# ---- block 1 ----
Fig. 1: block 1, drive-strength map
(3 px per µm)
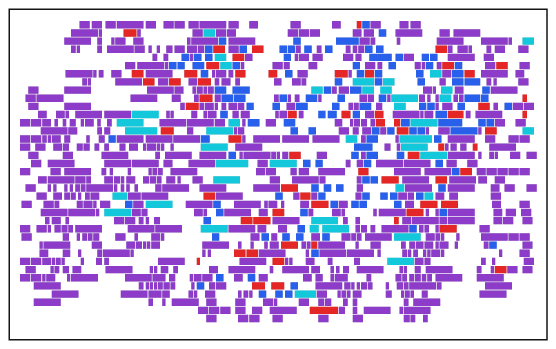

`src/rtl/histogram_ctrl_pkg.sv`:
```
// Shared types and defaults for the histogram BRAM controller.
package histogram_ctrl_pkg;

   localparam int unsigned ADDR_W_DEF = 10;
   localparam int unsigned DATA_W_DEF = 16;
   localparam logic [DATA_W_DEF-1:0] COUNT_MAX = '1;

   typedef enum logic [1:0] {
      ST_RUN,
      ST_DRAIN,
      ST_CLEAR
   } state_t;

endpackage

```
`src/rtl/histogram_rmw_pipe.sv`:
```
// Two-stage increment pipeline: S1 issues the port-A read, S2 does the saturating
// add and drives port B, forwarding the previous write when the bins collide.
module histogram_rmw_pipe
   import histogram_ctrl_pkg::*;
#(
   parameter int unsigned ADDR_W = ADDR_W_DEF,
   parameter int unsigned DATA_W = DATA_W_DEF
) (
   input  logic              clk,
   input  logic              reset,
   input  logic              i_accept,
   input  logic [ADDR_W-1:0] i_bin,
   input  logic [DATA_W-1:0] i_memDoutA,
   input  logic              i_clearWe,
   input  logic [ADDR_W-1:0] i_clearAddr,
   output logic              o_s2Valid,
   output logic              o_satHit,
   output logic              o_weB,
   output logic [ADDR_W-1:0] o_addrB,
   output logic [DATA_W-1:0] o_dinB,
   output logic              o_wbValid,
   output logic [ADDR_W-1:0] o_wbAddr,
   output logic [DATA_W-1:0] o_wbData
);

   localparam logic [DATA_W-1:0] W_MAX = '1;

   logic              r_s2Valid;
   logic [ADDR_W-1:0] r_s2Bin;
   logic              r_wbValid;
   logic [ADDR_W-1:0] r_wbAddr;
   logic [DATA_W-1:0] r_wbData;

   logic              w_fwd;
   logic [DATA_W-1:0] w_old;
   logic [DATA_W-1:0] w_new;
   logic              w_weB;
   logic [ADDR_W-1:0] w_addrB;
   logic [DATA_W-1:0] w_dinB;

   always_ff @(posedge clk or posedge reset) begin
      if (reset) begin
         r_s2Valid <= 1'b0;
         r_s2Bin   <= '0;
         r_wbValid <= 1'b0;
         r_wbAddr  <= '0;
         r_wbData  <= '0;
      end else begin
         r_s2Valid <= i_accept;
         r_s2Bin   <= i_bin;
         r_wbValid <= w_weB;
         r_wbAddr  <= w_addrB;
         r_wbData  <= w_dinB;
      end
   end

   // BRAM reads return pre-write data when a port-B write lands on the same edge.
   always_comb begin
      w_fwd   = r_wbValid && (r_wbAddr == r_s2Bin);
      w_old   = w_fwd ? r_wbData : i_memDoutA;
      w_new   = (w_old == W_MAX) ? W_MAX : w_old + 1'b1;
      w_weB   = 1'b0;
      w_addrB = '0;
      w_dinB  = '0;
      if (i_clearWe) begin
         w_weB   = 1'b1;
         w_addrB = i_clearAddr;
      end else if (r_s2Valid) begin
         w_weB   = 1'b1;
         w_addrB = r_s2Bin;
         w_dinB  = w_new;
      end
   end

   assign o_s2Valid = r_s2Valid;
   assign o_satHit  = r_s2Valid && (w_old == W_MAX);
   assign o_weB     = w_weB;
   assign o_addrB   = w_addrB;
   assign o_dinB    = w_dinB;
   assign o_wbValid = r_wbValid;
   assign o_wbAddr  = r_wbAddr;
   assign o_wbData  = r_wbData;

endmodule

```
`src/rtl/histogram_bin_controller.sv`:
```
// Histogram BRAM sequencer: event RMW pipe, starvation-bounded host reads on port A,
// and a drain-then-sweep clear of every bin.
module histogram_bin_controller
   import histogram_ctrl_pkg::*;
#(
   parameter int unsigned ADDR_W       = ADDR_W_DEF,
   parameter int unsigned DATA_W       = DATA_W_DEF,
   parameter int unsigned STARVE_LIMIT = 8,
   parameter bit          CLEAR_ON_RST = 1'b1
) (
   input  logic              clk,
   input  logic              reset,
   input  logic              eventValid,
   input  logic [ADDR_W-1:0] eventBin,
   output logic              eventReady,
   input  logic              hostReadReq,
   input  logic [ADDR_W-1:0] hostReadAddr,
   output logic              hostReadBusy,
   output logic              hostReadValid,
   output logic [DATA_W-1:0] hostReadData,
   input  logic              clearStart,
   output logic              clearBusy,
   output logic              overflowSeen,
   output logic [31:0]       eventCount,
   output logic [ADDR_W-1:0] memAddrA,
   input  logic [DATA_W-1:0] memDoutA,
   output logic              memWeB,
   output logic [ADDR_W-1:0] memAddrB,
   output logic [DATA_W-1:0] memDinB
);

   localparam int unsigned SW = $clog2(STARVE_LIMIT + 2);

   state_t            r_state;
   logic [SW-1:0]     r_starve;
   logic              r_hostPend;
   logic              r_hostRd;
   logic [ADDR_W-1:0] r_hostAddr;
   logic              r_hostValid;
   logic [DATA_W-1:0] r_hostData;
   logic              r_ovf;
   logic [31:0]       r_evCnt;
   logic [ADDR_W-1:0] r_clrAddr;

   logic              w_hostGrant;
   logic              w_accept;
   logic              w_clearWe;
   logic              w_s2Valid;
   logic              w_satHit;
   logic              w_wbValid;
   logic [ADDR_W-1:0] w_wbAddr;
   logic [DATA_W-1:0] w_wbData;
   logic [DATA_W-1:0] w_hostRdData;

   // Host loses port A to a live event until it has been passed over STARVE_LIMIT times.
   assign w_hostGrant = (r_state == ST_RUN) && r_hostPend &&
                        (!eventValid || (r_starve == SW'(STARVE_LIMIT)));
   assign eventReady  = (r_state == ST_RUN) && !w_hostGrant && !reset;
   assign w_accept    = eventValid && eventReady;
   assign w_clearWe   = (r_state == ST_CLEAR) && !reset;
   assign memAddrA    = w_hostGrant ? r_hostAddr : (w_accept ? eventBin : '0);

   histogram_rmw_pipe #(
      .ADDR_W (ADDR_W),
      .DATA_W (DATA_W)
   ) u_pipe (
      .clk         (clk),
      .reset       (reset),
      .i_accept    (w_accept),
      .i_bin       (eventBin),
      .i_memDoutA  (memDoutA),
      .i_clearWe   (w_clearWe),
      .i_clearAddr (r_clrAddr),
      .o_s2Valid   (w_s2Valid),
      .o_satHit    (w_satHit),
      .o_weB       (memWeB),
      .o_addrB     (memAddrB),
      .o_dinB      (memDinB),
      .o_wbValid   (w_wbValid),
      .o_wbAddr    (w_wbAddr),
      .o_wbData    (w_wbData)
   );

   always_comb begin
      w_hostRdData = memDoutA;
      if (memWeB && (memAddrB == r_hostAddr))
         w_hostRdData = memDinB;
      else if (w_wbValid && (w_wbAddr == r_hostAddr))
         w_hostRdData = w_wbData;
   end

   always_ff @(posedge clk or posedge reset) begin
      if (reset) begin
         r_state     <= CLEAR_ON_RST ? ST_CLEAR : ST_RUN;
         r_starve    <= '0;
         r_hostPend  <= 1'b0;
         r_hostRd    <= 1'b0;
         r_hostAddr  <= '0;
         r_hostValid <= 1'b0;
         r_hostData  <= '0;
         r_ovf       <= 1'b0;
         r_evCnt     <= '0;
         r_clrAddr   <= '0;
      end else begin
         if (w_accept)
            r_evCnt <= r_evCnt + 32'd1;
         if (w_satHit)
            r_ovf <= 1'b1;

         case (r_state)
            ST_RUN:
               if (clearStart)
                  r_state <= ST_DRAIN;
            ST_DRAIN:
               if (!w_s2Valid) begin
                  r_state   <= ST_CLEAR;
                  r_clrAddr <= '0;
                  r_evCnt   <= '0;
                  r_ovf     <= 1'b0;
               end
            ST_CLEAR: begin
               r_clrAddr <= r_clrAddr + 1'b1;
               if (r_clrAddr == '1)
                  r_state <= ST_RUN;
            end
            default: r_state <= ST_RUN;
         endcase

         r_hostRd    <= w_hostGrant;
         r_hostValid <= r_hostRd;
         if (r_hostRd)
            r_hostData <= w_hostRdData;

         if (w_hostGrant) begin
            r_hostPend <= 1'b0;
            r_starve   <= '0;
         end else begin
            if (hostReadReq && !hostReadBusy) begin
               r_hostPend <= 1'b1;
               r_hostAddr <= hostReadAddr;
            end
            if ((r_state == ST_RUN) && r_hostPend)
               r_starve <= r_starve + 1'b1;
         end
      end
   end

   assign hostReadBusy  = r_hostPend || r_hostRd;
   assign hostReadValid = r_hostValid;
   assign hostReadData  = r_hostData;
   assign clearBusy     = (r_state != ST_RUN) && !reset;
   assign overflowSeen  = r_ovf;
   assign eventCount    = r_evCnt;

endmodule

```
`config.mk`:
```
export PLATFORM = sky130hd
export DESIGN_NAME = histogram_bin_controller
export DESIGN_NICKNAME = d
export VERILOG_FILES = /design/src/rtl/histogram_ctrl_pkg.sv /design/src/rtl/histogram_rmw_pipe.sv /design/src/rtl/histogram_bin_controller.sv
export SDC_FILE = /design/constraint.sdc
export NUM_CORES = 1
export LEC_CHECK = 0
export CAP_MARGIN = 10
export CELL_PAD_IN_SITES_DETAIL_PLACEMENT = 0
export CELL_PAD_IN_SITES_GLOBAL_PLACEMENT = 1
export CORE_ASPECT_RATIO = 0.6
export CORE_MARGIN = 3
export CORE_UTILIZATION = 36
export CTS_CLUSTER_DIAMETER = 200
export CTS_CLUSTER_SIZE = 28
export DETAILED_ROUTE_END_ITERATION = 6
export PLACE_DENSITY_LB_ADDON = 0.2
export SLEW_MARGIN = 20
export SYNTH_ARGS = -nofsm -noshare
export SYNTH_HDL_FRONTEND = slang
export SYNTH_SLANG_ARGS = --single-unit
export TNS_END_PERCENT = 50
```
`constraint.sdc`:
```
create_clock -name clk -period 3.8 [get_ports clk]
set_clock_uncertainty 0.05 [all_clocks]
set_input_delay 0.76 -clock clk [delete_from_list [all_inputs] [get_ports clk]]
set_output_delay 0.76 -clock clk [all_outputs]
set_load 0.005 [all_outputs]
```
# ---- block 2 ----
`config.mk`:
```
export PLATFORM = sky130hd
export DESIGN_NAME = left_rotate_iter_flat
export DESIGN_NICKNAME = d
export VERILOG_FILES = /design/src/rtl/left_rotate_iter_if.sv /design/src/rtl/left_rotate_iter.sv /design/src/flat_wrapper.sv
export SDC_FILE = /design/constraint.sdc
export NUM_CORES = 1
export LEC_CHECK = 0
export ABC_AREA = 1
export CAP_MARGIN = 20
export CELL_PAD_IN_SITES_DETAIL_PLACEMENT = 0
export CELL_PAD_IN_SITES_GLOBAL_PLACEMENT = 2
export CORE_ASPECT_RATIO = 1.5
export CORE_MARGIN = 1.5
export CORE_UTILIZATION = 32
export CTS_CLUSTER_SIZE = 16
export DETAILED_ROUTE_END_ITERATION = 16
export PLACE_DENSITY = 0.92
export SYNTH_ARGS = -nofsm -noshare
export SYNTH_HDL_FRONTEND = slang
export SYNTH_SLANG_ARGS = --single-unit
```
`constraint.sdc`:
```
create_clock -name clk -period 6.2 [get_ports clk]
set_clock_uncertainty 0.05 [all_clocks]
set_input_delay 0.62 -clock clk [delete_from_list [all_inputs] [get_ports clk]]
set_output_delay 0.62 -clock clk [all_outputs]
set_load 0.005 [all_outputs]
```
`src/rtl/left_rotate_iter_if.sv`:
```
// Start/busy/done handshake bundle for the iterative left rotator.
// The requester drives operand and count; the rotator returns status and result.
interface left_rotate_iter_if #(
    parameter int N = 16,
    parameter int C = 4
) ();
    logic         start;
    logic [N-1:0] In;
    logic [C-1:0] Cnt;
    logic         busy;
    logic         done;
    logic [N-1:0] Out;

    modport master (
        output start, In, Cnt,
        input  busy, done, Out
    );

    modport slave (
        input  start, In, Cnt,
        output busy, done, Out
    );
endinterface

```
`src/rtl/left_rotate_iter.sv`:
```
// Multi-cycle left barrel rotator: one power-of-two stage per clock, largest stage first.
// Fixed latency of C busy cycles followed by a one-cycle done pulse; Out holds between completions.
module left_rotate_iter #(
    parameter int N = 16,
    parameter int C = 4
) (
    input  logic              clk,
    input  logic              rst,
    left_rotate_iter_if.slave rotBus
);
    localparam int IW = (C > 1) ? $clog2(C) : 1;

    typedef enum logic [1:0] {
        IDLE = 2'd0,
        ROT  = 2'd1,
        DONE = 2'd2
    } stateT;

    stateT         state;
    stateT         nextState;
    logic [N-1:0]  workReg;
    logic [N-1:0]  outReg;
    logic [C-1:0]  cntReg;
    logic [IW-1:0] stageIdx;

    logic          accept;
    logic          lastStage;
    logic [C:0]    shiftAmt;
    logic [C:0]    backAmt;
    logic [N-1:0]  rotated;
    logic [N-1:0]  stageResult;

    // NOTE: every signal driven here gets a default first, so no path leaves it unassigned (no latch).
    always_comb begin
        nextState = state;
        accept    = 1'b0;
        lastStage = 1'b0;
        unique case (state)
            IDLE: begin
                if (rotBus.start) begin
                    accept    = 1'b1;
                    nextState = ROT;
                end
            end
            ROT: begin
                // start is deliberately ignored here; the in-flight operation is never disturbed
                if (stageIdx == '0) begin
                    lastStage = 1'b1;
                    nextState = DONE;
                end
            end
            DONE: begin
                if (rotBus.start) begin
                    accept    = 1'b1;
                    nextState = ROT;
                end else begin
                    nextState = IDLE;
                end
            end
            default: nextState = IDLE;
        endcase
    end

    // Current stage rotates by 2^stageIdx, applied only when that count bit is set.
    always_comb begin
        shiftAmt    = (C + 1)'(1) << stageIdx;
        backAmt     = (C + 1)'(N) - shiftAmt;
        rotated     = (workReg << shiftAmt) | (workReg >> backAmt);
        stageResult = cntReg[stageIdx] ? rotated : workReg;
    end

    // NOTE: state registers use non-blocking assignments so all of them update from pre-edge values.
    always_ff @(posedge clk) begin
        if (rst) begin
            // NOTE: the working and result registers are ordinary flops, so they are cleared here too.
            state    <= IDLE;
            workReg  <= '0;
            cntReg   <= '0;
            outReg   <= '0;
            stageIdx <= IW'(C - 1);
        end else begin
            state <= nextState;
            if (accept) begin
                workReg  <= rotBus.In;
                cntReg   <= rotBus.Cnt;
                stageIdx <= IW'(C - 1);
            end else if (state == ROT) begin
                workReg <= stageResult;
                if (lastStage) begin
                    outReg <= stageResult;
                end else begin
                    stageIdx <= stageIdx - IW'(1);
                end
            end
        end
    end

    assign rotBus.busy = (state == ROT);
    assign rotBus.done = (state == DONE);
    assign rotBus.Out  = outReg;
endmodule

```
`src/flat_wrapper.sv`:
```
// flat-port wrapper written by rule: the top's interface ports become plain ports
module left_rotate_iter_flat 
#(
    parameter int N = 16,
    parameter int C = 4
)
  (clk, rst, rotBus_start, rotBus_In, rotBus_Cnt, rotBus_busy, rotBus_done, rotBus_Out);
  left_rotate_iter_if #(.N(N), .C(C)) rotBus_i ();
  input  logic clk;
  input  logic rst;
  input wire logic [$bits(rotBus_i.start)-1:0] rotBus_start;
  input wire logic [$bits(rotBus_i.In)-1:0] rotBus_In;
  input wire logic [$bits(rotBus_i.Cnt)-1:0] rotBus_Cnt;
  output wire logic [$bits(rotBus_i.busy)-1:0] rotBus_busy;
  output wire logic [$bits(rotBus_i.done)-1:0] rotBus_done;
  output wire logic [$bits(rotBus_i.Out)-1:0] rotBus_Out;
  assign rotBus_i.start = rotBus_start;
  assign rotBus_i.In = rotBus_In;
  assign rotBus_i.Cnt = rotBus_Cnt;
  assign rotBus_busy = rotBus_i.busy;
  assign rotBus_done = rotBus_i.done;
  assign rotBus_Out = rotBus_i.Out;
  left_rotate_iter #(.N(N), .C(C)) u_core (.clk(clk), .rst(rst), .rotBus(rotBus_i));
endmodule
```
# ---- block 3 ----
===== src/rtl/uart_pkg.sv =====
`default_nettype none
`timescale 1ns/1ps
// +-----------------------------------------------------------------------+
// | Module  : uart_pkg                                                    |
// | Brief   : Shared constants, state encoding and divider helper for the |
// |           16x-oversampling UART receiver.                             |
// | Rev     : 1.0  initial release                                        |
// +-----------------------------------------------------------------------+
package uart_pkg;

  localparam int CLK_FREQ_HZ = 10_000_000;
  localparam int BAUD        = 9600;
  localparam int OVERSAMPLE  = 16;
  localparam int DATA_BITS   = 8;

  // Rounded integer division so the bit period error stays below half a clock per tick
  function automatic int calc_div(input int clk_hz, input int baud, input int os);
    return (clk_hz + (baud * os) / 2) / (baud * os);
  endfunction

  localparam int DIV    = calc_div(CLK_FREQ_HZ, BAUD, OVERSAMPLE);
  localparam int MID    = OVERSAMPLE / 2;
  localparam int TCNT_W = $clog2(OVERSAMPLE);
  localparam int BCNT_W = $clog2(DATA_BITS);

  typedef enum logic [2:0] {
    IDLE   = 3'd0,
    START  = 3'd1,
    DATA   = 3'd2,
    PARITY = 3'd3,
    STOP   = 3'd4
  } rx_state_t;

endpackage
`default_nettype wire


===== src/rtl/uart_baud_tick.sv =====
`default_nettype none
`timescale 1ns/1ps
// +-----------------------------------------------------------------------+
// | Module  : uart_baud_tick                                              |
// | Brief   : Free-running oversample tick divider, restartable by clr_i. |
// |           tick_o is high for one cycle when the count hits DIVISOR-1. |
// | Rev     : 1.0  initial release                                        |
// +-----------------------------------------------------------------------+
module uart_baud_tick #(
  parameter int DIVISOR = 65
) (
  input  logic clk_i,
  input  logic rst_i,
  input  logic clr_i,
  output logic tick_o
);

  localparam int CW = $clog2(DIVISOR);

  logic [CW-1:0] cnt_q, cnt_d;

  // Wrap at DIVISOR-1; a clear restarts the phase so ticks align to the start edge
  always_comb begin
    cnt_d = cnt_q + CW'(1);
    if (clr_i || (cnt_q == CW'(DIVISOR - 1))) begin
      cnt_d = '0;
    end
  end

  // Counter register
  always_ff @(posedge clk_i or negedge rst_i) begin
    if (!rst_i) cnt_q <= '0;
    else        cnt_q <= cnt_d;
  end

  assign tick_o = (cnt_q == CW'(DIVISOR - 1));

endmodule
`default_nettype wire


===== src/rtl/uart_rx_core.sv =====
`default_nettype none
`timescale 1ns/1ps
// +-----------------------------------------------------------------------+
// | Module  : uart_rx_core                                                |
// | Brief   : 16x-oversampling UART receiver with one-deep holding        |
// |           register and sticky framing/overrun flags.                  |
// |           Define UART_PARITY_EN for 8E1 frames with parity checking;  |
// |           otherwise frames are 8N1 and parity_err_o is tied low.      |
// | Rev     : 1.0  initial release                                        |
// +-----------------------------------------------------------------------+
module uart_rx_core
  import uart_pkg::*;
(
  input  logic                 clk_i,
  input  logic                 rst_i,
  input  logic                 rx_i,
  input  logic                 rd_ack_i,
  input  logic                 clr_err_i,
  output logic [DATA_BITS-1:0] data_o,
  output logic                 data_rdy_o,
  output logic                 rx_pulse_o,
  output logic                 busy_o,
  output logic                 frame_err_o,
  output logic                 overrun_o,
  output logic                 parity_err_o
);

  logic                 sync1_q, sync2_q, prev_q;
  logic                 w_fall, w_tick, w_clr_tick;
  logic                 w_ferr_set;
  rx_state_t            state_q, state_d;
  logic [TCNT_W-1:0]    tcnt_q, tcnt_d;
  logic [BCNT_W-1:0]    bcnt_q, bcnt_d;
  logic [DATA_BITS-1:0] shift_q, shift_d;
  logic                 commit_q, commit_d;
  logic [DATA_BITS-1:0] data_q, data_d;
  logic                 rdy_q, rdy_d;
  logic                 pulse_q, pulse_d;
  logic                 ferr_q, ferr_d;
  logic                 ovr_q, ovr_d;
`ifdef UART_PARITY_EN
  logic                 w_perr_set;
  logic                 par_bad_q, par_bad_d;
  logic                 perr_q, perr_d;
`endif

  // Synchroniser and edge register idle high so reset never fakes a start edge
  always_ff @(posedge clk_i or negedge rst_i) begin
    if (!rst_i) begin
      sync1_q <= 1'b1;
      sync2_q <= 1'b1;
      prev_q  <= 1'b1;
    end else begin
      sync1_q <= rx_i;
      sync2_q <= sync1_q;
      prev_q  <= sync2_q;
    end
  end

  assign w_fall     = prev_q & ~sync2_q;
  assign w_clr_tick = (state_q == IDLE) & w_fall;

  uart_baud_tick #(
    .DIVISOR (DIV)
  ) u_baud_tick (
    .clk_i  (clk_i),
    .rst_i  (rst_i),
    .clr_i  (w_clr_tick),
    .tick_o (w_tick)
  );

  // Frame sequencing: centre-sample start, data, optional parity, and stop bits
  always_comb begin
    state_d    = state_q;
    tcnt_d     = tcnt_q;
    bcnt_d     = bcnt_q;
    shift_d    = shift_q;
    commit_d   = 1'b0;
    w_ferr_set = 1'b0;
`ifdef UART_PARITY_EN
    w_perr_set = 1'b0;
    par_bad_d  = par_bad_q;
`endif
    unique case (state_q)
      IDLE: begin
        tcnt_d = '0;
        bcnt_d = '0;
`ifdef UART_PARITY_EN
        par_bad_d = 1'b0;
`endif
        if (w_fall) state_d = START;
      end
      START: begin
        if (w_tick) begin
          if (tcnt_q == TCNT_W'(MID - 1)) begin
            tcnt_d  = '0;
            state_d = sync2_q ? IDLE : DATA;
          end else begin
            tcnt_d = tcnt_q + TCNT_W'(1);
          end
        end
      end
      DATA: begin
        if (w_tick) begin
          if (tcnt_q == TCNT_W'(OVERSAMPLE - 1)) begin
            tcnt_d  = '0;
            shift_d = {sync2_q, shift_q[DATA_BITS-1:1]};
            if (bcnt_q == BCNT_W'(DATA_BITS - 1)) begin
              bcnt_d = '0;
`ifdef UART_PARITY_EN
              state_d = PARITY;
`else
              state_d = STOP;
`endif
            end else begin
              bcnt_d = bcnt_q + BCNT_W'(1);
            end
          end else begin
            tcnt_d = tcnt_q + TCNT_W'(1);
          end
        end
      end
`ifdef UART_PARITY_EN
      PARITY: begin
        if (w_tick) begin
          if (tcnt_q == TCNT_W'(OVERSAMPLE - 1)) begin
            tcnt_d  = '0;
            state_d = STOP;
            if (sync2_q != (^shift_q)) begin
              w_perr_set = 1'b1;
              par_bad_d  = 1'b1;
            end
          end else begin
            tcnt_d = tcnt_q + TCNT_W'(1);
          end
        end
      end
`endif
      STOP: begin
        if (w_tick) begin
          if (tcnt_q == TCNT_W'(OVERSAMPLE - 1)) begin
            tcnt_d  = '0;
            state_d = IDLE;
            if (sync2_q) begin
`ifdef UART_PARITY_EN
              commit_d = ~par_bad_q;
`else
              commit_d = 1'b1;
`endif
            end else begin
              w_ferr_set = 1'b1;
            end
          end else begin
            tcnt_d = tcnt_q + TCNT_W'(1);
          end
        end
      end
      default: state_d = IDLE;
    endcase
  end

  // Holding register and sticky flags; a flag being set beats a same-cycle clear
  always_comb begin
    data_d  = data_q;
    rdy_d   = rdy_q;
    pulse_d = 1'b0;
    ferr_d  = ferr_q;
    ovr_d   = ovr_q;
    if (clr_err_i) begin
      ferr_d = 1'b0;
      ovr_d  = 1'b0;
    end
    if (w_ferr_set) ferr_d = 1'b1;
    if (commit_q) begin
      if (rdy_q && !rd_ack_i) begin
        ovr_d = 1'b1;
      end else begin
        data_d  = shift_q;
        rdy_d   = 1'b1;
        pulse_d = 1'b1;
      end
    end else if (rd_ack_i) begin
      rdy_d = 1'b0;
    end
  end

`ifdef UART_PARITY_EN
  // Parity error flag follows the same set-over-clear rule
  always_comb begin
    perr_d = perr_q;
    if (clr_err_i)  perr_d = 1'b0;
    if (w_perr_set) perr_d = 1'b1;
  end

  // Parity flag registers
  always_ff @(posedge clk_i or negedge rst_i) begin
    if (!rst_i) begin
      perr_q    <= 1'b0;
      par_bad_q <= 1'b0;
    end else begin
      perr_q    <= perr_d;
      par_bad_q <= par_bad_d;
    end
  end

  assign parity_err_o = perr_q;
`else
  assign parity_err_o = 1'b0;
`endif

  // State, counters, shift register and output registers
  always_ff @(posedge clk_i or negedge rst_i) begin
    if (!rst_i) begin
      state_q  <= IDLE;
      tcnt_q   <= '0;
      bcnt_q   <= '0;
      shift_q  <= '0;
      commit_q <= 1'b0;
      data_q   <= '0;
      rdy_q    <= 1'b0;
      pulse_q  <= 1'b0;
      ferr_q   <= 1'b0;
      ovr_q    <= 1'b0;
    end else begin
      state_q  <= state_d;
      tcnt_q   <= tcnt_d;
      bcnt_q   <= bcnt_d;
      shift_q  <= shift_d;
      commit_q <= commit_d;
      data_q   <= data_d;
      rdy_q    <= rdy_d;
      pulse_q  <= pulse_d;
      ferr_q   <= ferr_d;
      ovr_q    <= ovr_d;
    end
  end

  assign data_o      = data_q;
  assign data_rdy_o  = rdy_q;
  assign rx_pulse_o  = pulse_q;
  assign busy_o      = (state_q != IDLE);
  assign frame_err_o = ferr_q;
  assign overrun_o   = ovr_q;

endmodule
`default_nettype wire

===== config.mk =====
export PLATFORM = sky130hd
export DESIGN_NAME = uart_rx_core
export DESIGN_NICKNAME = d
export VERILOG_FILES = /design/src/rtl/uart_pkg.sv /design/src/rtl/uart_baud_tick.sv /design/src/rtl/uart_rx_core.sv
export SDC_FILE = /design/constraint.sdc
export NUM_CORES = 1
export LEC_CHECK = 0
export CAP_MARGIN = 10
export CORE_MARGIN = 1.5
export CORE_UTILIZATION = 66
export CTS_CLUSTER_DIAMETER = 50
export CTS_CLUSTER_SIZE = 30
export DETAILED_ROUTE_END_ITERATION = 7
export DONT_BUFFER_PORTS = 1
export PLACE_DENSITY_LB_ADDON = 0.12
export SLEW_MARGIN = 25
export SYNTH_ARGS = -nofsm -noshare
export SYNTH_HDL_FRONTEND = slang
export SYNTH_SLANG_ARGS = --single-unit

===== constraint.sdc =====
create_clock -name clk_i -period 3.3 [get_ports clk_i]
set_clock_uncertainty 0.2 [all_clocks]
set_input_delay 0.33 -clock clk_i [delete_from_list [all_inputs] [get_ports clk_i]]
set_output_delay 0.33 -clock clk_i [all_outputs]
set_load 0.005 [all_outputs]

Fig. 2: block 3, routing congestion map
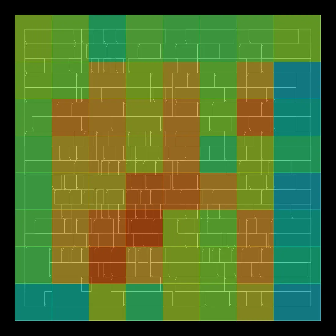
routed wire length per instance: 14.7 µm
most crowded layer after global routing: met2
utilization of the core after routing: 0.743

Fig. 3: block 3, gate-type map
(6 px per µm)
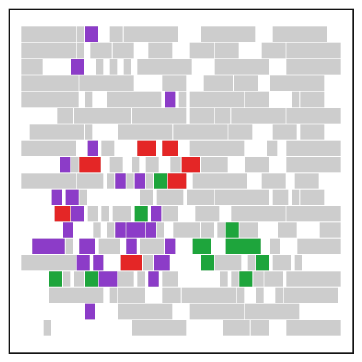
| colour | family | cells |
|---|---|---|
| green | AND and OR gates | 10 |
| red | AND-OR and OR-AND gates | 7 |
| purple | inverting AOI/OAI gates | 25 |
final non-filler cell total: 206
multi-input combinational area share: 0.399
most frequent logic cell in the layout: dfrtp_1

==> flow.log, block 3 <==
[flow] collecting metrics
[metrics] capturing element type of the critical path: flip-flop
[metrics] horizontal die dimension: 57.1 µm
[metrics] share of Yosys cell area claimed by the top area cell type: 0.493
[metrics] tally of max-capacitance violations: 0
[metrics] classification of the worst-slack hold path: reg -> reg
[metrics] commonest register cell after synthesis: dfrtp_1
[metrics] number of distinct library cells after synthesis: 46
[metrics] clock root buffer: clkbuf_4
[metrics] Top delay family on crit path: simple AND/OR/NAND/NOR gates
[metrics] post-CTS setup buffer count: 0
[metrics] number of fill cells in the layout: 189
[metrics] chip footprint: 0.00326 mm²
[metrics] TritonCTS clock tree: yes
[metrics] Non-Clock Buffer Area Fraction: 0.0293
[metrics] Min-Delay Endpoint: sync2_q$_DFF_PN1_
[metrics] ys cells: 168
[metrics] Flops: 41
[metrics] start-to-end type of the worst setup path: reg -> reg
[metrics] num rows: 19
[metrics] worst setup slack after placement: 1.04 ns
[metrics] Vias per Instance: 6.06
[metrics] Worst path slowest cell: dfrtp_1
[metrics] count of multi-input gates: 111
[metrics] crit-path max cell delay: 0.46 ns
[metrics] sequential fraction of design power: 0.592
[metrics] most frequent logic cells in the routed design: dfrtp_1 (38), nor2_1 (11), nand2_1 (11)
[metrics] biggest fanout along the worst timing path: 13
[metrics] WL met2: 1500 µm
[metrics] number of vias in the routed layout: 1248
[metrics] time the final worst path needs with I/O delays and setup: 2.25 ns
[metrics] async set or reset register ratio after synthesis: 1.00
[metrics] total DRC errors in the routed layout: 0
[metrics] antenna violations before repair: 0
[metrics] WHS Path Cells: 0
[metrics] type of element launching the critical path: flip-flop
[metrics] total negative slack for setup checks: 0 ns
[metrics] outcome: completed
[metrics] Critical R2R Launch: tcnt_q[0]$_DFFE_PN0P_
block 3: what timing repair did:
action / in CTS / in global routing
gates resized: 0 / 0
endpoints found under the hold margin: 45 / 0
hold buffers: 5 / 0
block 3: cells by family after synthesis:
| family | count (synthesis) | synth area share |
|---|---|---|
| buffers and inverters | 16 | 0.0428 |
| and+or+nand+nor | 50 | 0.151 |
| DFF | 41 | 0.534 |
| muxes | 17 | 0.0992 |
| AOI/OAI and AO/OA | 32 | 0.112 |
| other | 1 | 0.00194 |
| xor gates and xnor gates | 6 | 0.0272 |
| adders and majority gates | 5 | 0.0324 |
block 3: registers in the layout, indices dropped and copies added (netlist names):
signal	cells
data_rdy_o	1
shift_q	8
frame_err_o	1
state_q	3
sync2_q	1
rx_pulse_o	1
overrun_o	1
commit_q	1
bcnt_q	3
sync1_q	1
data_o	8
prev_q	1
tcnt_q	4
u_baud_tick.cnt_q	7
block 3: cells in the mapped netlist (3+ instances only):
master and number:
mux2_2 8, ha_1 5, nand2_1 11, nand3_1 4
mux2_1 9, buf_2 3, xnor2_1 5, dfrtp_1 38
inv_1 9, a22o_1 3, nor2_1 11, o21ai_1 5
o22ai_1 5, dfstp_2 3, a21oi_1 8, and3_1 5
nand4_1 4
Fig. 4: block 1, routing congestion map
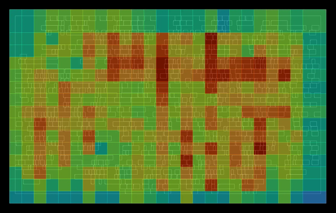
Global Route met1 Usage: 0.356
routed wire length per instance: 19.2 µm
global routing met3 resource utilization: 0.0690

Notes on Fig. 1 above:
| colour | size | cells |
|---|---|---|
| purple | drive 1 or less | 690 |
| blue | drive 3 to 4 | 132 |
| red | drive 2 | 64 |
| cyan | drive 6 and up | 41 |
worst path setup slack after routing: -0.176 ns
P&R area growth vs syn: 50.1%
cell area after layout: 0.00968 mm²
number of non-clock buffers: 242

==> flow.log, block 1 <==
[flow] collecting metrics
[metrics] start-to-end type of the worst setup path: reg -> out
[metrics] minimum hold slack: 0.438 ns
[metrics] Complex Gates by Area: 0.119
[metrics] chip height: 110 µm
[metrics] top power group: registers
[metrics] worst path setup slack after routing: -0.176 ns
[metrics] sequential portion of the cell area: 0.300
[metrics] total area of multi-input combinational cells: 0.00361 mm²
[metrics] outcome: complete, but fails checks
[metrics] number of setup violations in the final report: 15
[metrics] Flops: 116
[metrics] placeable core region: 0.0174 mm²
[metrics] synthesized net count: 734
[metrics] most frequent logic cells in the routed design: dfrtp_1 (115), clkdlybuf4s50_1 (114), buf_4 (100)
[metrics] clock root buffer: clkbuf_16
[metrics] failing checks: negative setup slack
block 1: metal layers:
layer | wire length, µm | up-vias
li1 | - | 2893
met1 | 11200 | 3014
met2 | 8720 | 291
met3 | 2080 | 27
met4 | 330 | 2
met5 | 11 | -
block 1: how the worst max path moves through the flow:
stage / slack, ns / end
floorplan: 0.19 / memDinB[4]
global placement: -0.35 / memDinB[9]
detailed placement: -0.37 / memDinB[4]
CTS: -0.18 / memDinB[9]
global route: -0.39 / memDinB[0]
finish: -0.18 / memDinB[0]
block 1: kinds of logic (layout without fill, tap and decap cells):
group | count (synthesis) | in the layout
simple gates | 283 | 283
compound gates | 119 | 119
flops | 116 | 116
xor+xnor | 67 | 67
buf+inv | 53 | 292
mux | 45 | 45
fa+ha+maj | 5 | 5
block 1: registers in the layout (all words and copies together) (netlist names):
name              cells
r_hostRd              1
eventCount           32
u_pipe.r_s2Bin       10
r_starve              4
overflowSeen          1
u_pipe.o_s2Valid      1
hostReadValid         1
r_clrAddr            10
u_pipe.o_wbValid      1
hostReadData         16
r_hostPend            1
u_pipe.o_wbData      16
r_hostAddr           10
u_pipe.o_wbAddr      10
r_state               2
Fig. 5: block 2, gate-type map
(3 px per µm)
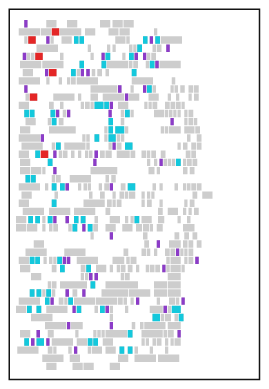
| colour | family | cells |
|---|---|---|
| cyan | inverting AOI/OAI gates | 69 |
| purple | inverters | 57 |
| red | AND-OR and OR-AND gates | 6 |
final non-filler cell total: 620
multi-input combinational area share: 0.514
most frequent logic cell in the layout: nand2_1

==> flow.log, block 2 <==
[flow] collecting metrics
[metrics] TritonCTS clock tree: yes
[metrics] outcome: completed
[metrics] IR drop worst, VDD: 0.148 mV
[metrics] total cell area reported by yosys after synthesis: 0.00307 mm²
[metrics] number of vias in the routed layout: 3163
[metrics] area share of fa/ha/maj cells after synthesis: 0.0326
[metrics] largest net degree at the start of global routing: 31
[metrics] net switching fraction of the power: 0.342
[metrics] clock root buffer: clkbuf_16
[metrics] biggest area consumer among synthesized cells: dfxtp_1
[metrics] combinational group power: 0.237 mW
[metrics] biggest combinational cell group after synthesis: simple AND/OR/NAND/NOR gates
[metrics] ys cells: 485
[metrics] cell area after layout: 0.00355 mm²
[metrics] capturing element type of the critical path: flip-flop
[metrics] series of cell instances along the critical path: inv_1, ha_1, inv_2, ha_1, inv_2, or2_2, nand3_1, nand3_1, nand3_1, a21oi_1
[metrics] hold bufs inserted after CTS: 0
[metrics] post-layout period usage: 0.502
[metrics] Flops: 40
[metrics] diode insertion count for antenna repair: 0
[metrics] tally of max-capacitance violations: 0
[metrics] capture instance of the worst register-to-register path: u_core.workReg[0]$_SDFFE_PP0P_
[metrics] total wire length: 9290 µm
==> block 2: layer usage <==
layer  track usage  routed length, µm  share of wire  vias up
met3        0.0160                252          0.027       18
met2         0.318               4470           0.48       87
li1              -                  -              -     1621
met4        0.0865                289          0.031        0
met5             0                  0              0        -
met1         0.236               4280           0.46     1437
==> block 2: synthesized netlist by cell type (all sizes together) <==
cell type and count:
nand4 7, a21o 1, a21oi 26, nor2 31, ha 8, o21bai 1, o21a 5, nor3 1
clkbuf 12, nand3 93, inv 57, buf 13, o21ai 38, dfxtp 40, o211ai 4, nand2 147
or2 1
==> block 2: how the worst max path moves through the flow <==
stage	end	slack [ns]	cells past startpoint
final	u_core.workReg[0]$_SDFFE_PP0P_	3.09	10
after global placement	u_core.workReg[0]$_SDFFE_PP0P_	3.23	10
after global routing	u_core.workReg[0]$_SDFFE_PP0P_	2.81	10
after detailed placement	u_core.workReg[0]$_SDFFE_PP0P_	3.13	10
after CTS	u_core.workReg[0]$_SDFFE_PP0P_	3.11	10
after floorplan	u_core.workReg[0]$_SDFFE_PP0P_	4.02	11

# ---- block 4 ----
Fig. 6: block 4, routing congestion map
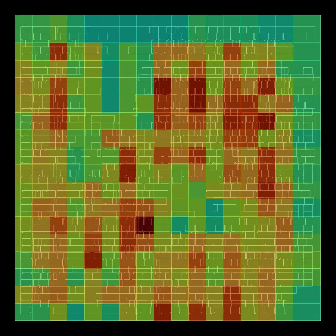

`src/rtl/dcache_wb_bridge.sv`:
```
// Bridges the data cache memory command/response bus onto a Wishbone B4 master.
// Single-beat writes, incrementing read bursts, and a per-beat watchdog that forces error completion.
module dcache_wb_bridge #(
    parameter int unsigned TIMEOUT_CYCLES = 255,
    localparam int unsigned AdrW  = 30,
    localparam int unsigned DataW = 32,
    localparam int unsigned SelW  = 4,
    localparam int unsigned LenW  = 3
) (
    input  logic             clk,
    input  logic             reset,
    input  logic             io_mem_cmd_valid,
    output logic             io_mem_cmd_ready,
    input  logic             io_mem_cmd_payload_wr,
    input  logic [31:0]      io_mem_cmd_payload_address,
    input  logic [DataW-1:0] io_mem_cmd_payload_data,
    input  logic [SelW-1:0]  io_mem_cmd_payload_mask,
    input  logic [LenW-1:0]  io_mem_cmd_payload_length,
    input  logic             io_mem_cmd_payload_last,
    output logic             io_mem_rsp_valid,
    output logic [DataW-1:0] io_mem_rsp_payload_data,
    output logic             io_mem_rsp_payload_error,
    output logic             wb_cyc,
    output logic             wb_stb,
    output logic             wb_we,
    output logic [AdrW-1:0]  wb_adr,
    output logic [DataW-1:0] wb_dat_w,
    output logic [SelW-1:0]  wb_sel,
    output logic [2:0]       wb_cti,
    output logic [1:0]       wb_bte,
    input  logic [DataW-1:0] wb_dat_r,
    input  logic             wb_ack,
    input  logic             wb_err,
    output logic             wr_error
);
    localparam int unsigned WdW   = (TIMEOUT_CYCLES > 1) ? $clog2(TIMEOUT_CYCLES) : 1;
    localparam int unsigned WdMax = (TIMEOUT_CYCLES == 0) ? 0 : TIMEOUT_CYCLES - 1;
    localparam logic [2:0]  CtiInc = 3'b010;
    localparam logic [2:0]  CtiEnd = 3'b111;

    typedef enum logic [1:0] {IDLE, READ, WRITE} stateE;

    stateE           state;
    logic [LenW-1:0] beatsLeft;
    logic [WdW-1:0]  wdCount;
    logic            wdTimeout_c;
    logic            beatEnd_c;
    logic            beatErr_c;
    logic            unusedBits;

    // Watchdog fires only when the slave stays silent for the whole allowance.
    assign wdTimeout_c = (TIMEOUT_CYCLES != 0) && (wdCount == WdW'(WdMax)) && !wb_ack && !wb_err;
    assign beatEnd_c   = wb_ack || wb_err || wdTimeout_c;
    assign beatErr_c   = wb_err || wdTimeout_c;
    assign wb_bte      = 2'b00;
    assign unusedBits  = ^{io_mem_cmd_payload_last, io_mem_cmd_payload_address[1:0]};

    always_ff @(posedge clk or negedge reset) begin
        if (!reset) begin
            state                    <= IDLE;
            io_mem_cmd_ready         <= 1'b0;
            wb_cyc                   <= 1'b0;
            wb_stb                   <= 1'b0;
            wb_we                    <= 1'b0;
            wb_adr                   <= '0;
            wb_dat_w                 <= '0;
            wb_sel                   <= '0;
            wb_cti                   <= '0;
            beatsLeft                <= '0;
            wdCount                  <= '0;
            io_mem_rsp_valid         <= 1'b0;
            io_mem_rsp_payload_data  <= '0;
            io_mem_rsp_payload_error <= 1'b0;
            wr_error                 <= 1'b0;
        end else begin
            io_mem_rsp_valid <= 1'b0;
            wr_error         <= 1'b0;
            unique case (state)
                IDLE: begin
                    io_mem_cmd_ready <= 1'b1;
                    if (io_mem_cmd_valid && io_mem_cmd_ready) begin
                        io_mem_cmd_ready <= 1'b0;
                        wb_cyc           <= 1'b1;
                        wb_stb           <= 1'b1;
                        wb_adr           <= io_mem_cmd_payload_address[31:2];
                        wdCount          <= '0;
                        if (io_mem_cmd_payload_wr) begin
                            wb_we    <= 1'b1;
                            wb_dat_w <= io_mem_cmd_payload_data;
                            wb_sel   <= io_mem_cmd_payload_mask;
                            wb_cti   <= CtiEnd;
                            state    <= WRITE;
                        end else begin
                            wb_we     <= 1'b0;
                            wb_sel    <= '1;
                            wb_cti    <= (io_mem_cmd_payload_length != '0) ? CtiInc : CtiEnd;
                            beatsLeft <= io_mem_cmd_payload_length;
                            state     <= READ;
                        end
                    end
                end
                READ: begin
                    // Every beat returns a word, even on error, so the cache word count stays aligned.
                    if (beatEnd_c) begin
                        io_mem_rsp_valid         <= 1'b1;
                        io_mem_rsp_payload_data  <= wdTimeout_c ? '0 : wb_dat_r;
                        io_mem_rsp_payload_error <= beatErr_c;
                        wdCount                  <= '0;
                        if (beatsLeft == '0) begin
                            wb_cyc           <= 1'b0;
                            wb_stb           <= 1'b0;
                            io_mem_cmd_ready <= 1'b1;
                            state            <= IDLE;
                        end else begin
                            wb_adr    <= wb_adr + AdrW'(1);
                            beatsLeft <= beatsLeft - LenW'(1);
                            wb_cti    <= (beatsLeft == LenW'(1)) ? CtiEnd : CtiInc;
                        end
                    end else begin
                        wdCount <= wdCount + WdW'(1);
                    end
                end
                WRITE: begin
                    if (beatEnd_c) begin
                        wr_error         <= beatErr_c;
                        wb_cyc           <= 1'b0;
                        wb_stb           <= 1'b0;
                        wb_we            <= 1'b0;
                        io_mem_cmd_ready <= 1'b1;
                        state            <= IDLE;
                    end else begin
                        wdCount <= wdCount + WdW'(1);
                    end
                end
                default: state <= IDLE;
            endcase
        end
    end
endmodule

```
`config.mk`:
```
export PLATFORM = sky130hd
export DESIGN_NAME = dcache_wb_bridge
export DESIGN_NICKNAME = d
export VERILOG_FILES = /design/src/rtl/dcache_wb_bridge.sv
export SDC_FILE = /design/constraint.sdc
export NUM_CORES = 1
export LEC_CHECK = 0
export ABC_AREA = 1
export CAP_MARGIN = 20
export CORE_MARGIN = 2
export CORE_UTILIZATION = 45
export CTS_CLUSTER_DIAMETER = 60
export DETAILED_ROUTE_END_ITERATION = 6
export GPL_TIMING_DRIVEN = 0
export MAX_ROUTING_LAYER = met4
export PLACE_DENSITY = 0.89
export SLEW_MARGIN = 5
export SYNTH_ARGS = -nofsm -noshare
export SYNTH_HDL_FRONTEND = slang
export SYNTH_SLANG_ARGS = --single-unit
```
`constraint.sdc`:
```
create_clock -name clk -period 2.55 [get_ports clk]
set_input_delay 0.6375 -clock clk [delete_from_list [all_inputs] [get_ports clk]]
set_output_delay 0.6375 -clock clk [all_outputs]
set_load 0.02 [all_outputs]
```
# ---- block 5 ----
==> src/rtl/eth_rxstatus_fifo_if.sv <==
// Status-word handshake between the RX status collector and the
// buffer-descriptor logic that consumes it.
interface eth_rxstatus_fifo_if #(
   parameter int LEN_W = 16
);
   logic             StatVld;
   logic             StatRdy;
   logic [LEN_W+7:0] StatData;
   logic             FifoFull;

   modport master (
      output StatVld,
      output StatData,
      output FifoFull,
      input  StatRdy
   );

   modport slave (
      input  StatVld,
      input  StatData,
      input  FifoFull,
      output StatRdy
   );
endinterface

==> src/rtl/eth_rxstatus_fifo.sv <==
// Receive-side status collector: follows each frame from SOF to EOF,
// gathers sticky error flags, packs {len, flags} at frame end and queues
// the word in a small FIFO that drains over a valid/ready handshake.
// Saturating frame/error/drop statistics are kept alongside.
module eth_rxstatus_fifo #(
   parameter int LEN_W = 16,
   parameter int DEPTH = 4,
   parameter int CNT_W = 16
) (
   input  logic               MRxClk,
   input  logic               Reset,
   input  logic               RxSof,
   input  logic               RxEof,
   input  logic [LEN_W-1:0]   RxByteCnt,
   input  logic               RxCrcError,
   input  logic               MRxErr,
   input  logic               MRxDV,
   input  logic [3:0]         MRxD,
   input  logic               RxDribble,
   input  logic               RxLateColl,
   input  logic               HugEn,
   input  logic [LEN_W-1:0]   MinFL,
   input  logic [LEN_W-1:0]   MaxFL,
   eth_rxstatus_fifo_if.master stat,
   input  logic               CntClr,
   output logic [CNT_W-1:0]   FrameCnt,
   output logic [CNT_W-1:0]   ErrCnt,
   output logic [CNT_W-1:0]   DropCnt
);

   localparam int AW = $clog2(DEPTH);
   localparam int CW = AW + 1;
   localparam int WW = LEN_W + 8;
   localparam logic [AW:0] C_FULL = DEPTH[AW:0];

   typedef enum logic [1:0] {IDLE, FRAME, COMMIT} state_t;

   state_t           r_state;
   state_t           w_state_nxt;
   logic             w_latch;
   logic             w_push_req;

   logic             r_err_seen;
   logic             r_inv_sym;
   logic             r_late_coll;
   logic             w_err_hit;
   logic             w_inv_hit;
   logic             w_crc;
   logic             w_short;
   logic             w_big;

   logic [LEN_W-1:0] r_len_p1;
   logic [6:0]       r_flags_p1;
   logic             r_ovr;

   logic [WW-1:0]    r_mem [DEPTH];
   logic [AW-1:0]    r_wptr;
   logic [AW-1:0]    r_rptr;
   logic [AW:0]      r_count;
   logic             w_full;
   logic             w_pop;
   logic             w_push_ok;
   logic             w_drop;

   logic [CNT_W-1:0] r_frame_cnt;
   logic [CNT_W-1:0] r_err_cnt;
   logic [CNT_W-1:0] r_drop_cnt;

   function automatic logic [CNT_W-1:0] sat_inc(input logic [CNT_W-1:0] v);
      return (&v) ? v : v + CNT_W'(1);
   endfunction

   assign w_err_hit = MRxErr & MRxDV;
   assign w_inv_hit = w_err_hit & (MRxD == 4'hE);
   assign w_crc     = RxCrcError & (RxByteCnt != '0);
   assign w_short   = RxByteCnt < MinFL;
   assign w_big     = ~HugEn & (RxByteCnt > MaxFL);

   // Frame tracking state register.
   always_ff @(posedge MRxClk or posedge Reset) begin
      if (Reset) r_state <= IDLE;
      else       r_state <= w_state_nxt;
   end

   // Next state; a new SOF always wins, so a SOF inside a frame restarts it.
   always_comb begin
      w_state_nxt = r_state;
      w_latch     = 1'b0;
      w_push_req  = 1'b0;
      case (r_state)
         IDLE: begin
            if (RxSof) w_state_nxt = FRAME;
         end
         FRAME: begin
            if (RxSof) begin
               w_state_nxt = FRAME;
            end else if (RxEof) begin
               w_state_nxt = COMMIT;
               w_latch     = 1'b1;
            end
         end
         COMMIT: begin
            w_push_req  = 1'b1;
            w_state_nxt = RxSof ? FRAME : IDLE;
         end
         default: w_state_nxt = IDLE;
      endcase
   end

   // Sticky per-frame error flags, cleared whenever a frame (re)starts.
   always_ff @(posedge MRxClk or posedge Reset) begin
      if (Reset) begin
         r_err_seen  <= 1'b0;
         r_inv_sym   <= 1'b0;
         r_late_coll <= 1'b0;
      end else if (RxSof) begin
         r_err_seen  <= 1'b0;
         r_inv_sym   <= 1'b0;
         r_late_coll <= 1'b0;
      end else if (r_state == FRAME) begin
         r_err_seen  <= r_err_seen | w_err_hit;
         r_inv_sym   <= r_inv_sym | w_inv_hit;
         r_late_coll <= r_late_coll | RxLateColl;
      end
   end

   // EOF capture stage: length and flags[6:0], including this cycle's errors.
   always_ff @(posedge MRxClk) begin
      if (w_latch) begin
         r_len_p1   <= RxByteCnt;
         r_flags_p1 <= {r_late_coll | RxLateColl, w_big, w_short, RxDribble,
                        r_inv_sym | w_inv_hit, r_err_seen | w_err_hit, w_crc};
      end
   end

   assign w_full    = (r_count == C_FULL);
   assign w_pop     = (r_count != '0) & stat.StatRdy;
   assign w_push_ok = w_push_req & (~w_full | w_pop);
   assign w_drop    = w_push_req & w_full & ~w_pop;

   // Commit stage: write the packed word, with any pending overrun in bit 7.
   always_ff @(posedge MRxClk) begin
      if (w_push_ok) r_mem[r_wptr] <= {r_len_p1, r_ovr, r_flags_p1};
   end

   // FIFO pointers and occupancy; a full FIFO can push when it also pops.
   always_ff @(posedge MRxClk or posedge Reset) begin
      if (Reset) begin
         r_wptr  <= '0;
         r_rptr  <= '0;
         r_count <= '0;
      end else begin
         if (w_push_ok) r_wptr <= r_wptr + AW'(1);
         if (w_pop)     r_rptr <= r_rptr + AW'(1);
         if (w_push_ok & ~w_pop)      r_count <= r_count + CW'(1);
         else if (~w_push_ok & w_pop) r_count <= r_count - CW'(1);
      end
   end

   // Pending overrun: raised by a dropped frame, consumed by the next push.
   always_ff @(posedge MRxClk or posedge Reset) begin
      if (Reset)          r_ovr <= 1'b0;
      else if (w_push_ok) r_ovr <= 1'b0;
      else if (w_drop)    r_ovr <= 1'b1;
   end

   // Saturating statistics; a clear beats any increment in the same cycle.
   always_ff @(posedge MRxClk or posedge Reset) begin
      if (Reset) begin
         r_frame_cnt <= '0;
         r_err_cnt   <= '0;
         r_drop_cnt  <= '0;
      end else if (CntClr) begin
         r_frame_cnt <= '0;
         r_err_cnt   <= '0;
         r_drop_cnt  <= '0;
      end else begin
         if (w_push_ok) r_frame_cnt <= sat_inc(r_frame_cnt);
         if (w_push_ok & (|r_flags_p1)) r_err_cnt <= sat_inc(r_err_cnt);
         if (w_drop) r_drop_cnt <= sat_inc(r_drop_cnt);
      end
   end

   assign stat.StatVld  = (r_count != '0);
   assign stat.StatData = r_mem[r_rptr];
   assign stat.FifoFull = w_full;
   assign FrameCnt      = r_frame_cnt;
   assign ErrCnt        = r_err_cnt;
   assign DropCnt       = r_drop_cnt;

endmodule

==> src/flat_wrapper.sv <==
// flat-port wrapper written by rule: the top's interface ports become plain ports
module eth_rxstatus_fifo_flat 
#(
   parameter int LEN_W = 16,
   parameter int DEPTH = 4,
   parameter int CNT_W = 16
)
  (MRxClk, Reset, RxSof, RxEof, RxByteCnt, RxCrcError, MRxErr, MRxDV, MRxD, RxDribble, RxLateColl, HugEn, MinFL, MaxFL, CntClr, FrameCnt, ErrCnt, DropCnt, stat_StatVld, stat_StatData, stat_FifoFull, stat_StatRdy);
  eth_rxstatus_fifo_if #(.LEN_W(LEN_W)) stat_i ();
  input  logic MRxClk;
  input  logic Reset;
  input  logic RxSof;
  input  logic RxEof;
  input  logic [LEN_W-1:0] RxByteCnt;
  input  logic RxCrcError;
  input  logic MRxErr;
  input  logic MRxDV;
  input  logic [3:0] MRxD;
  input  logic RxDribble;
  input  logic RxLateColl;
  input  logic HugEn;
  input  logic [LEN_W-1:0] MinFL;
  input  logic [LEN_W-1:0] MaxFL;
  input  logic CntClr;
  output logic [CNT_W-1:0] FrameCnt;
  output logic [CNT_W-1:0] ErrCnt;
  output logic [CNT_W-1:0] DropCnt;
  output wire logic [$bits(stat_i.StatVld)-1:0] stat_StatVld;
  output wire logic [$bits(stat_i.StatData)-1:0] stat_StatData;
  output wire logic [$bits(stat_i.FifoFull)-1:0] stat_FifoFull;
  input wire logic [$bits(stat_i.StatRdy)-1:0] stat_StatRdy;
  assign stat_StatVld = stat_i.StatVld;
  assign stat_StatData = stat_i.StatData;
  assign stat_FifoFull = stat_i.FifoFull;
  assign stat_i.StatRdy = stat_StatRdy;
  eth_rxstatus_fifo #(.LEN_W(LEN_W), .DEPTH(DEPTH), .CNT_W(CNT_W)) u_core (.MRxClk(MRxClk), .Reset(Reset), .RxSof(RxSof), .RxEof(RxEof), .RxByteCnt(RxByteCnt), .RxCrcError(RxCrcError), .MRxErr(MRxErr), .MRxDV(MRxDV), .MRxD(MRxD), .RxDribble(RxDribble), .RxLateColl(RxLateColl), .HugEn(HugEn), .MinFL(MinFL), .MaxFL(MaxFL), .stat(stat_i), .CntClr(CntClr), .FrameCnt(FrameCnt), .ErrCnt(ErrCnt), .DropCnt(DropCnt));
endmodule
==> config.mk <==
export PLATFORM = sky130hd
export DESIGN_NAME = eth_rxstatus_fifo_flat
export DESIGN_NICKNAME = d
export VERILOG_FILES = /design/src/rtl/eth_rxstatus_fifo_if.sv /design/src/rtl/eth_rxstatus_fifo.sv /design/src/flat_wrapper.sv
export SDC_FILE = /design/constraint.sdc
export NUM_CORES = 1
export LEC_CHECK = 0
export CORE_MARGIN = 2
export CORE_UTILIZATION = 30
export DETAILED_ROUTE_END_ITERATION = 10
export SKIP_CTS_REPAIR_TIMING = 1
export SLEW_MARGIN = 30
export SYNTH_ARGS = -nofsm -noshare
export SYNTH_HDL_FRONTEND = slang
export SYNTH_SLANG_ARGS = --single-unit
==> constraint.sdc <==
create_clock -name MRxClk -period 5.98 [get_ports MRxClk]
set_input_delay 1.196 -clock MRxClk [delete_from_list [all_inputs] [get_ports MRxClk]]
set_output_delay 1.196 -clock MRxClk [all_outputs]
set_load 0.03 [all_outputs]
Fig. 7: block 4, gate-type map
(3 px per µm)
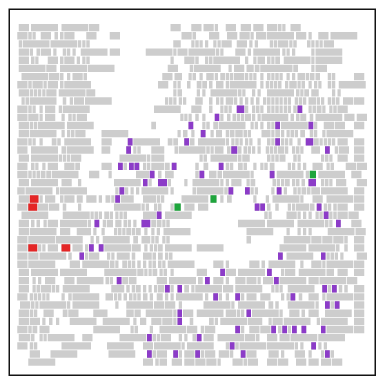
| colour | family | cells |
|---|---|---|
| green | AND and OR gates | 3 |
| purple | inverting AOI/OAI gates | 75 |
| red | AND-OR and OR-AND gates | 4 |
multi-input combinational area share: 0.312
final non-filler cell total: 1284
most frequent logic cell in the layout: nand2_1

Notes on Fig. 6 above:
most crowded layer after global routing: met2
combined global-route utilization of all metal layers: 0.259
global routing met3 resource utilization: 0.0705
Global Route met1 Usage: 0.315
met2 layer usage reported by global route: 0.420

==> flow.log, block 4 <==
[flow] collecting metrics
[metrics] chip height: 121 µm
[metrics] count of library flops with an enable pin: 0
[metrics] outcome: completed
[metrics] Clock Path Buffers: 2
[metrics] number of pins with negative max-slew slack in the final report: 0
[metrics] met3 wire len: 1400 µm
[metrics] number of fill cells in the layout: 1113
[metrics] Hold Vio Cnt, Final: 0
[metrics] setup repair after global routing missed its margin: no
[metrics] total cell area reported by yosys after synthesis: 0.00621 mm²
[metrics] total buffers and inverters traversed by the critical path: 5
[metrics] Worst path slowest cell: dfrtp_1
[metrics] top cells by area in the synthesized netlist: dfrtp_1 (48%), nand2_1 (24%), nor2_1 (5.4%)
[metrics] post-CTS setup buffer count: 0
[metrics] combinational group power: 5.60 mW
[metrics] CP dominant cell by count: inv_1
[metrics] top power group: combinational cells
[metrics] nonclk inv count: 53
[metrics] worst path setup slack after routing: 0.350 ns
[metrics] time the final worst path needs with I/O delays and setup: 2.20 ns
[metrics] FF-to-FF setup slack: 0.35 ns
[metrics] combinational power share: 0.490
[metrics] Power Dens Cells: 1240 mW/mm²
[metrics] number of buffers created by CTS: 17
[metrics] biggest fanout along the worst timing path: 10
[metrics] Crit path arrival time: 2.50 ns
[metrics] net switching fraction of the power: 0.418
[metrics] type of element launching the critical path: flip-flop
[metrics] cell internal pwr: 6.66 mW
[metrics] Flops: 119
[metrics] start-to-end type of the worst setup path: reg -> reg
[metrics] setup clock skew after layout: 0.00976 ns
[metrics] area fraction of clock buffers and clock inverters: 0.0646
[metrics] TritonCTS clock tree: yes
[metrics] maximum clock frequency: 0.455 GHz
[metrics] count of multi-input gates: 656
[metrics] biggest combinational cell group after synthesis: simple AND/OR/NAND/NOR gates
[metrics] worst setup slack after placement: 0.0435 ns
[metrics] antenna violations before repair: 0
[metrics] IR drop worst, VDD: 0.655 mV
[block 4: worst max path at each step]
| stage | slack [ns] | depth (start not counted) | endpoint | startpoint |
|---|---|---|---|---|
| after detailed placement | 0.04 | 9 | wb_dat_w[29]$_DFFE_PN0P_ | io_mem_cmd_valid |
| after global placement | -3.84 | 1 | wb_adr[20]$_DFFE_PN0P_ | reset |
| after floorplan | 0.86 | 11 | wb_adr[24]$_DFFE_PN0P_ | state[1]$_DFFE_PN0P_ |
| final | 0.35 | 10 | wb_dat_w[29]$_DFFE_PN0P_ | state[0]$_DFFE_PN0P_ |
| after CTS | 0.34 | 10 | wb_dat_w[29]$_DFFE_PN0P_ | state[0]$_DFFE_PN0P_ |
| after global routing | 0.15 | 7 | wb_cti[0]$_DFFE_PN0P_ | state[1]$_DFFE_PN0P_ |
[block 4: state kept, by name, indices dropped and copies added, names as in the netlist]
signal / count
wb_sel: 4
wr_error: 1
wdCount: 8
wb_adr: 30
beatsLeft: 3
io_mem_cmd_ready: 1
io_mem_rsp_valid: 1
wb_dat_w: 32
wb_cti: 2
io_mem_rsp_payload_error: 1
io_mem_rsp_payload_data: 32
state: 2
wb_we: 1
wb_stb: 1
Fig. 8: block 5, gate-type map
(2 px per µm)
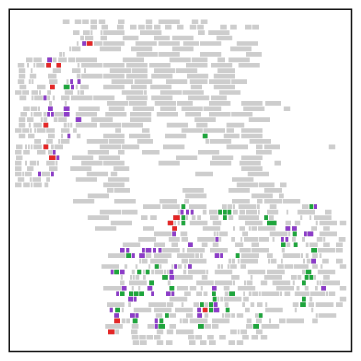
| colour | family | cells |
|---|---|---|
| green | AND and OR gates | 50 |
| red | AND-OR and OR-AND gates | 13 |
| purple | inverting AOI/OAI gates | 67 |
most frequent logic cell in the layout: clkdlybuf4s50_1
multi-input combinational area share: 0.275
final non-filler cell total: 1139

==> flow.log, block 5 <==
[flow] collecting metrics
[metrics] capturing element type of the critical path: output port
[metrics] setup clock skew after layout: 0.0174 ns
[metrics] FF-to-FF path depth: 5
[metrics] weighted congestion at the end of routability-driven global placement: 0.813
[metrics] placed instance area: 0.0101 mm²
[metrics] antenna violations before repair: 1
[metrics] outcome: completed
[metrics] commonest register cell after synthesis: edfxtp_1
[metrics] routed wire length per instance: 16.2 µm
[metrics] Critical Path Source: u_core.r_rptr[0]$_DFFE_PP0N_
[metrics] FF-to-FF setup slack: 3.51 ns
[metrics] most frequent logic cells in the routed design: clkdlybuf4s50_1 (137), edfxtp_1 (119), dfrtp_1 (60)
[metrics] Hold Vio Cnt, Final: 0
[metrics] worst path setup slack after routing: 2.35 ns
[metrics] ys cells: 605
==> block 5: power breakdown <==
part	switching (mW)	internal [mW]
Clock	0.553	0.574
Sequential	0.0933	1.39
Combinational	0.418	0.397
==> block 5: layout make-up <==
type	count	area (µm²)	share of cell area
antenna	2	5.00	0.000465
clock buffer	17	425	0.0395
timing repair buffer	146	1440	0.134
tap	372	465	0.0432
multi-input combinational	364	2960	0.275
inverter	43	161	0.0150
clock inverter	15	203	0.0188
sequential	180	5100	0.474
==> block 5: registers in the layout (all words and copies together), names as in the netlist, 3 cells and up <==
| signal | flops |
|---|---|
| u_core.r_len_p1 | 16 |
| u_core.DropCnt | 16 |
| u_core.r_flags_p1 | 7 |
| u_core.ErrCnt | 16 |
| u_core.r_mem | 96 |
| u_core.FrameCnt | 16 |
| u_core.r_count | 3 |
==> block 5: cell families (layout without fill, tap and decap cells) <==
family,after synthesis,after routing,share of synthesized area
xor+xnor,30,30,0.0316
compound gates,80,80,0.0632
buf+inv,61,221,0.0304
fa+ha+maj,40,40,0.0611
other cells,0,2,0
mux,28,28,0.0700
simple gates,186,186,0.130
flops,180,180,0.614

==> notes/layouts.md <==
Pictures saved along the way, in no particular order.

Met3 routing.
(a)
(3 px per µm)
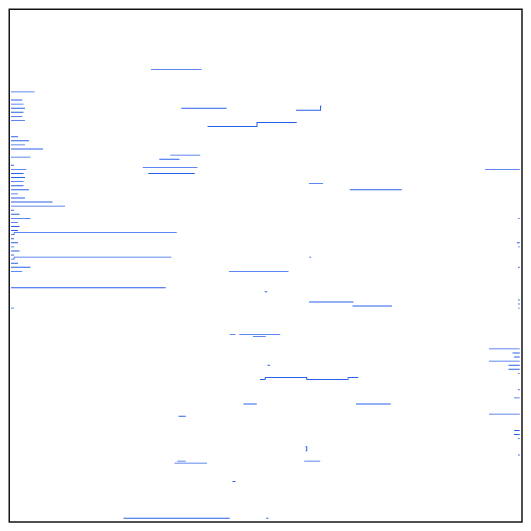
(b)
(4 px per µm)
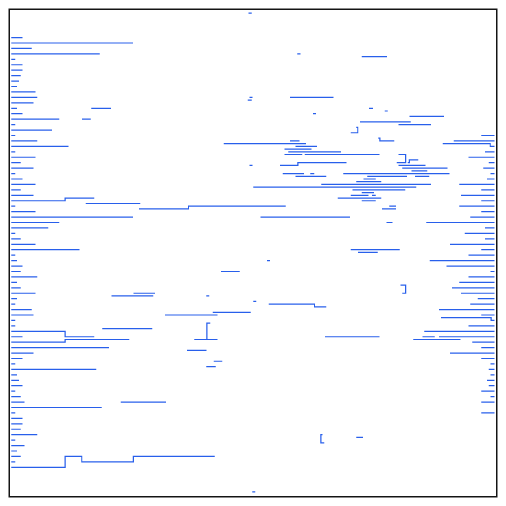
(b) -> block 4
(a) -> block 5


# ---- block 6 ----
Fig. 9: block 6, met3 routing
(6 px per µm)
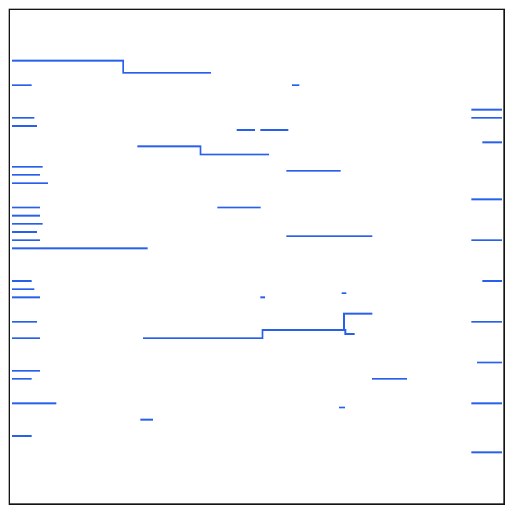

`src/rtl/seq_adder_nbit.sv`:
```
// Multi-cycle WIDTH-bit adder/subtractor: ripples CHUNK bits per clock, LSB chunk first,
// under a start/busy/done handshake with carry-out and signed-overflow flags.
module seq_adder_nbit #(
    parameter int WIDTH = 16,
    parameter int CHUNK = 4
) (
    input  logic             clk,
    input  logic             rst_n,
    input  logic             start,
    input  logic             mode,
    input  logic [WIDTH-1:0] a,
    input  logic [WIDTH-1:0] b,
    input  logic             cin,
    output logic             busy,
    output logic             done,
    output logic [WIDTH-1:0] sum,
    output logic             cout,
    output logic             ovf
);
    localparam int NCHUNK = WIDTH / CHUNK;
    localparam int CW     = (NCHUNK > 1) ? $clog2(NCHUNK) : 1;

    typedef enum logic {IDLE, RUN} state_t;

    state_t           state, state_nxt;
    logic [WIDTH-1:0] a_r, b_r, psum, psum_nxt;
    logic             carry;
    logic [CW-1:0]    cnt;
    logic [CHUNK-1:0] ach, bch;
    logic [CHUNK:0]   csum;
    logic             accept, last, msb_cin;

    assign accept = (state == IDLE) && start;
    assign last   = (cnt == CW'(NCHUNK - 1));
    assign busy   = (state == RUN);

    // One CHUNK-wide ripple slice; the partial sum keeps results away from sum until the end.
    always_comb begin
        ach      = a_r[cnt*CHUNK +: CHUNK];
        bch      = b_r[cnt*CHUNK +: CHUNK];
        csum     = {1'b0, ach} + {1'b0, bch} + {{CHUNK{1'b0}}, carry};
        psum_nxt = psum;
        psum_nxt[cnt*CHUNK +: CHUNK] = csum[CHUNK-1:0];
        // Carry into the top bit of the slice, recovered from its sum bit.
        msb_cin  = ach[CHUNK-1] ^ bch[CHUNK-1] ^ csum[CHUNK-1];
    end

    always_ff @(posedge clk or negedge rst_n) begin
        if (!rst_n) state <= IDLE;
        else        state <= state_nxt;
    end

    always_comb begin
        state_nxt = state;
        case (state)
            IDLE:    if (start) state_nxt = RUN;
            RUN:     if (last)  state_nxt = IDLE;
            default: state_nxt = IDLE;
        endcase
    end

    always_ff @(posedge clk or negedge rst_n) begin
        if (!rst_n) begin
            a_r   <= '0;
            b_r   <= '0;
            psum  <= '0;
            carry <= 1'b0;
            cnt   <= '0;
            sum   <= '0;
            cout  <= 1'b0;
            ovf   <= 1'b0;
            done  <= 1'b0;
        end else begin
            done <= 1'b0;
            if (accept) begin
                // Subtraction is A + ~B + 1, so invert B once here and seed the carry.
                a_r   <= a;
                b_r   <= mode ? ~b : b;
                carry <= mode ? 1'b1 : cin;
                cnt   <= '0;
            end else if (state == RUN) begin
                psum  <= psum_nxt;
                carry <= csum[CHUNK];
                cnt   <= cnt + 1'b1;
                if (last) begin
                    sum  <= psum_nxt;
                    cout <= csum[CHUNK];
                    ovf  <= msb_cin ^ csum[CHUNK];
                    done <= 1'b1;
                end
            end
        end
    end
endmodule

```
`config.mk`:
```
export PLATFORM = sky130hd
export DESIGN_NAME = seq_adder_nbit
export DESIGN_NICKNAME = d
export VERILOG_FILES = /design/src/rtl/seq_adder_nbit.sv
export SDC_FILE = /design/constraint.sdc
export NUM_CORES = 1
export LEC_CHECK = 0
export CAP_MARGIN = 10
export CORE_MARGIN = 3
export CORE_UTILIZATION = 55
export DETAILED_ROUTE_END_ITERATION = 16
export GPL_ROUTABILITY_DRIVEN = 0
export PLACE_DENSITY_LB_ADDON = 0.05
export SKIP_LAST_GASP = 1
export SYNTH_ARGS = -nofsm -noshare
export SYNTH_HDL_FRONTEND = slang
export SYNTH_SLANG_ARGS = --single-unit
```
`constraint.sdc`:
```
create_clock -name clk -period 5.81 [get_ports clk]
set_clock_uncertainty 0.15 [all_clocks]
set_input_delay 1.743 -clock clk [delete_from_list [all_inputs] [get_ports clk]]
set_output_delay 1.743 -clock clk [all_outputs]
set_load 0.02 [all_outputs]
```
# ---- block 7 ----
===== config.mk =====
export PLATFORM = sky130hd
export DESIGN_NAME = eth_txframer
export DESIGN_NICKNAME = d
export VERILOG_FILES = /design/src/rtl/eth_tx_pkg.sv /design/src/rtl/eth_txcrc.sv /design/src/rtl/eth_txframer.sv
export SDC_FILE = /design/constraint.sdc
export NUM_CORES = 1
export LEC_CHECK = 0
export CAP_MARGIN = 20
export CELL_PAD_IN_SITES_DETAIL_PLACEMENT = 0
export CELL_PAD_IN_SITES_GLOBAL_PLACEMENT = 1
export CORE_ASPECT_RATIO = 0.5
export CORE_MARGIN = 3
export CORE_UTILIZATION = 46
export DETAILED_ROUTE_END_ITERATION = 10
export PLACE_DENSITY_LB_ADDON = 0.1
export SKIP_LAST_GASP = 1
export SLEW_MARGIN = 20
export SYNTH_ARGS = -nofsm -noshare
export SYNTH_HDL_FRONTEND = slang
export SYNTH_SLANG_ARGS = --single-unit

===== constraint.sdc =====
create_clock -name MTxClk -period 3.1 [get_ports MTxClk]
set_input_delay 0.31 -clock MTxClk [delete_from_list [all_inputs] [get_ports MTxClk]]
set_output_delay 0.31 -clock MTxClk [all_outputs]
set_load 0.03 [all_outputs]

===== src/rtl/eth_tx_pkg.sv =====
// Shared constants, one-hot state encoding and nibble-serial CRC-32 step for the MII transmit framer.
package eth_tx_pkg;

   localparam int IDX_IDLE     = 0;
   localparam int IDX_PREAMBLE = 1;
   localparam int IDX_DATA0    = 2;
   localparam int IDX_DATA1    = 3;
   localparam int IDX_PAD      = 4;
   localparam int IDX_FCS      = 5;
   localparam int IDX_JAM      = 6;
   localparam int IDX_IPG      = 7;

   typedef enum logic [7:0] {
      ST_IDLE     = 8'b1 << IDX_IDLE,
      ST_PREAMBLE = 8'b1 << IDX_PREAMBLE,
      ST_DATA0    = 8'b1 << IDX_DATA0,
      ST_DATA1    = 8'b1 << IDX_DATA1,
      ST_PAD      = 8'b1 << IDX_PAD,
      ST_FCS      = 8'b1 << IDX_FCS,
      ST_JAM      = 8'b1 << IDX_JAM,
      ST_IPG      = 8'b1 << IDX_IPG
   } txState_t;

   localparam logic [3:0]  PREAMBLE_NIB = 4'h5;
   localparam logic [3:0]  SFD_NIB      = 4'hD;
   localparam logic [3:0]  JAM_NIB      = 4'h9;
   localparam int          PREAMBLE_LEN = 16;
   localparam int          FCS_NIB      = 8;
   localparam int          JAM_NIB_CNT  = 8;
   localparam logic [31:0] CRC_POLY     = 32'h04C11DB7;
   localparam logic [31:0] CRC_INIT     = 32'hFFFFFFFF;

   // Bit 0 of the nibble leaves the wire first, so it is folded into the register first.
   function automatic logic [31:0] crcNibble(input logic [31:0] crc, input logic [3:0] nib);
      logic [31:0] c;
      c = crc;
      for (int i = 0; i < 4; i++) begin
         if (c[31] ^ nib[i]) c = {c[30:0], 1'b0} ^ CRC_POLY;
         else                c = {c[30:0], 1'b0};
      end
      return c;
   endfunction

endpackage


===== src/rtl/eth_txcrc.sv =====
// Nibble-serial Ethernet CRC-32: Initialize loads all ones, Enable folds in Data, Shift walks the FCS out.
module eth_txcrc
   import eth_tx_pkg::*;
(
   input  logic       MTxClk,
   input  logic       Reset_n,
   input  logic       Initialize,
   input  logic       Enable,
   input  logic       Shift,
   input  logic [3:0] Data,
   output logic [3:0] FcsNib
);

   logic [31:0] crc;

   always_ff @(posedge MTxClk or negedge Reset_n) begin
      if (!Reset_n)        crc <= CRC_INIT;
      else if (Initialize) crc <= CRC_INIT;
      else if (Enable)     crc <= crcNibble(crc, Data);
      else if (Shift)      crc <= {crc[27:0], 4'h0};
   end

   // Complemented and bit-reversed so MTxD[0] carries the next FCS bit on the wire.
   assign FcsNib = ~{crc[28], crc[29], crc[30], crc[31]};

endmodule


===== src/rtl/eth_txframer.sv =====
// MII transmit framer: preamble/SFD, data, optional pad, FCS, then a mandatory inter-packet gap.
// Build option ETH_TX_PAD_EN enables padding of short frames up to MIN_FRAME bytes.
module eth_txframer
   import eth_tx_pkg::*;
#(
   parameter int Tp        = 1,
   parameter int MIN_FRAME = 60,
   parameter int MAX_FRAME = 1518,
   parameter int IPG_NIB   = 24
) (
   input  logic       MTxClk,
   input  logic       Reset_n,
   input  logic       TxStartFrm,
   input  logic [7:0] TxData,
   input  logic       TxEndFrm,
   input  logic       CarrierSense,
   input  logic       Collision,
   output logic       TxUsedData,
   output logic       TxDone,
   output logic       TxAbort,
   output logic [3:0] MTxD,
   output logic       MTxEn,
   output logic       StateIdle,
   output logic       StatePreamble,
   output logic       StatePAD,
   output logic       StateFCS,
   output logic       StateJam,
   output logic       StateIPG,
   output logic [1:0] StateData
);

   if (Tp < 0 || MIN_FRAME < 1 || MAX_FRAME < MIN_FRAME + 5 || IPG_NIB < 2) begin : gParamCheck
      $error("eth_txframer: inconsistent frame/gap parameters");
   end

   txState_t    state;
   logic [15:0] nibCnt;
   logic [15:0] byteCnt;
   logic [3:0]  fcsNib;
   logic        crcInit;
   logic        crcEnable;
   logic        crcShift;
   logic [3:0]  crcData;

   // Handshake: TxStartFrm/TxData are valid from the request; a byte is taken at the end of
   // every cycle with TxUsedData high, after which the source must present the next byte.
   assign TxUsedData    = state[IDX_DATA1];
   assign StateIdle     = state[IDX_IDLE];
   assign StatePreamble = state[IDX_PREAMBLE];
   assign StateFCS      = state[IDX_FCS];
   assign StateJam      = state[IDX_JAM];
   assign StateIPG      = state[IDX_IPG];
   assign StateData     = {state[IDX_DATA1], state[IDX_DATA0]};
`ifdef ETH_TX_PAD_EN
   assign StatePAD      = state[IDX_PAD];
`else
   assign StatePAD      = 1'b0;
`endif

   assign crcInit   = state[IDX_PREAMBLE];
   assign crcEnable = state[IDX_DATA0] | state[IDX_DATA1] | StatePAD;
   assign crcShift  = state[IDX_FCS];
   assign crcData   = state[IDX_DATA0] ? TxData[3:0] :
                      state[IDX_DATA1] ? TxData[7:4] : 4'h0;

   eth_txcrc uCrc (
      .MTxClk     (MTxClk),
      .Reset_n    (Reset_n),
      .Initialize (crcInit),
      .Enable     (crcEnable),
      .Shift      (crcShift),
      .Data       (crcData),
      .FcsNib     (fcsNib)
   );

   always_ff @(posedge MTxClk or negedge Reset_n) begin
      if (!Reset_n) begin
         state   <= ST_IPG;
         nibCnt  <= '0;
         byteCnt <= '0;
         MTxD    <= 4'h0;
         MTxEn   <= 1'b0;
         TxDone  <= 1'b0;
         TxAbort <= 1'b0;
      end else begin
         TxDone  <= 1'b0;
         TxAbort <= 1'b0;
         MTxD    <= 4'h0;
         MTxEn   <= 1'b0;
         nibCnt  <= nibCnt + 16'd1;
         case (state)
            ST_IDLE: begin
               nibCnt <= '0;
               if (TxStartFrm && !CarrierSense) begin
                  state   <= ST_PREAMBLE;
                  byteCnt <= '0;
               end
            end
            ST_PREAMBLE: begin
               MTxEn <= 1'b1;
               MTxD  <= (nibCnt == 16'(PREAMBLE_LEN - 1)) ? SFD_NIB : PREAMBLE_NIB;
               if (Collision) begin
                  state <= ST_JAM; nibCnt <= '0; byteCnt <= '0;
               end else if (nibCnt == 16'(PREAMBLE_LEN - 1)) begin
                  state <= ST_DATA0;
               end
            end
            ST_DATA0: begin
               MTxEn <= 1'b1;
               MTxD  <= TxData[3:0];
               if (Collision) begin
                  state <= ST_JAM; nibCnt <= '0; byteCnt <= '0;
               end else begin
                  state <= ST_DATA1;
               end
            end
            ST_DATA1: begin
               MTxEn   <= 1'b1;
               MTxD    <= TxData[7:4];
               byteCnt <= byteCnt + 16'd1;
               // Collision wins over end-of-frame in the same cycle.
               if (Collision) begin
                  state <= ST_JAM; nibCnt <= '0; byteCnt <= '0;
               end else if (TxEndFrm) begin
                  nibCnt <= '0;
`ifdef ETH_TX_PAD_EN
                  if (byteCnt + 16'd1 < 16'(MIN_FRAME)) state <= ST_PAD;
                  else                                  state <= ST_FCS;
`else
                  state <= ST_FCS;
`endif
               end else if (byteCnt + 16'd1 == 16'(MAX_FRAME - 4)) begin
                  state   <= ST_IPG;
                  nibCnt  <= '0;
                  byteCnt <= '0;
                  TxAbort <= 1'b1;
               end else begin
                  state <= ST_DATA0;
               end
            end
`ifdef ETH_TX_PAD_EN
            ST_PAD: begin
               MTxEn <= 1'b1;
               MTxD  <= 4'h0;
               if (nibCnt[0]) byteCnt <= byteCnt + 16'd1;
               if (Collision) begin
                  state <= ST_JAM; nibCnt <= '0; byteCnt <= '0;
               end else if (nibCnt[0] && (byteCnt + 16'd1 == 16'(MIN_FRAME))) begin
                  state  <= ST_FCS;
                  nibCnt <= '0;
               end
            end
`endif
            ST_FCS: begin
               MTxEn <= 1'b1;
               MTxD  <= fcsNib;
               if (Collision) begin
                  state <= ST_JAM; nibCnt <= '0; byteCnt <= '0;
               end else if (nibCnt == 16'(FCS_NIB - 1)) begin
                  state   <= ST_IPG;
                  nibCnt  <= '0;
                  byteCnt <= '0;
                  TxDone  <= 1'b1;
               end
            end
            ST_JAM: begin
               MTxEn <= 1'b1;
               MTxD  <= JAM_NIB;
               if (nibCnt == 16'(JAM_NIB_CNT - 1)) begin
                  state   <= ST_IPG;
                  nibCnt  <= '0;
                  byteCnt <= '0;
                  TxAbort <= 1'b1;
               end
            end
            ST_IPG: begin
               if (nibCnt == 16'(IPG_NIB - 1)) state <= ST_IDLE;
            end
            default: begin
               state  <= ST_IPG;
               nibCnt <= '0;
            end
         endcase
      end
   end

endmodule


# ---- block 8 ----
### src/rtl/seq_mul.sv
// Sequential shift-and-add multiplier: operands reduced to magnitudes, one partial product
// per cycle, early exit once the remaining multiplier bits are zero, sign applied on completion.
module seq_mul #(
  parameter int WIDTH = 16
) (
  input  logic                 clk,
  input  logic                 rst_n,
  input  logic                 start,
  input  logic                 signed_mode,
  input  logic [WIDTH-1:0]     a,
  input  logic [WIDTH-1:0]     b,
  output logic                 busy,
  output logic                 done,
  output logic [2*WIDTH-1:0]   product
);

  // Handshake: start is accepted only when the block is idle (busy=0, done=0); done is a
  // one-cycle pulse during which product is valid, and product then holds until the next done.
  typedef enum logic [1:0] {
    IDLE = 2'd0,
    CALC = 2'd1,
    DONE = 2'd2
  } state_t;

  state_t             state_q, state_d;
  logic [2*WIDTH-1:0] mcand_q, mcand_d;
  logic [2*WIDTH-1:0] acc_q, acc_d;
  logic [2*WIDTH-1:0] product_q, product_d;
  logic [WIDTH-1:0]   mplier_q, mplier_d;
  logic               sign_q, sign_d;

  logic [WIDTH-1:0]   a_mag, b_mag;
  logic [2*WIDTH-1:0] acc_sum;

  always_comb begin
    // The most negative value negates to itself, which read as unsigned is its magnitude.
    a_mag   = (signed_mode && a[WIDTH-1]) ? (~a + WIDTH'(1)) : a;
    b_mag   = (signed_mode && b[WIDTH-1]) ? (~b + WIDTH'(1)) : b;
    acc_sum = acc_q + (mplier_q[0] ? mcand_q : '0);

    state_d   = state_q;
    mcand_d   = mcand_q;
    acc_d     = acc_q;
    product_d = product_q;
    mplier_d  = mplier_q;
    sign_d    = sign_q;

    case (state_q)
      IDLE: begin
        if (start) begin
          mcand_d  = {{WIDTH{1'b0}}, a_mag};
          mplier_d = b_mag;
          acc_d    = '0;
          sign_d   = signed_mode & (a[WIDTH-1] ^ b[WIDTH-1]);
          if (b_mag == '0) begin
            state_d   = DONE;
            product_d = '0;
          end else begin
            state_d = CALC;
          end
        end
      end
      CALC: begin
        acc_d    = acc_sum;
        mcand_d  = mcand_q << 1;
        mplier_d = mplier_q >> 1;
        // Exit as soon as no set multiplier bits remain above the one just consumed.
        if (mplier_q[WIDTH-1:1] == '0) begin
          state_d   = DONE;
          product_d = sign_q ? -acc_sum : acc_sum;
        end
      end
      DONE: begin
        state_d = IDLE;
      end
      default: begin
        state_d = IDLE;
      end
    endcase
  end

  always_ff @(posedge clk or negedge rst_n) begin
    if (!rst_n) begin
      state_q   <= IDLE;
      mcand_q   <= '0;
      acc_q     <= '0;
      product_q <= '0;
      mplier_q  <= '0;
      sign_q    <= 1'b0;
    end else begin
      state_q   <= state_d;
      mcand_q   <= mcand_d;
      acc_q     <= acc_d;
      product_q <= product_d;
      mplier_q  <= mplier_d;
      sign_q    <= sign_d;
    end
  end

  // busy and done together expose the state: 00 idle, 10 calculating, 01 done.
  assign busy    = (state_q == CALC);
  assign done    = (state_q == DONE);
  assign product = product_q;

endmodule

### config.mk
export PLATFORM = sky130hd
export DESIGN_NAME = seq_mul
export DESIGN_NICKNAME = d
export VERILOG_FILES = /design/src/rtl/seq_mul.sv
export SDC_FILE = /design/constraint.sdc
export NUM_CORES = 1
export LEC_CHECK = 0
export CAP_MARGIN = 20
export CORE_ASPECT_RATIO = 1.1
export CORE_UTILIZATION = 55
export CTS_CLUSTER_DIAMETER = 50
export DETAILED_ROUTE_END_ITERATION = 7
export PLACE_DENSITY = 0.79
export SYNTH_ARGS = -nofsm -noshare
export SYNTH_HDL_FRONTEND = slang
export SYNTH_SLANG_ARGS = --single-unit
### constraint.sdc
create_clock -name clk -period 6.1 [get_ports clk]
set_clock_uncertainty 0.15 [all_clocks]
set_input_delay 1.83 -clock clk [delete_from_list [all_inputs] [get_ports clk]]
set_output_delay 1.83 -clock clk [all_outputs]
set_load 0.05 [all_outputs]
# ---- block 9 ----
### src/rtl/instruction_fetch_unit.sv
// instruction_fetch_unit
//   Fetches 16-bit instruction words from instruction memory and presents them,
//   in program order, to decode through a small FIFO. One memory request is
//   outstanding at a time. Redirects flush the queue and restart fetch. Halt only
//   blocks new requests.
//
// Ports
//   clk, reset_n                 clock, synchronous active-low reset
//   i_readM, i_address           memory read request / address (held until i_inputReady)
//   i_data, i_inputReady         memory read data / one-cycle completion strobe
//   if_valid, if_instr, if_pc    head of the fetch queue (registered)
//   id_ready                     decode pops the head when if_valid is high
//   redirect, redirect_pc        flush and refetch from redirect_pc
//   halt                         suppresses new requests while high
//   num_fetch, num_flush         perf counters (only with IF_PERF_CNT_EN)
//
// Configuration macro: IF_PERF_CNT_EN adds the saturating perf counters.

module instruction_fetch_unit #(
  parameter int unsigned WORD_SIZE   = 16,
  parameter int unsigned QUEUE_DEPTH = 2,
  parameter int unsigned RESET_PC    = 0
) (
  input  logic                 clk,
  input  logic                 reset_n,
  output logic                 i_readM,
  output logic [WORD_SIZE-1:0] i_address,
  input  logic [WORD_SIZE-1:0] i_data,
  input  logic                 i_inputReady,
  output logic                 if_valid,
  output logic [WORD_SIZE-1:0] if_instr,
  output logic [WORD_SIZE-1:0] if_pc,
  input  logic                 id_ready,
  input  logic                 redirect,
  input  logic [WORD_SIZE-1:0] redirect_pc,
`ifdef IF_PERF_CNT_EN
  output logic [15:0]          num_fetch,
  output logic [15:0]          num_flush,
`endif
  input  logic                 halt
);

  localparam int unsigned PTR_W = (QUEUE_DEPTH > 1) ? $clog2(QUEUE_DEPTH) : 1;
  localparam int unsigned CNT_W = $clog2(QUEUE_DEPTH) + 1;

  typedef enum logic [1:0] {
    IDLE = 2'd0,
    REQ  = 2'd1,
    DROP = 2'd2
  } state_t;

  state_t               state, state_next;
  logic [WORD_SIZE-1:0] pc, pc_next;
  logic                 issue;
  logic                 push;

  logic [WORD_SIZE-1:0] q_instr [QUEUE_DEPTH];
  logic [WORD_SIZE-1:0] q_pc    [QUEUE_DEPTH];
  logic [PTR_W-1:0]     rd_ptr, rd_next;
  logic [PTR_W-1:0]     wr_ptr, wr_next;
  logic [CNT_W-1:0]     count, count_next, remain;
  logic                 pop;
  logic [WORD_SIZE-1:0] head_instr_next, head_pc_next;

  // State register
  always_ff @(posedge clk) begin
    if (!reset_n) state <= IDLE;
    else          state <= state_next;
  end

  // Next-state, pc and push decode.
  // Issue is only evaluated in IDLE where nothing is outstanding, so the
  // pending term of the occupancy test is zero there; the slot for an issued
  // request stays reserved because count can only fall until it returns.
  always_comb begin
    state_next = state;
    pc_next    = pc;
    issue      = 1'b0;
    push       = 1'b0;
    case (state)
      IDLE: begin
        if (!halt && !redirect && (count < CNT_W'(QUEUE_DEPTH))) begin
          state_next = REQ;
          issue      = 1'b1;
        end
      end
      REQ: begin
        if (i_inputReady) begin
          state_next = IDLE;
          if (!redirect) begin
            push    = 1'b1;
            pc_next = pc + WORD_SIZE'(1);
          end
        end else if (redirect) begin
          state_next = DROP;
        end
      end
      DROP: begin
        if (i_inputReady) state_next = IDLE;
      end
      default: state_next = IDLE;
    endcase
    if (redirect) pc_next = redirect_pc;
  end

  // Queue bookkeeping; redirect overrides any same-cycle push or pop
  always_comb begin
    pop        = if_valid & id_ready & ~redirect;
    remain     = count - CNT_W'(pop);
    count_next = remain + CNT_W'(push);
    rd_next    = rd_ptr + PTR_W'(pop);
    wr_next    = wr_ptr + PTR_W'(push);
    if (redirect) begin
      count_next = '0;
      rd_next    = '0;
      wr_next    = '0;
    end
    // Head after this edge: the word being pushed if nothing else remains
    if (remain == '0) begin
      head_instr_next = i_data;
      head_pc_next    = pc;
    end else begin
      head_instr_next = q_instr[rd_next];
      head_pc_next    = q_pc[rd_next];
    end
  end

  // Queue storage (no reset needed; validity tracked by count)
  always_ff @(posedge clk) begin
    if (push) begin
      q_instr[wr_ptr] <= i_data;
      q_pc[wr_ptr]    <= pc;
    end
  end

  // Datapath and registered outputs
  always_ff @(posedge clk) begin
    if (!reset_n) begin
      pc        <= WORD_SIZE'(RESET_PC);
      rd_ptr    <= '0;
      wr_ptr    <= '0;
      count     <= '0;
      i_readM   <= 1'b0;
      i_address <= '0;
      if_valid  <= 1'b0;
      if_instr  <= '0;
      if_pc     <= '0;
    end else begin
      pc       <= pc_next;
      rd_ptr   <= rd_next;
      wr_ptr   <= wr_next;
      count    <= count_next;
      i_readM  <= (state_next != IDLE);
      if (issue) i_address <= pc;
      if_valid <= (count_next != '0);
      if (count_next != '0) begin
        if_instr <= head_instr_next;
        if_pc    <= head_pc_next;
      end
    end
  end

`ifdef IF_PERF_CNT_EN
  // Saturating perf counters, cleared only by reset
  always_ff @(posedge clk) begin
    if (!reset_n) begin
      num_fetch <= '0;
      num_flush <= '0;
    end else begin
      if (push && (num_fetch != 16'hFFFF))     num_fetch <= num_fetch + 16'd1;
      if (redirect && (num_flush != 16'hFFFF)) num_flush <= num_flush + 16'd1;
    end
  end
`endif

endmodule
### config.mk
export PLATFORM = sky130hd
export DESIGN_NAME = instruction_fetch_unit
export DESIGN_NICKNAME = d
export VERILOG_FILES = /design/src/rtl/instruction_fetch_unit.sv
export SDC_FILE = /design/constraint.sdc
export NUM_CORES = 1
export LEC_CHECK = 0
export CAP_MARGIN = 20
export CORE_MARGIN = 4
export CORE_UTILIZATION = 40
export DETAILED_ROUTE_END_ITERATION = 8
export PLACE_DENSITY = 0.68
export REMOVE_ABC_BUFFERS = 1
export SLEW_MARGIN = 0
export SYNTH_ARGS = -nofsm -noshare
export SYNTH_HDL_FRONTEND = slang
export SYNTH_SLANG_ARGS = --single-unit
### constraint.sdc
create_clock -name clk -period 3.7 [get_ports clk]
set_input_delay 0.555 -clock clk [delete_from_list [all_inputs] [get_ports clk]]
set_output_delay 0.555 -clock clk [all_outputs]
set_load 0.005 [all_outputs]

==> notes/layouts.md <==
Pictures saved along the way, in no particular order.

Gate-type map.
panel A
(3 px per µm)
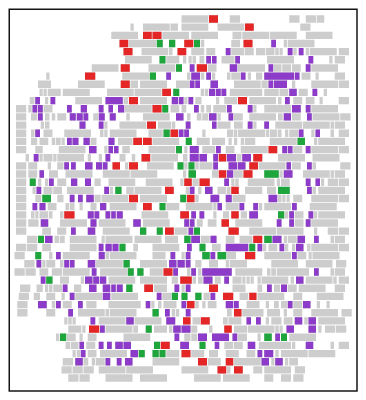
panel B
(3 px per µm)
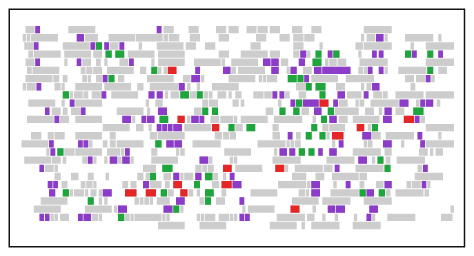
panel C
(4 px per µm)
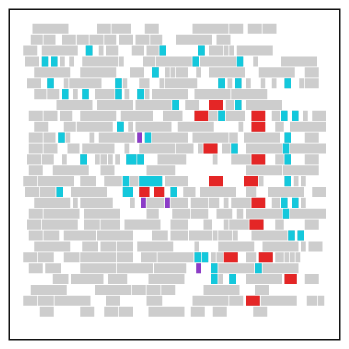
panel D
(3 px per µm)
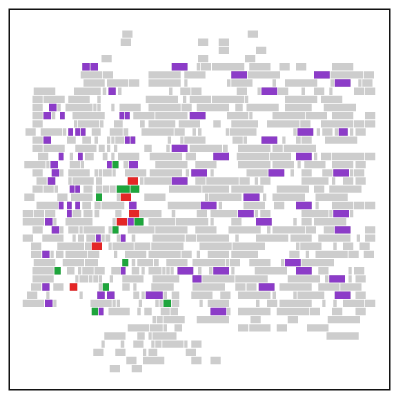
Block 9 is panel D.
Block 7 is panel B.
Block 8 is panel A.
Block 6 is panel C.
- fewest cells: panel C

Key to panel C:
| colour | family | cells |
|---|---|---|
| cyan | inverting AOI/OAI gates | 49 |
| purple | inverters | 4 |
| red | AND-OR and OR-AND gates | 16 |

Fig. 10: block 8, routing congestion map
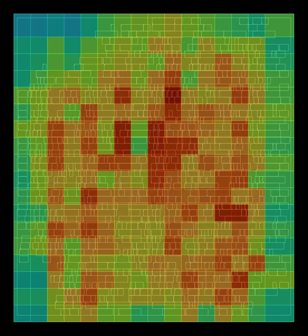
global routing met3 resource utilization: 0.0339
met2 layer usage reported by global route: 0.430
most crowded layer after global routing: met2

==> flow.log, block 8 <==
[flow] collecting metrics
[metrics] outcome: completed
[metrics] IR drop worst, VDD: 0.236 mV
[metrics] Worst path slowest cell: dfrtp_1
[metrics] uppermost routed layer: met4
[metrics] global-route wire length before repair: 30400 µm
[metrics] Crit path arrival time: 5.18 ns
[metrics] biggest fanout along the worst timing path: 34
[metrics] antenna violations before repair: 0
[metrics] placed instance area: 0.00849 mm²
[metrics] CP dominant cell by count: o21ai_1
[metrics] crit-path max cell delay: 0.68 ns
[metrics] met3 wire len: 991 µm
[metrics] time the final worst path needs with I/O delays and setup: 5.05 ns
[metrics] number of distinct library cells after synthesis: 78
[metrics] total wire length: 18200 µm
[metrics] nonclk inv count: 21
[metrics] number of setup violations in the final report: 0
[metrics] via count of the first global-routing pass: 6290
[metrics] antenna-violating nets left: 0
[metrics] combined global-route utilization of all metal layers: 0.263
[metrics] start-to-end type of the worst setup path: reg -> reg
[metrics] capturing element type of the critical path: flip-flop
[metrics] Tap Cells: 188
[metrics] hold bufs inserted after CTS: 0
[metrics] largest net degree at the start of global routing: 78
[metrics] Cells after DPL: 1086
[metrics] count of buffers inserted at the top-level ports: 69
[metrics] WL met2: 8610 µm
[metrics] number of H-tree levels: 4
[metrics] overall power after layout: 4.52 mW
[metrics] chip footprint: 0.0146 mm²
[metrics] WHS Path Cells: 2
[metrics] count of library flops with an enable pin: 0
[metrics] cell area after layout: 0.00912 mm²
[metrics] total buffers and inverters traversed by the critical path: 0
## block 8: logic make-up after synthesis
family                   count (synthesis)  synth area share
AND/OR/NAND/NOR                        256             0.162
multiplexers                             2           0.00257
buffers and inverters                   73            0.0449
adder cells (fa/ha/maj)                 36            0.0588
AND-OR/OR-AND                          309             0.267
flip-flops                             115             0.370
XOR/XNOR                                84            0.0955
## block 8: report_power, final
part	switching [mW]	internal [mW]
clock network	0.340	0.712
logic	1.43	0.835
registers	0.224	0.986
## block 8: worst paths after layout
| kind | from | endpoint | slack, ns |
|---|---|---|---|
| max in group asynchronous | rst_n | acc_q[11]$_DFFE_PN0P_ | 3.32 |
| min in group asynchronous | rst_n | product[25]$_DFFE_PN0P_ | 1.43 |
| max | mplier_q[0]$_DFFE_PN0P_ | product[31]$_DFFE_PN0P_ | 1.05 |
| min reg2reg | product[6]$_DFFE_PN0P_ | product[6]$_DFFE_PN0P_ | 0.32 |
| min | product[6]$_DFFE_PN0P_ | product[6]$_DFFE_PN0P_ | 0.32 |
| max reg2reg | mplier_q[0]$_DFFE_PN0P_ | product[31]$_DFFE_PN0P_ | 1.05 |
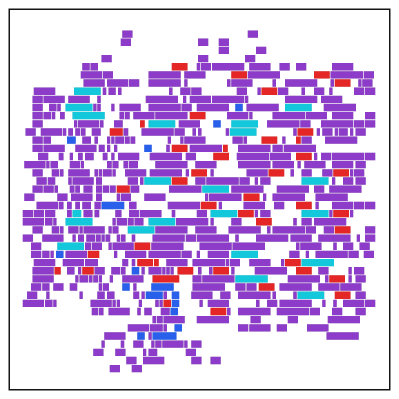
Fig. 11. Drive-strength map (block 9).
(3 px per µm)
| colour | size | cells |
|---|---|---|
| red | drive 2 | 43 |
| blue | drive 3 to 4 | 16 |
| cyan | drive 6 and up | 21 |
| purple | drive 1 or less | 485 |
number of non-clock buffers: 95
worst path setup slack after routing: 0.876 ns
P&R area growth vs syn: 29.2%

==> flow.log, block 9 <==
[flow] collecting metrics
[metrics] overall power after layout: 3.47 mW
[metrics] WL met2: 5990 µm
[metrics] placed instance area: 0.00665 mm²
[metrics] total buffers and inverters traversed by the critical path: 3
[metrics] total DRC errors in the routed layout: 0
[metrics] setup repair after global routing missed its margin: no
[metrics] synthesized-area fraction occupied by xor and xnor cells: 0.0232
[metrics] largest net degree at the start of global routing: 33
[metrics] required time at the endpoint of the critical path: 3.95 ns
[metrics] post-cts sizing count: 0
[metrics] crit-path max cell delay: 0.47 ns
[metrics] biggest combinational cell group after synthesis: AND-OR/OR-AND gates
[metrics] hold bufs inserted after CTS: 0
[metrics] time the final worst path needs with I/O delays and setup: 2.82 ns
[metrics] Power Dens Cells: 480 mW/mm²
[metrics] capture instance of the worst register-to-register path: if_pc[15]$_SDFFE_PN0P_
[metrics] number of clock sinks: 136
[metrics] WHS Path Cells: 2
[metrics] outcome: completed
[metrics] total tool warning count: 26
[metrics] chip footprint: 0.0160 mm²
[metrics] maximum clock frequency: 0.354 GHz
[metrics] met2 layer usage reported by global route: 0.265
[metrics] mux share of post-synthesis cell area: 0.0628
[metrics] combined global-route utilization of all metal layers: 0.156
-- block 9: cell type report --
class	count	area share
flip-flops and latches	136	0.465
multi-input cells	258	0.272
repair buffers	95	0.129
clock buffers	19	0.0598
well taps	176	0.0304
inverters	44	0.0228
clock inverters	13	0.0213
-- block 9: metrics by stage --
step,instances,utilization,hold slack [ns]
2_1_floorplan,438,-,0.460
3_3_place_gp,709,0.494,0.458
3_5_place_dp,709,0.494,0.456
4_1_cts,741,0.538,0.464
5_1_grt,741,0.538,0.487
6_report,741,0.538,0.460
-- block 9: kinds of logic after synthesis --
kind of cell,after synthesis
flip-flops,136
AND/OR/NAND/NOR,126
AND-OR/OR-AND,79
buffers and inverters,69
multiplexers,35
XOR/XNOR,13
adder cells (fa/ha/maj),5
-- block 9: worst reg2reg max path, cell delays in order, from the launching register on --
cell	delay, ns
dfxtp_1	0.34
nand3b_2	0.35
nor2_1	0.27
ha_1	0.22
xor3_2	0.28
nor2_1	0.12
or3_2	0.12
buf_4	0.47
o221ai_1	0.24
-- block 9: power breakdown --
group	leakage [nW]	internal (mW)	switching (mW)
registers	1.16	1.60	0.0332
logic	1.20	0.0896	0.0835
clock network	0.281	1.05	0.607
total	2.65	2.75	0.724
Fig. 12: block 7, met3 routing
(4 px per µm)
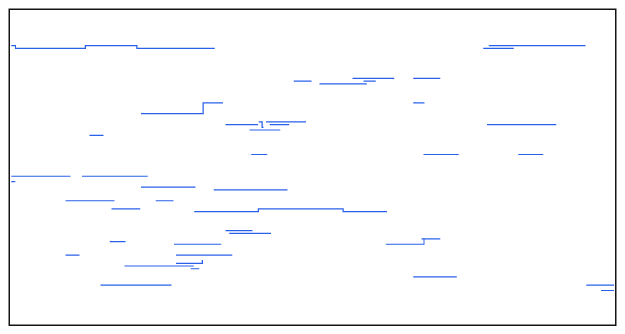
main direction: horizontal
longest straight run: 23.9 µm
total wire length: 11900 µm
number of vias in the routed layout: 4058
global routing met3 resource utilization: 0.0490

Fig. 13: block 7, routing congestion map
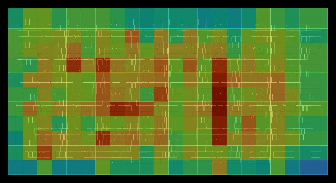
routed wire length per instance: 17.0 µm
combined global-route utilization of all metal layers: 0.210
utilization of the core after routing: 0.558

==> flow.log, block 7 <==
[flow] collecting metrics
[metrics] outcome: completed
[metrics] number of buffers created by CTS: 9
[metrics] antenna-violating nets left: 0
[metrics] async set or reset register ratio after synthesis: 1.00
[metrics] post-cts sizing count: 0
[metrics] number of distinct library cells after synthesis: 73
[metrics] FF-to-FF path depth: 7
[metrics] type of element launching the critical path: flip-flop
[metrics] post-layout period usage: 0.916
[metrics] Core Util at FP: 0.492
[metrics] final layout net count: 577
[metrics] start-to-end type of the worst setup path: reg -> reg
[metrics] Worst path slowest cell: dfrtp_1
[metrics] setup clock skew after layout: 0.00612 ns
[metrics] Cells after DPL: 684
[metrics] global-route wire length before repair: 19900 µm
[metrics] classification of the worst-slack hold path: in -> async
[metrics] Basic Gates by Area: 0.273
[metrics] net switching fraction of the power: 0.237
[metrics] number of pins with negative max-slew slack in the final report: 0
[metrics] number of warnings reported in the yosys synthesis log: 0
[metrics] P&R area growth vs syn: 13.3%
[metrics] ratio of cells with drive above 1 in the final layout: 0.142
[metrics] leakage dissipation: 2.11 nW
[metrics] diode insertion count for antenna repair: 0
[metrics] ys cells: 547
[metrics] worst path setup slack after routing: 0.262 ns
[metrics] number of fill cells in the layout: 896
[metrics] biggest area consumer among synthesized cells: dfrtp_1
[metrics] Crit path arrival time: 3.10 ns
==> block 7: routing by layer <==
layer / track usage / share of wire
met1: 0.313 / 0.51
met2: 0.311 / 0.44
met3: 0.0490 / 0.040
met4: 0.0434 / 0.0058
met5: 0 / 0
==> block 7: area by class of cell <==
type | count | area share
Multi-Input combinational cell | 425 | 0.482
Sequential cell | 79 | 0.367
Timing Repair Buffer | 37 | 0.0635
Clock buffer | 13 | 0.0473
Tap cell | 135 | 0.0307
Inverter | 8 | 0.00546
Clock inverter | 3 | 0.00341
==> block 7: power by group through the flow <==
stage	registers, mW	logic [mW]	clock network (mW)
finish	1.12	0.154	1.01
CTS	1.12	0.155	1.04
global placement	1.13	0.151	0
global route	1.12	0.173	1.08
floorplan	1.12	0.0976	0
detailed placement	1.13	0.153	0
==> block 7: state kept, by name (all words and copies together) (netlist names) <==
| register | count |
|---|---|
| MTxD | 4 |
| MTxEn | 1 |
| TxAbort | 1 |
| TxDone | 1 |
| byteCnt | 16 |
| nibCnt | 16 |
| state | 8 |
| uCrc.crc | 32 |
Fig. 14: block 6, placed cells, one colour a class
(4 px per µm) Fill, decap, tap and diode cells in grey.
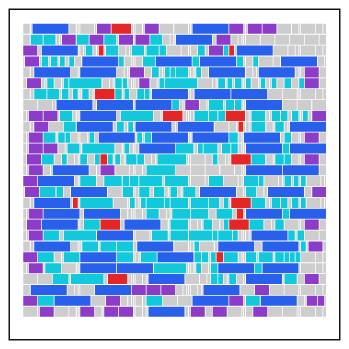
| colour | class | cells |
|---|---|---|
| red | clock drivers and dummy loads | 16 |
| blue | flip-flops | 67 |
| cyan | all other logic | 188 |
| purple | other buffers and delay cells | 58 |
placeable core region: 0.00557 mm²
sequential portion of the cell area: 0.427
num rows: 27

Fig. 15: block 6, drive-strength map
(4 px per µm)
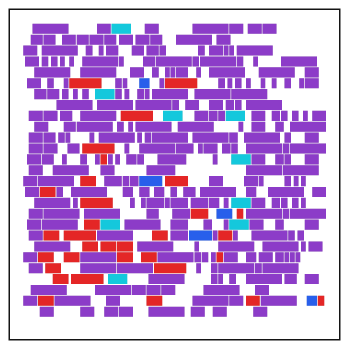
| colour | size | cells |
|---|---|---|
| cyan | drive 6 and up | 9 |
| blue | drive 3 to 4 | 5 |
| purple | drive 1 or less | 283 |
| red | drive 2 | 32 |
cell area after layout: 0.00393 mm²
worst path setup slack after routing: 2.06 ns

Notes on Fig. 9 above:
longest straight run: 22.3 µm
share of all routed wire: 5.0%
nets with wire on the layer: 40
wire length on this layer: 298 µm
global routing met3 resource utilization: 0.0510
total wire length: 6000 µm
number of vias in the routed layout: 2147

==> flow.log, block 6 <==
[flow] collecting metrics
[metrics] outcome: completed
[metrics] total cell area reported by yosys after synthesis: 0.00320 mm²
[metrics] area share of fa/ha/maj cells after synthesis: 0.0439
[metrics] number of warnings reported in the yosys synthesis log: 0
[metrics] cell count along the critical path: 1
[metrics] total DRC errors in the routed layout: 0
[metrics] final layout net count: 371
[metrics] diode insertion count for antenna repair: 0
[metrics] count of library flops with an enable pin: 0
[metrics] ratio of cells with drive above 1 in the final layout: 0.140
[metrics] start-to-end type of the worst setup path: reg -> out
[metrics] P&R area growth vs syn: 22.8%
[metrics] TritonCTS clock tree: yes
[metrics] antenna violations before repair: 0
[metrics] Top delay family on crit path: flip-flops
[metrics] WHS Path Cells: 2
[block 6: power by group through the flow]
| stage | clock, mW | combinational [mW] | sequential, mW |
|---|---|---|---|
| 2_1_floorplan | 0 | 0.873 | 0.807 |
| 3_3_place_gp | 0 | 1.20 | 0.814 |
| 3_5_place_dp | 0 | 1.23 | 0.823 |
| 4_1_cts | 0.321 | 1.23 | 0.815 |
| 5_1_grt | 0.346 | 1.34 | 0.843 |
| 6_report | 0.316 | 1.22 | 0.813 |
[block 6: area by class of cell]
cell class              count  area (µm²)
repair buffers             58         571
flip-flops and latches     67        1680
clock inverters             3        15.0
inverters                   4        15.0
multi-input cells         184        1420
fillers                   435        1650
well taps                  72        90.1
clock buffers              13         139
[block 6: per-stage QoR]
| step | area (µm²) | instances | setup WS [ns] | hold slack (ns) |
|---|---|---|---|---|
| 2_1_floorplan | 3200 | 272 | 2.95 | 0.295 |
| 3_3_place_gp | 3770 | 385 | 2.19 | 0.310 |
| 3_5_place_dp | 3770 | 385 | 2.13 | 0.319 |
| 4_1_cts | 3930 | 401 | 2.06 | 0.334 |
| 5_1_grt | 3930 | 401 | 1.96 | 0.347 |
| 6_report | 3930 | 401 | 2.06 | 0.328 |

# ---- block 10 ----
Fig. 16: block 10, met3 routing
(1 px per µm)
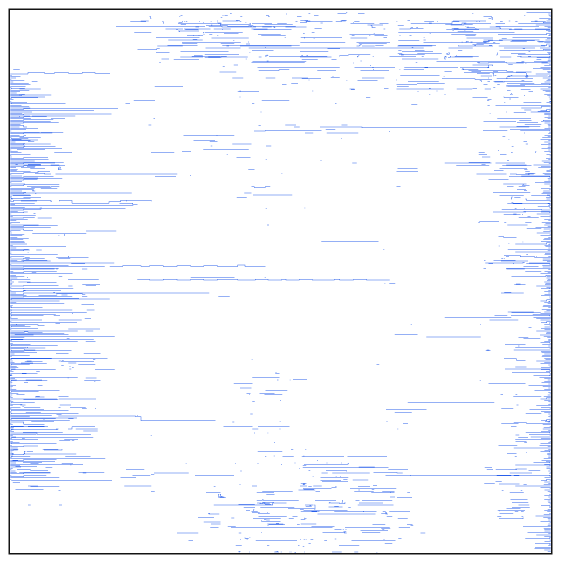

File: src/rtl/rvvi_trace_driver.sv
// RVVI trace producer for a single hart (RETIRE=1). Retirement records are queued in a small FIFO
// and emitted one per cycle along with a shadow copy of the integer register file.
module rvvi_trace_driver #(
    parameter int unsigned ILEN  = 32,
    parameter int unsigned XLEN  = 32,
    parameter int unsigned DEPTH = 4
) (
    input  logic                      clk,
    input  logic                      reset,
    input  logic                      in_valid,
    output logic                      in_ready,
    input  logic [ILEN-1:0]           in_insn,
    input  logic [XLEN-1:0]           in_pc,
    input  logic [XLEN-1:0]           in_pc_next,
    input  logic                      in_trap,
    input  logic                      in_debug,
    input  logic [1:0]                in_mode,
    input  logic [4:0]                in_rd,
    input  logic                      in_rd_we,
    input  logic [XLEN-1:0]           in_rd_wdata,
    input  logic                      out_hold,
    output logic                      valid,
    output logic [63:0]               order,
    output logic [ILEN-1:0]           insn,
    output logic                      trap,
    output logic                      debug_mode,
    output logic [XLEN-1:0]           pc_rdata,
    output logic [XLEN-1:0]           pc_wdata,
    output logic [1:0]                mode,
    output logic [31:0]               x_wb,
    output logic [32*XLEN-1:0]        x_wdata,
    output logic [$clog2(DEPTH):0]    occupancy
);

    localparam int unsigned AW = $clog2(DEPTH);
    localparam int unsigned CW = AW + 1;

    typedef struct packed {
        logic [ILEN-1:0] insn;
        logic [XLEN-1:0] pc;
        logic [XLEN-1:0] pc_next;
        logic            trap;
        logic            debug;
        logic [1:0]      mode;
        logic [4:0]      rd;
        logic            rd_we;
        logic [XLEN-1:0] rd_wdata;
    } rec_t;

    rec_t            fifo_q [DEPTH];
    logic [AW-1:0]   wr_ptr_q, rd_ptr_q;
    logic [CW-1:0]   count_q;
    logic [XLEN-1:0] xreg_q [32];

    rec_t in_rec;
    rec_t head;
    logic push;
    logic pop;
    logic wb_en;

    // Ready depends on fill level only: a pop on the same edge never frees a slot while full.
    assign in_ready  = (count_q != CW'(DEPTH));
    assign push      = in_valid && in_ready;
    assign pop       = (count_q != '0) && !out_hold;
    assign head      = fifo_q[rd_ptr_q];
    assign wb_en     = head.rd_we && !head.trap && (head.rd != 5'd0);
    assign occupancy = count_q;

    always_comb begin
        in_rec          = '0;
        in_rec.insn     = in_insn;
        in_rec.pc       = in_pc;
        in_rec.pc_next  = in_pc_next;
        in_rec.trap     = in_trap;
        in_rec.debug    = in_debug;
        in_rec.mode     = in_mode;
        in_rec.rd       = in_rd;
        in_rec.rd_we    = in_rd_we;
        in_rec.rd_wdata = in_rd_wdata;
    end

    always_ff @(posedge clk) begin
        if (push) begin
            fifo_q[wr_ptr_q] <= in_rec;
        end
    end

    always_ff @(posedge clk) begin
        if (reset) begin
            wr_ptr_q <= '0;
            rd_ptr_q <= '0;
            count_q  <= '0;
        end else begin
            if (push) wr_ptr_q <= wr_ptr_q + AW'(1);
            if (pop)  rd_ptr_q <= rd_ptr_q + AW'(1);
            case ({push, pop})
                2'b10:   count_q <= count_q + CW'(1);
                2'b01:   count_q <= count_q - CW'(1);
                default: count_q <= count_q;
            endcase
        end
    end

    always_ff @(posedge clk) begin
        if (reset) begin
            valid      <= 1'b0;
            order      <= '0;
            insn       <= '0;
            trap       <= 1'b0;
            debug_mode <= 1'b0;
            pc_rdata   <= '0;
            pc_wdata   <= '0;
            mode       <= '0;
            x_wb       <= '0;
        end else begin
            valid <= pop;
            if (pop) begin
                order      <= order + 64'd1;
                insn       <= head.insn;
                trap       <= head.trap;
                debug_mode <= head.debug;
                pc_rdata   <= head.pc;
                pc_wdata   <= head.pc_next;
                mode       <= head.mode;
                x_wb       <= wb_en ? (32'd1 << head.rd) : 32'd0;
            end
        end
    end

    // Entry 0 is never written, so x0 reads as zero from reset onward.
    always_ff @(posedge clk) begin
        if (reset) begin
            for (int i = 0; i < 32; i++) xreg_q[i] <= '0;
        end else if (pop && wb_en) begin
            xreg_q[head.rd] <= head.rd_wdata;
        end
    end

    for (genvar i = 0; i < 32; i++) begin : g_xw
        assign x_wdata[i*XLEN +: XLEN] = xreg_q[i];
    end

endmodule

File: config.mk
export PLATFORM = sky130hd
export DESIGN_NAME = rvvi_trace_driver
export DESIGN_NICKNAME = d
export VERILOG_FILES = /design/src/rtl/rvvi_trace_driver.sv
export SDC_FILE = /design/constraint.sdc
export NUM_CORES = 2
export LEC_CHECK = 0
export ABC_AREA = 1
export ABC_CLOCK_PERIOD_IN_PS = 17100
export CAP_MARGIN = 20
export CORE_AREA = 2 2 539 541
export DETAILED_ROUTE_END_ITERATION = 8
export DIE_AREA = 0 0 541 543
export SLEW_MARGIN = 10
export SYNTH_ARGS = -nofsm -noshare
export SYNTH_HDL_FRONTEND = slang
export SYNTH_SLANG_ARGS = --single-unit
File: constraint.sdc
create_clock -name clk -period 17.1 [get_ports clk]
set_input_delay 3.42 -clock clk [delete_from_list [all_inputs] [get_ports clk]]
set_output_delay 3.42 -clock clk [all_outputs]
set_load 0.02 [all_outputs]
# ---- block 11 ----
[src/rtl/alu_pkg.sv]
// Shared opcode encodings, FSM state type and opcode helpers for the multi-cycle ALU.
package alu_pkg;

  localparam logic [3:0] ALU_AND  = 4'b0000;
  localparam logic [3:0] ALU_OR   = 4'b0001;
  localparam logic [3:0] ALU_ADD  = 4'b0010;
  localparam logic [3:0] ALU_SUB  = 4'b0110;
  localparam logic [3:0] ALU_NOR  = 4'b1100;
  localparam logic [3:0] ALU_MULU = 4'b1000;
  localparam logic [3:0] ALU_DIVU = 4'b1001;
  localparam logic [3:0] ALU_REMU = 4'b1010;

  typedef enum logic [1:0] {
    ST_IDLE = 2'b00,
    ST_BUSY = 2'b01,
    ST_DONE = 2'b10
  } state_t;

  function automatic logic is_multicycle(input logic [3:0] op);
    case (op)
      ALU_MULU, ALU_DIVU, ALU_REMU: return 1'b1;
      default:                      return 1'b0;
    endcase
  endfunction

endpackage

[src/rtl/alu_muldiv_iter.sv]
// Iterative unsigned multiply / restoring divide engine, one bit per cycle.
// res carries the value after the step being taken while done is high.
module alu_muldiv_iter import alu_pkg::*; #(
  parameter int WIDTH = 64
) (
  input  logic             clk,
  input  logic             reset,
  input  logic             start,
  input  logic [3:0]       op,
  input  logic [WIDTH-1:0] a,
  input  logic [WIDTH-1:0] b,
  output logic             done,
  output logic [WIDTH-1:0] res
);

  localparam int CNTW = $clog2(WIDTH + 1);

  logic [CNTW-1:0]  cnt_r;
  logic [3:0]       op_r;
  logic [WIDTH:0]   acc_r;
  logic [WIDTH-1:0] x_r;
  logic [WIDTH-1:0] y_r;

  logic [WIDTH:0]   acc_nx_s;
  logic [WIDTH-1:0] x_nx_s;
  logic [WIDTH-1:0] y_nx_s;
  logic [WIDTH:0]   rem_sh_s;

  // One iteration step: acc/x/y are product/multiplicand/multiplier or remainder/quotient/divisor
  always_comb begin
    acc_nx_s = acc_r;
    x_nx_s   = x_r;
    y_nx_s   = y_r;
    rem_sh_s = {acc_r[WIDTH-1:0], x_r[WIDTH-1]};
    if (op_r == ALU_MULU) begin
      acc_nx_s = {1'b0, acc_r[WIDTH-1:0] + (y_r[0] ? x_r : {WIDTH{1'b0}})};
      x_nx_s   = {x_r[WIDTH-2:0], 1'b0};
      y_nx_s   = {1'b0, y_r[WIDTH-1:1]};
    end else if (rem_sh_s >= {1'b0, y_r}) begin
      // b==0 always subtracts: quotient fills with ones and remainder ends as a
      acc_nx_s = rem_sh_s - {1'b0, y_r};
      x_nx_s   = {x_r[WIDTH-2:0], 1'b1};
    end else begin
      acc_nx_s = rem_sh_s;
      x_nx_s   = {x_r[WIDTH-2:0], 1'b0};
    end
  end

  // Result selection from the post-step values
  always_comb begin
    res = {WIDTH{1'b0}};
    case (op_r)
      ALU_MULU: res = acc_nx_s[WIDTH-1:0];
      ALU_DIVU: res = x_nx_s;
      ALU_REMU: res = acc_nx_s[WIDTH-1:0];
      default:  res = {WIDTH{1'b0}};
    endcase
  end

  assign done = (cnt_r == CNTW'(1));

  // Operand load on start, then one step per cycle until the counter drains
  always_ff @(posedge clk or posedge reset) begin
    if (reset) begin
      cnt_r <= {CNTW{1'b0}};
      op_r  <= 4'b0000;
      acc_r <= {(WIDTH+1){1'b0}};
      x_r   <= {WIDTH{1'b0}};
      y_r   <= {WIDTH{1'b0}};
    end else if (start) begin
      cnt_r <= CNTW'(WIDTH);
      op_r  <= op;
      acc_r <= {(WIDTH+1){1'b0}};
      x_r   <= a;
      y_r   <= b;
    end else if (cnt_r != {CNTW{1'b0}}) begin
      cnt_r <= cnt_r - CNTW'(1);
      acc_r <= acc_nx_s;
      x_r   <= x_nx_s;
      y_r   <= y_nx_s;
    end else begin
      cnt_r <= cnt_r;
    end
  end

endmodule

[src/rtl/alu_mc.sv]
// Multi-cycle ALU with valid/ready handshakes: single-cycle logic/add/sub/nor,
// iterative unsigned MULU/DIVU/REMU via alu_muldiv_iter.
module alu_mc import alu_pkg::*; #(
  parameter int WIDTH = 64
) (
  input  logic             clk,
  input  logic             reset,
  input  logic             in_valid,
  output logic             in_ready,
  input  logic [WIDTH-1:0] a,
  input  logic [WIDTH-1:0] b,
  input  logic [3:0]       alu_op,
  output logic             out_valid,
  input  logic             out_ready,
  output logic [WIDTH-1:0] result,
  output logic             zero,
  output logic             busy
);

  state_t           state_r;
  state_t           state_nx;
  logic [WIDTH-1:0] result_r;
  logic [WIDTH-1:0] result_nx;
  logic             zero_r;
  logic [WIDTH-1:0] single_s;
  logic             start_s;
  logic             done_s;
  logic [WIDTH-1:0] res_s;

  alu_muldiv_iter #(.WIDTH(WIDTH)) u_iter (
    .clk   (clk),
    .reset (reset),
    .start (start_s),
    .op    (alu_op),
    .a     (a),
    .b     (b),
    .done  (done_s),
    .res   (res_s)
  );

  // Single-cycle datapath; unknown opcodes yield zero
  always_comb begin
    single_s = {WIDTH{1'b0}};
    case (alu_op)
      ALU_AND: single_s = a & b;
      ALU_OR:  single_s = a | b;
      ALU_ADD: single_s = a + b;
      ALU_SUB: single_s = a - b;
      ALU_NOR: single_s = ~(a | b);
      default: single_s = {WIDTH{1'b0}};
    endcase
  end

  // Next-state, engine start and result capture
  always_comb begin
    state_nx  = state_r;
    start_s   = 1'b0;
    result_nx = result_r;
    case (state_r)
      ST_IDLE: begin
        if (in_valid && is_multicycle(alu_op)) begin
          start_s  = 1'b1;
          state_nx = ST_BUSY;
        end else if (in_valid) begin
          result_nx = single_s;
          state_nx  = ST_DONE;
        end else begin
          state_nx = ST_IDLE;
        end
      end
      ST_BUSY: begin
        if (done_s) begin
          result_nx = res_s;
          state_nx  = ST_DONE;
        end else begin
          state_nx = ST_BUSY;
        end
      end
      ST_DONE: begin
        if (out_ready) begin
          state_nx = ST_IDLE;
        end else begin
          state_nx = ST_DONE;
        end
      end
      default: state_nx = ST_IDLE;
    endcase
  end

  // State, result and zero registers
  always_ff @(posedge clk or posedge reset) begin
    if (reset) begin
      state_r  <= ST_IDLE;
      result_r <= {WIDTH{1'b0}};
      zero_r   <= 1'b1;
    end else begin
      state_r  <= state_nx;
      result_r <= result_nx;
      zero_r   <= (result_nx == {WIDTH{1'b0}});
    end
  end

  assign in_ready  = (state_r == ST_IDLE);
  assign out_valid = (state_r == ST_DONE);
  assign busy      = (state_r != ST_IDLE);
  assign result    = result_r;
  assign zero      = zero_r;

endmodule

[config.mk]
export PLATFORM = sky130hd
export DESIGN_NAME = alu_mc
export DESIGN_NICKNAME = d
export VERILOG_FILES = /design/src/rtl/alu_pkg.sv /design/src/rtl/alu_muldiv_iter.sv /design/src/rtl/alu_mc.sv
export SDC_FILE = /design/constraint.sdc
export NUM_CORES = 1
export LEC_CHECK = 0
export CORE_MARGIN = 1.5
export CORE_UTILIZATION = 50
export CTS_CLUSTER_SIZE = 25
export DETAILED_ROUTE_END_ITERATION = 8
export DONT_BUFFER_PORTS = 1
export PLACE_DENSITY = 0.72
export RECOVER_POWER = 50
export SLEW_MARGIN = 40
export SYNTH_ARGS = -nofsm -noshare
export SYNTH_HDL_FRONTEND = slang
export SYNTH_SLANG_ARGS = --single-unit
[constraint.sdc]
create_clock -name clk -period 9.9 [get_ports clk]
set_clock_uncertainty 0.05 [all_clocks]
set_input_delay 1.98 -clock clk [delete_from_list [all_inputs] [get_ports clk]]
set_output_delay 1.98 -clock clk [all_outputs]
set_load 0.03 [all_outputs]

## Gallery

Routing congestion map.
shot_01.png
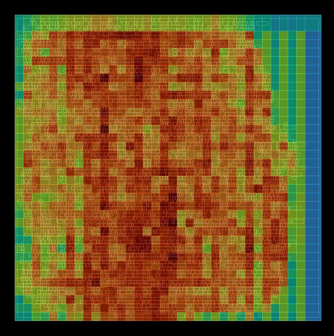
shot_02.png
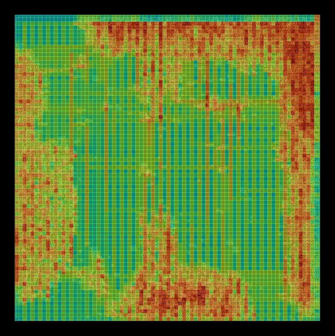
The one with the highest track usage is shot_01.png.
The one with the highest utilization is shot_01.png.
shot_01.png is block 11.
shot_02.png is block 10.

Fig. 17: block 11, gate-type map
(1.5 px per µm)
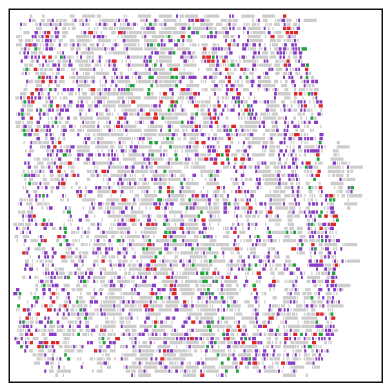
| colour | family | cells | where |
|---|---|---|---|
| green | AND and OR gates | 177 | widely spread |
| red | AND-OR and OR-AND gates | 193 | widely spread |
| purple | inverting AOI/OAI gates | 1213 | widely spread |
most frequent logic cell in the layout: nand2_1
multi-input combinational area share: 0.691
final non-filler cell total: 4752

==> flow.log, block 11 <==
[flow] collecting metrics
[metrics] sequential element share of the synthesized area: 0.226
[metrics] post-layout period usage: 0.823
[metrics] net switching fraction of the power: 0.571
[metrics] biggest fanout along the worst timing path: 7
[metrics] failing checks: max-capacitance violations, max-slew violations
[metrics] slew margin rel.: -2.79
[metrics] most common cell in the synthesized netlist: nand2_1
[metrics] leading cell types by count after synthesis: nand2_1 (569), a21oi_1 (438), nor2_1 (372), o21ai_0 (334), dfrtp_1 (269)
[metrics] Min-Delay Endpoint: u_iter.y_r[29]$_DFFE_PP0P_
[metrics] setup repair after global routing missed its margin: no
[metrics] maximum clock frequency: 0.123 GHz
[metrics] Crit path arrival time: 8.62 ns
[metrics] number of pins with negative max-slew slack in the final report: 289
[metrics] average size of a mapped cell: 7.22 µm²
[metrics] tally of max-capacitance violations: 4
[metrics] placeable core region: 0.0590 mm²
[metrics] number of distinct library cells after synthesis: 89
[metrics] ratio of cells with drive above 1 in the final layout: 0.0425
[metrics] hold bufs inserted after CTS: 0
[metrics] post-cts sizing count: 0
[metrics] worst setup slack after placement: 1.24 ns
[metrics] most crowded layer after global routing: met1
[metrics] total cell area reported by yosys after synthesis: 0.0299 mm²
[metrics] biggest area consumer among synthesized cells: dfrtp_1
[metrics] number of non-clock buffers: 55
[metrics] outcome: complete, but fails checks
[metrics] routed wire length per instance: 28.0 µm
[metrics] total wire length: 133000 µm
[metrics] ys cells: 4144
[metrics] crit-path max cell delay: 0.61 ns
[metrics] met1 WL: 53000 µm
[metrics] post-CTS setup buffer count: 0
[metrics] DR pass1 iterations: 9
[metrics] Tap Cells: 773
[block 11: registers in the layout, indices dropped and copies added, names as in the netlist]
| name | cells |
|---|---|
| result | 64 |
| u_iter.acc_r | 64 |
| zero | 1 |
| u_iter.y_r | 64 |
| u_iter.cnt_r | 7 |
| u_iter.x_r | 64 |
| state_r | 2 |
| u_iter.op_r | 4 |
[block 11: per-stage QoR]
| step | instance area, µm² | instances | utilization |
|---|---|---|---|
| after CTS | 31500 | 4750 | 0.534 |
| after global placement | 30400 | 4693 | 0.515 |
| after detailed placement | 30400 | 4694 | 0.516 |
| after floorplan | 29900 | 4144 | - |
| final | 31500 | 4752 | 0.533 |
| after global routing | 31500 | 4750 | 0.533 |
[block 11: logic make-up after synthesis]
family / after synthesis / share of synthesized area
simple gates: 1491 / 0.230
compound gates: 1406 / 0.294
buf+inv: 407 / 0.0513
flops: 270 / 0.226
fa+ha+maj: 254 / 0.102
xor+xnor: 224 / 0.0656
mux: 92 / 0.0310
Fig. 18: block 10, placed cells, one colour a class
(1 px per µm) Fill, decap, tap and diode cells in grey.
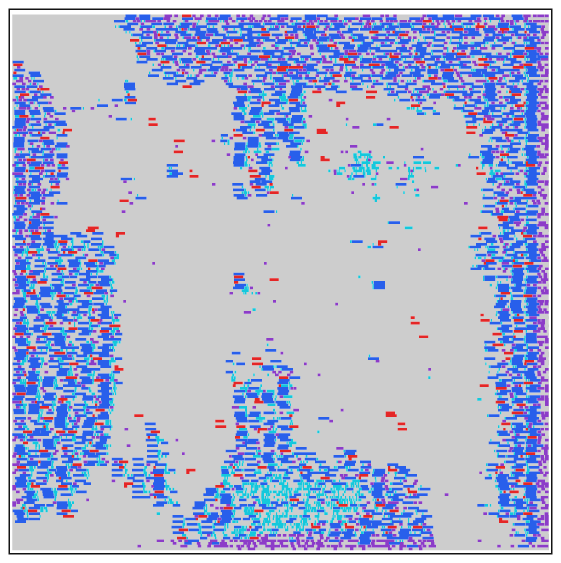
| colour | class | cells |
|---|---|---|
| cyan | all other logic | 2797 |
| red | clock drivers and dummy loads | 370 |
| blue | flip-flops | 1782 |
| purple | other buffers and delay cells | 1460 |
utilization of the core after routing: 0.313
placeable core region: 0.287 mm²
sequential portion of the cell area: 0.572
num rows: 197
cell area after layout: 0.0899 mm²

About Fig. 16:
longest straight run: 185 µm
share of all routed wire: 9.0%
wire length on this layer: 24.7 mm
main direction: horizontal
nets with wire on the layer: 1122
number of vias in the routed layout: 45416
total wire length: 275000 µm
global routing met3 resource utilization: 0.0486

==> flow.log, block 10 <==
[flow] collecting metrics
[metrics] Top delay family on crit path: simple AND/OR/NAND/NOR gates
[metrics] final non-filler cell total: 10217
[metrics] met1 WL: 104000 µm
[metrics] total area of multi-input combinational cells: 0.0122 mm²
[metrics] post-cts sizing count: 0
[metrics] FF-to-FF setup slack: 11.09 ns
[metrics] antenna-violating nets left: 0
[metrics] violation tally from detailed-route iteration zero: 4345
[metrics] ratio of cells with drive above 1 in the final layout: 0.0763
[metrics] start point of the worst min-delay path: x_wb[0]$_SDFFE_PP0P_
[metrics] top cells by area in the synthesized netlist: edfxtp_1 (73%), nor2_1 (8.8%), dfxtp_1 (6.4%)
[metrics] leakage dissipation: 31.7 nW
[metrics] number of H-tree levels: 4
[metrics] slew at the pin closest to its max-slew limit: 1.17 ns
[metrics] total tool warning count: 37
[metrics] number of standard cells after synthesis: 4895
[metrics] WL met2: 133000 µm
[metrics] count of buffers inserted at the top-level ports: 1366
[metrics] combined global-route utilization of all metal layers: 0.179
[metrics] capture instance of the worst register-to-register path: xreg_q[13][25]$_SDFFCE_PN0P_
[metrics] uppermost routed layer: met5
[metrics] series of cell instances along the critical path: clkdlybuf4s50_1, a21oi_4, nand2_1, nor2_2, inv_2, nor2_4, buf_4, nand3_2, nand2_2
[metrics] number of setup violations in the final report: 0
[metrics] largest net degree at the start of global routing: 145
[metrics] worst path setup slack after routing: 9.74 ns
[metrics] classification of the worst-slack hold path: reg -> reg
[metrics] commonest register cell after synthesis: edfxtp_1
[metrics] number of distinct library cells after synthesis: 39
[metrics] hold bufs inserted after CTS: 0
[metrics] number of clock sinks: 1782
[metrics] crit-path max cell delay: 1.17 ns
[metrics] outcome: completed
-- block 10: power by group --
| part | switching [mW] | leakage, nW | internal [mW] | total [mW] |
|---|---|---|---|---|
| Clock | 1.82 | 3.18 | 2.47 | 4.29 |
| Sequential | 0.160 | 17.3 | 5.06 | 5.22 |
| Combinational | 2.15 | 11.2 | 0.636 | 2.78 |
| Total | 4.12 | 31.7 | 8.17 | 12.3 |
-- block 10: layout make-up --
class                      count  area share
multi-input combinational   2685       0.136
clock buffer                 267      0.0598
sequential                  1782       0.572
clock inverter               103      0.0126
inverter                     112     0.00487
tap                         3781      0.0526
antenna                       27    0.000751
timing repair buffer        1460       0.162
-- block 10: flip-flops by register name, indices dropped and copies added (netlist names), 3 cells and up, named ones only --
register	flops
xreg_q	1024
fifo_q	552
order	64
insn	32
pc_rdata	32
pc_wdata	32
x_wb	32
occupancy	3
-- block 10: kinds of logic (layout without fill, tap and decap cells) --
group / count (synthesis) / count (layout)
fa+ha+maj: 7 / 7
compound gates: 546 / 546
buf+inv: 459 / 1942
xor+xnor: 9 / 9
simple gates: 2091 / 2091
other cells: 1 / 59
flops: 1782 / 1782


## Gallery

Routing congestion map.
image #1
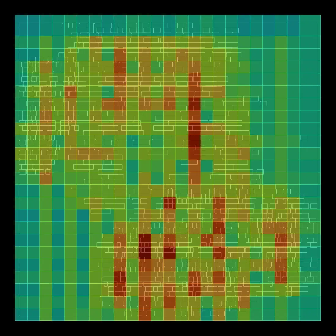
image #2
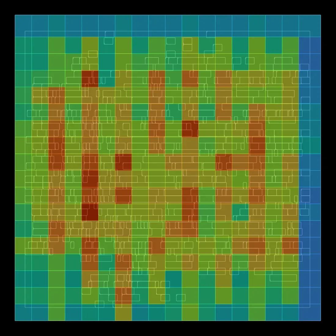
image #3
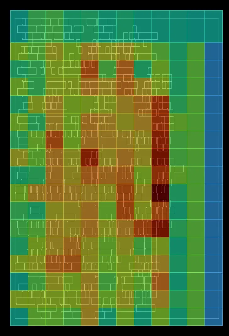
image #4
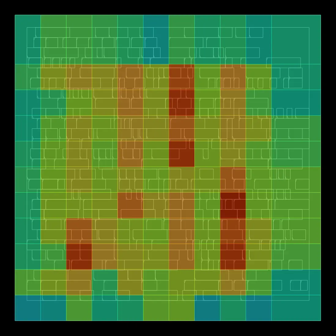
Image #4 is block 6.
Image #3 is block 2.
Image #2 is block 9.
Image #1 is block 5.


==> gallery <==
Met3 routing.
picture 1
(8 px per µm)
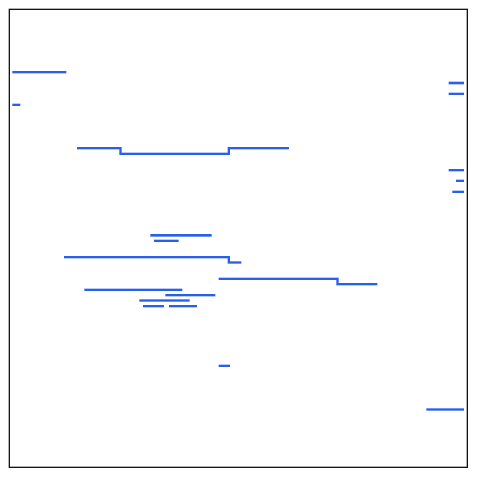
picture 2
(3 px per µm)
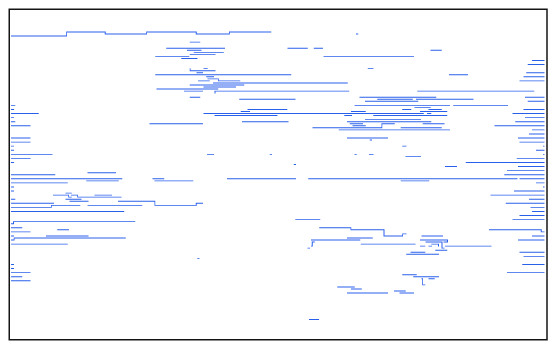
picture 3
(4 px per µm)
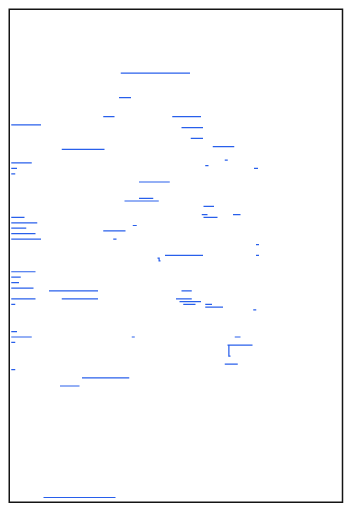
picture 4
(4 px per µm)
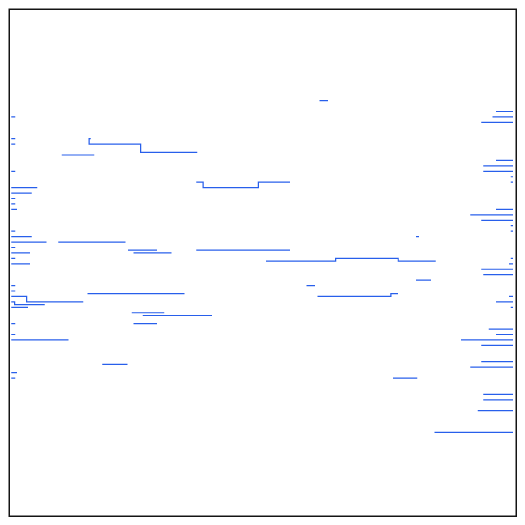
picture 5
(2 px per µm)
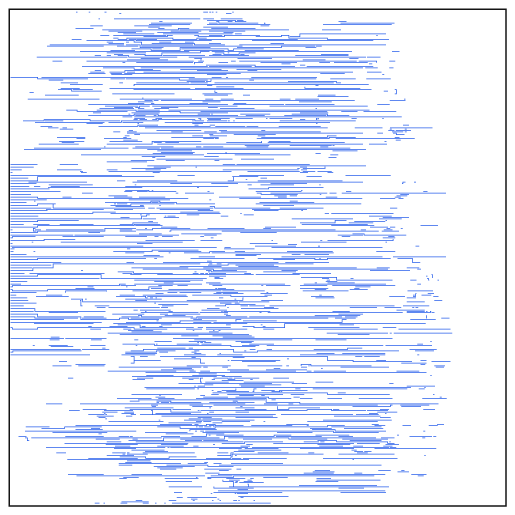
picture 6
(4 px per µm)
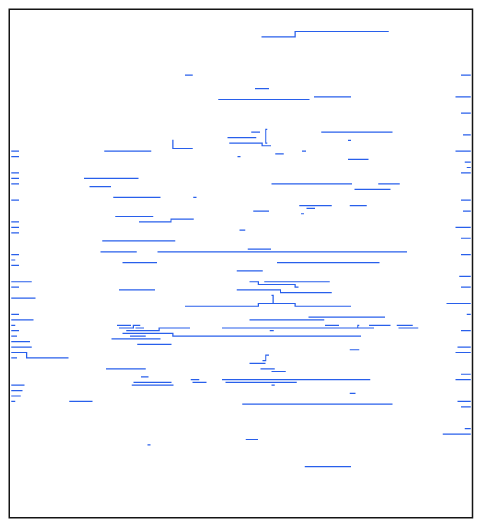
For block 2, see picture 3.
For block 1, see picture 2.
For block 8, see picture 6.
For block 9, see picture 4.
For block 11, see picture 5.
For block 3, see picture 1.
Of these, largest die: picture 5
Of these, smallest die: picture 1

Power is estimated from default activity; no workload was simulated.
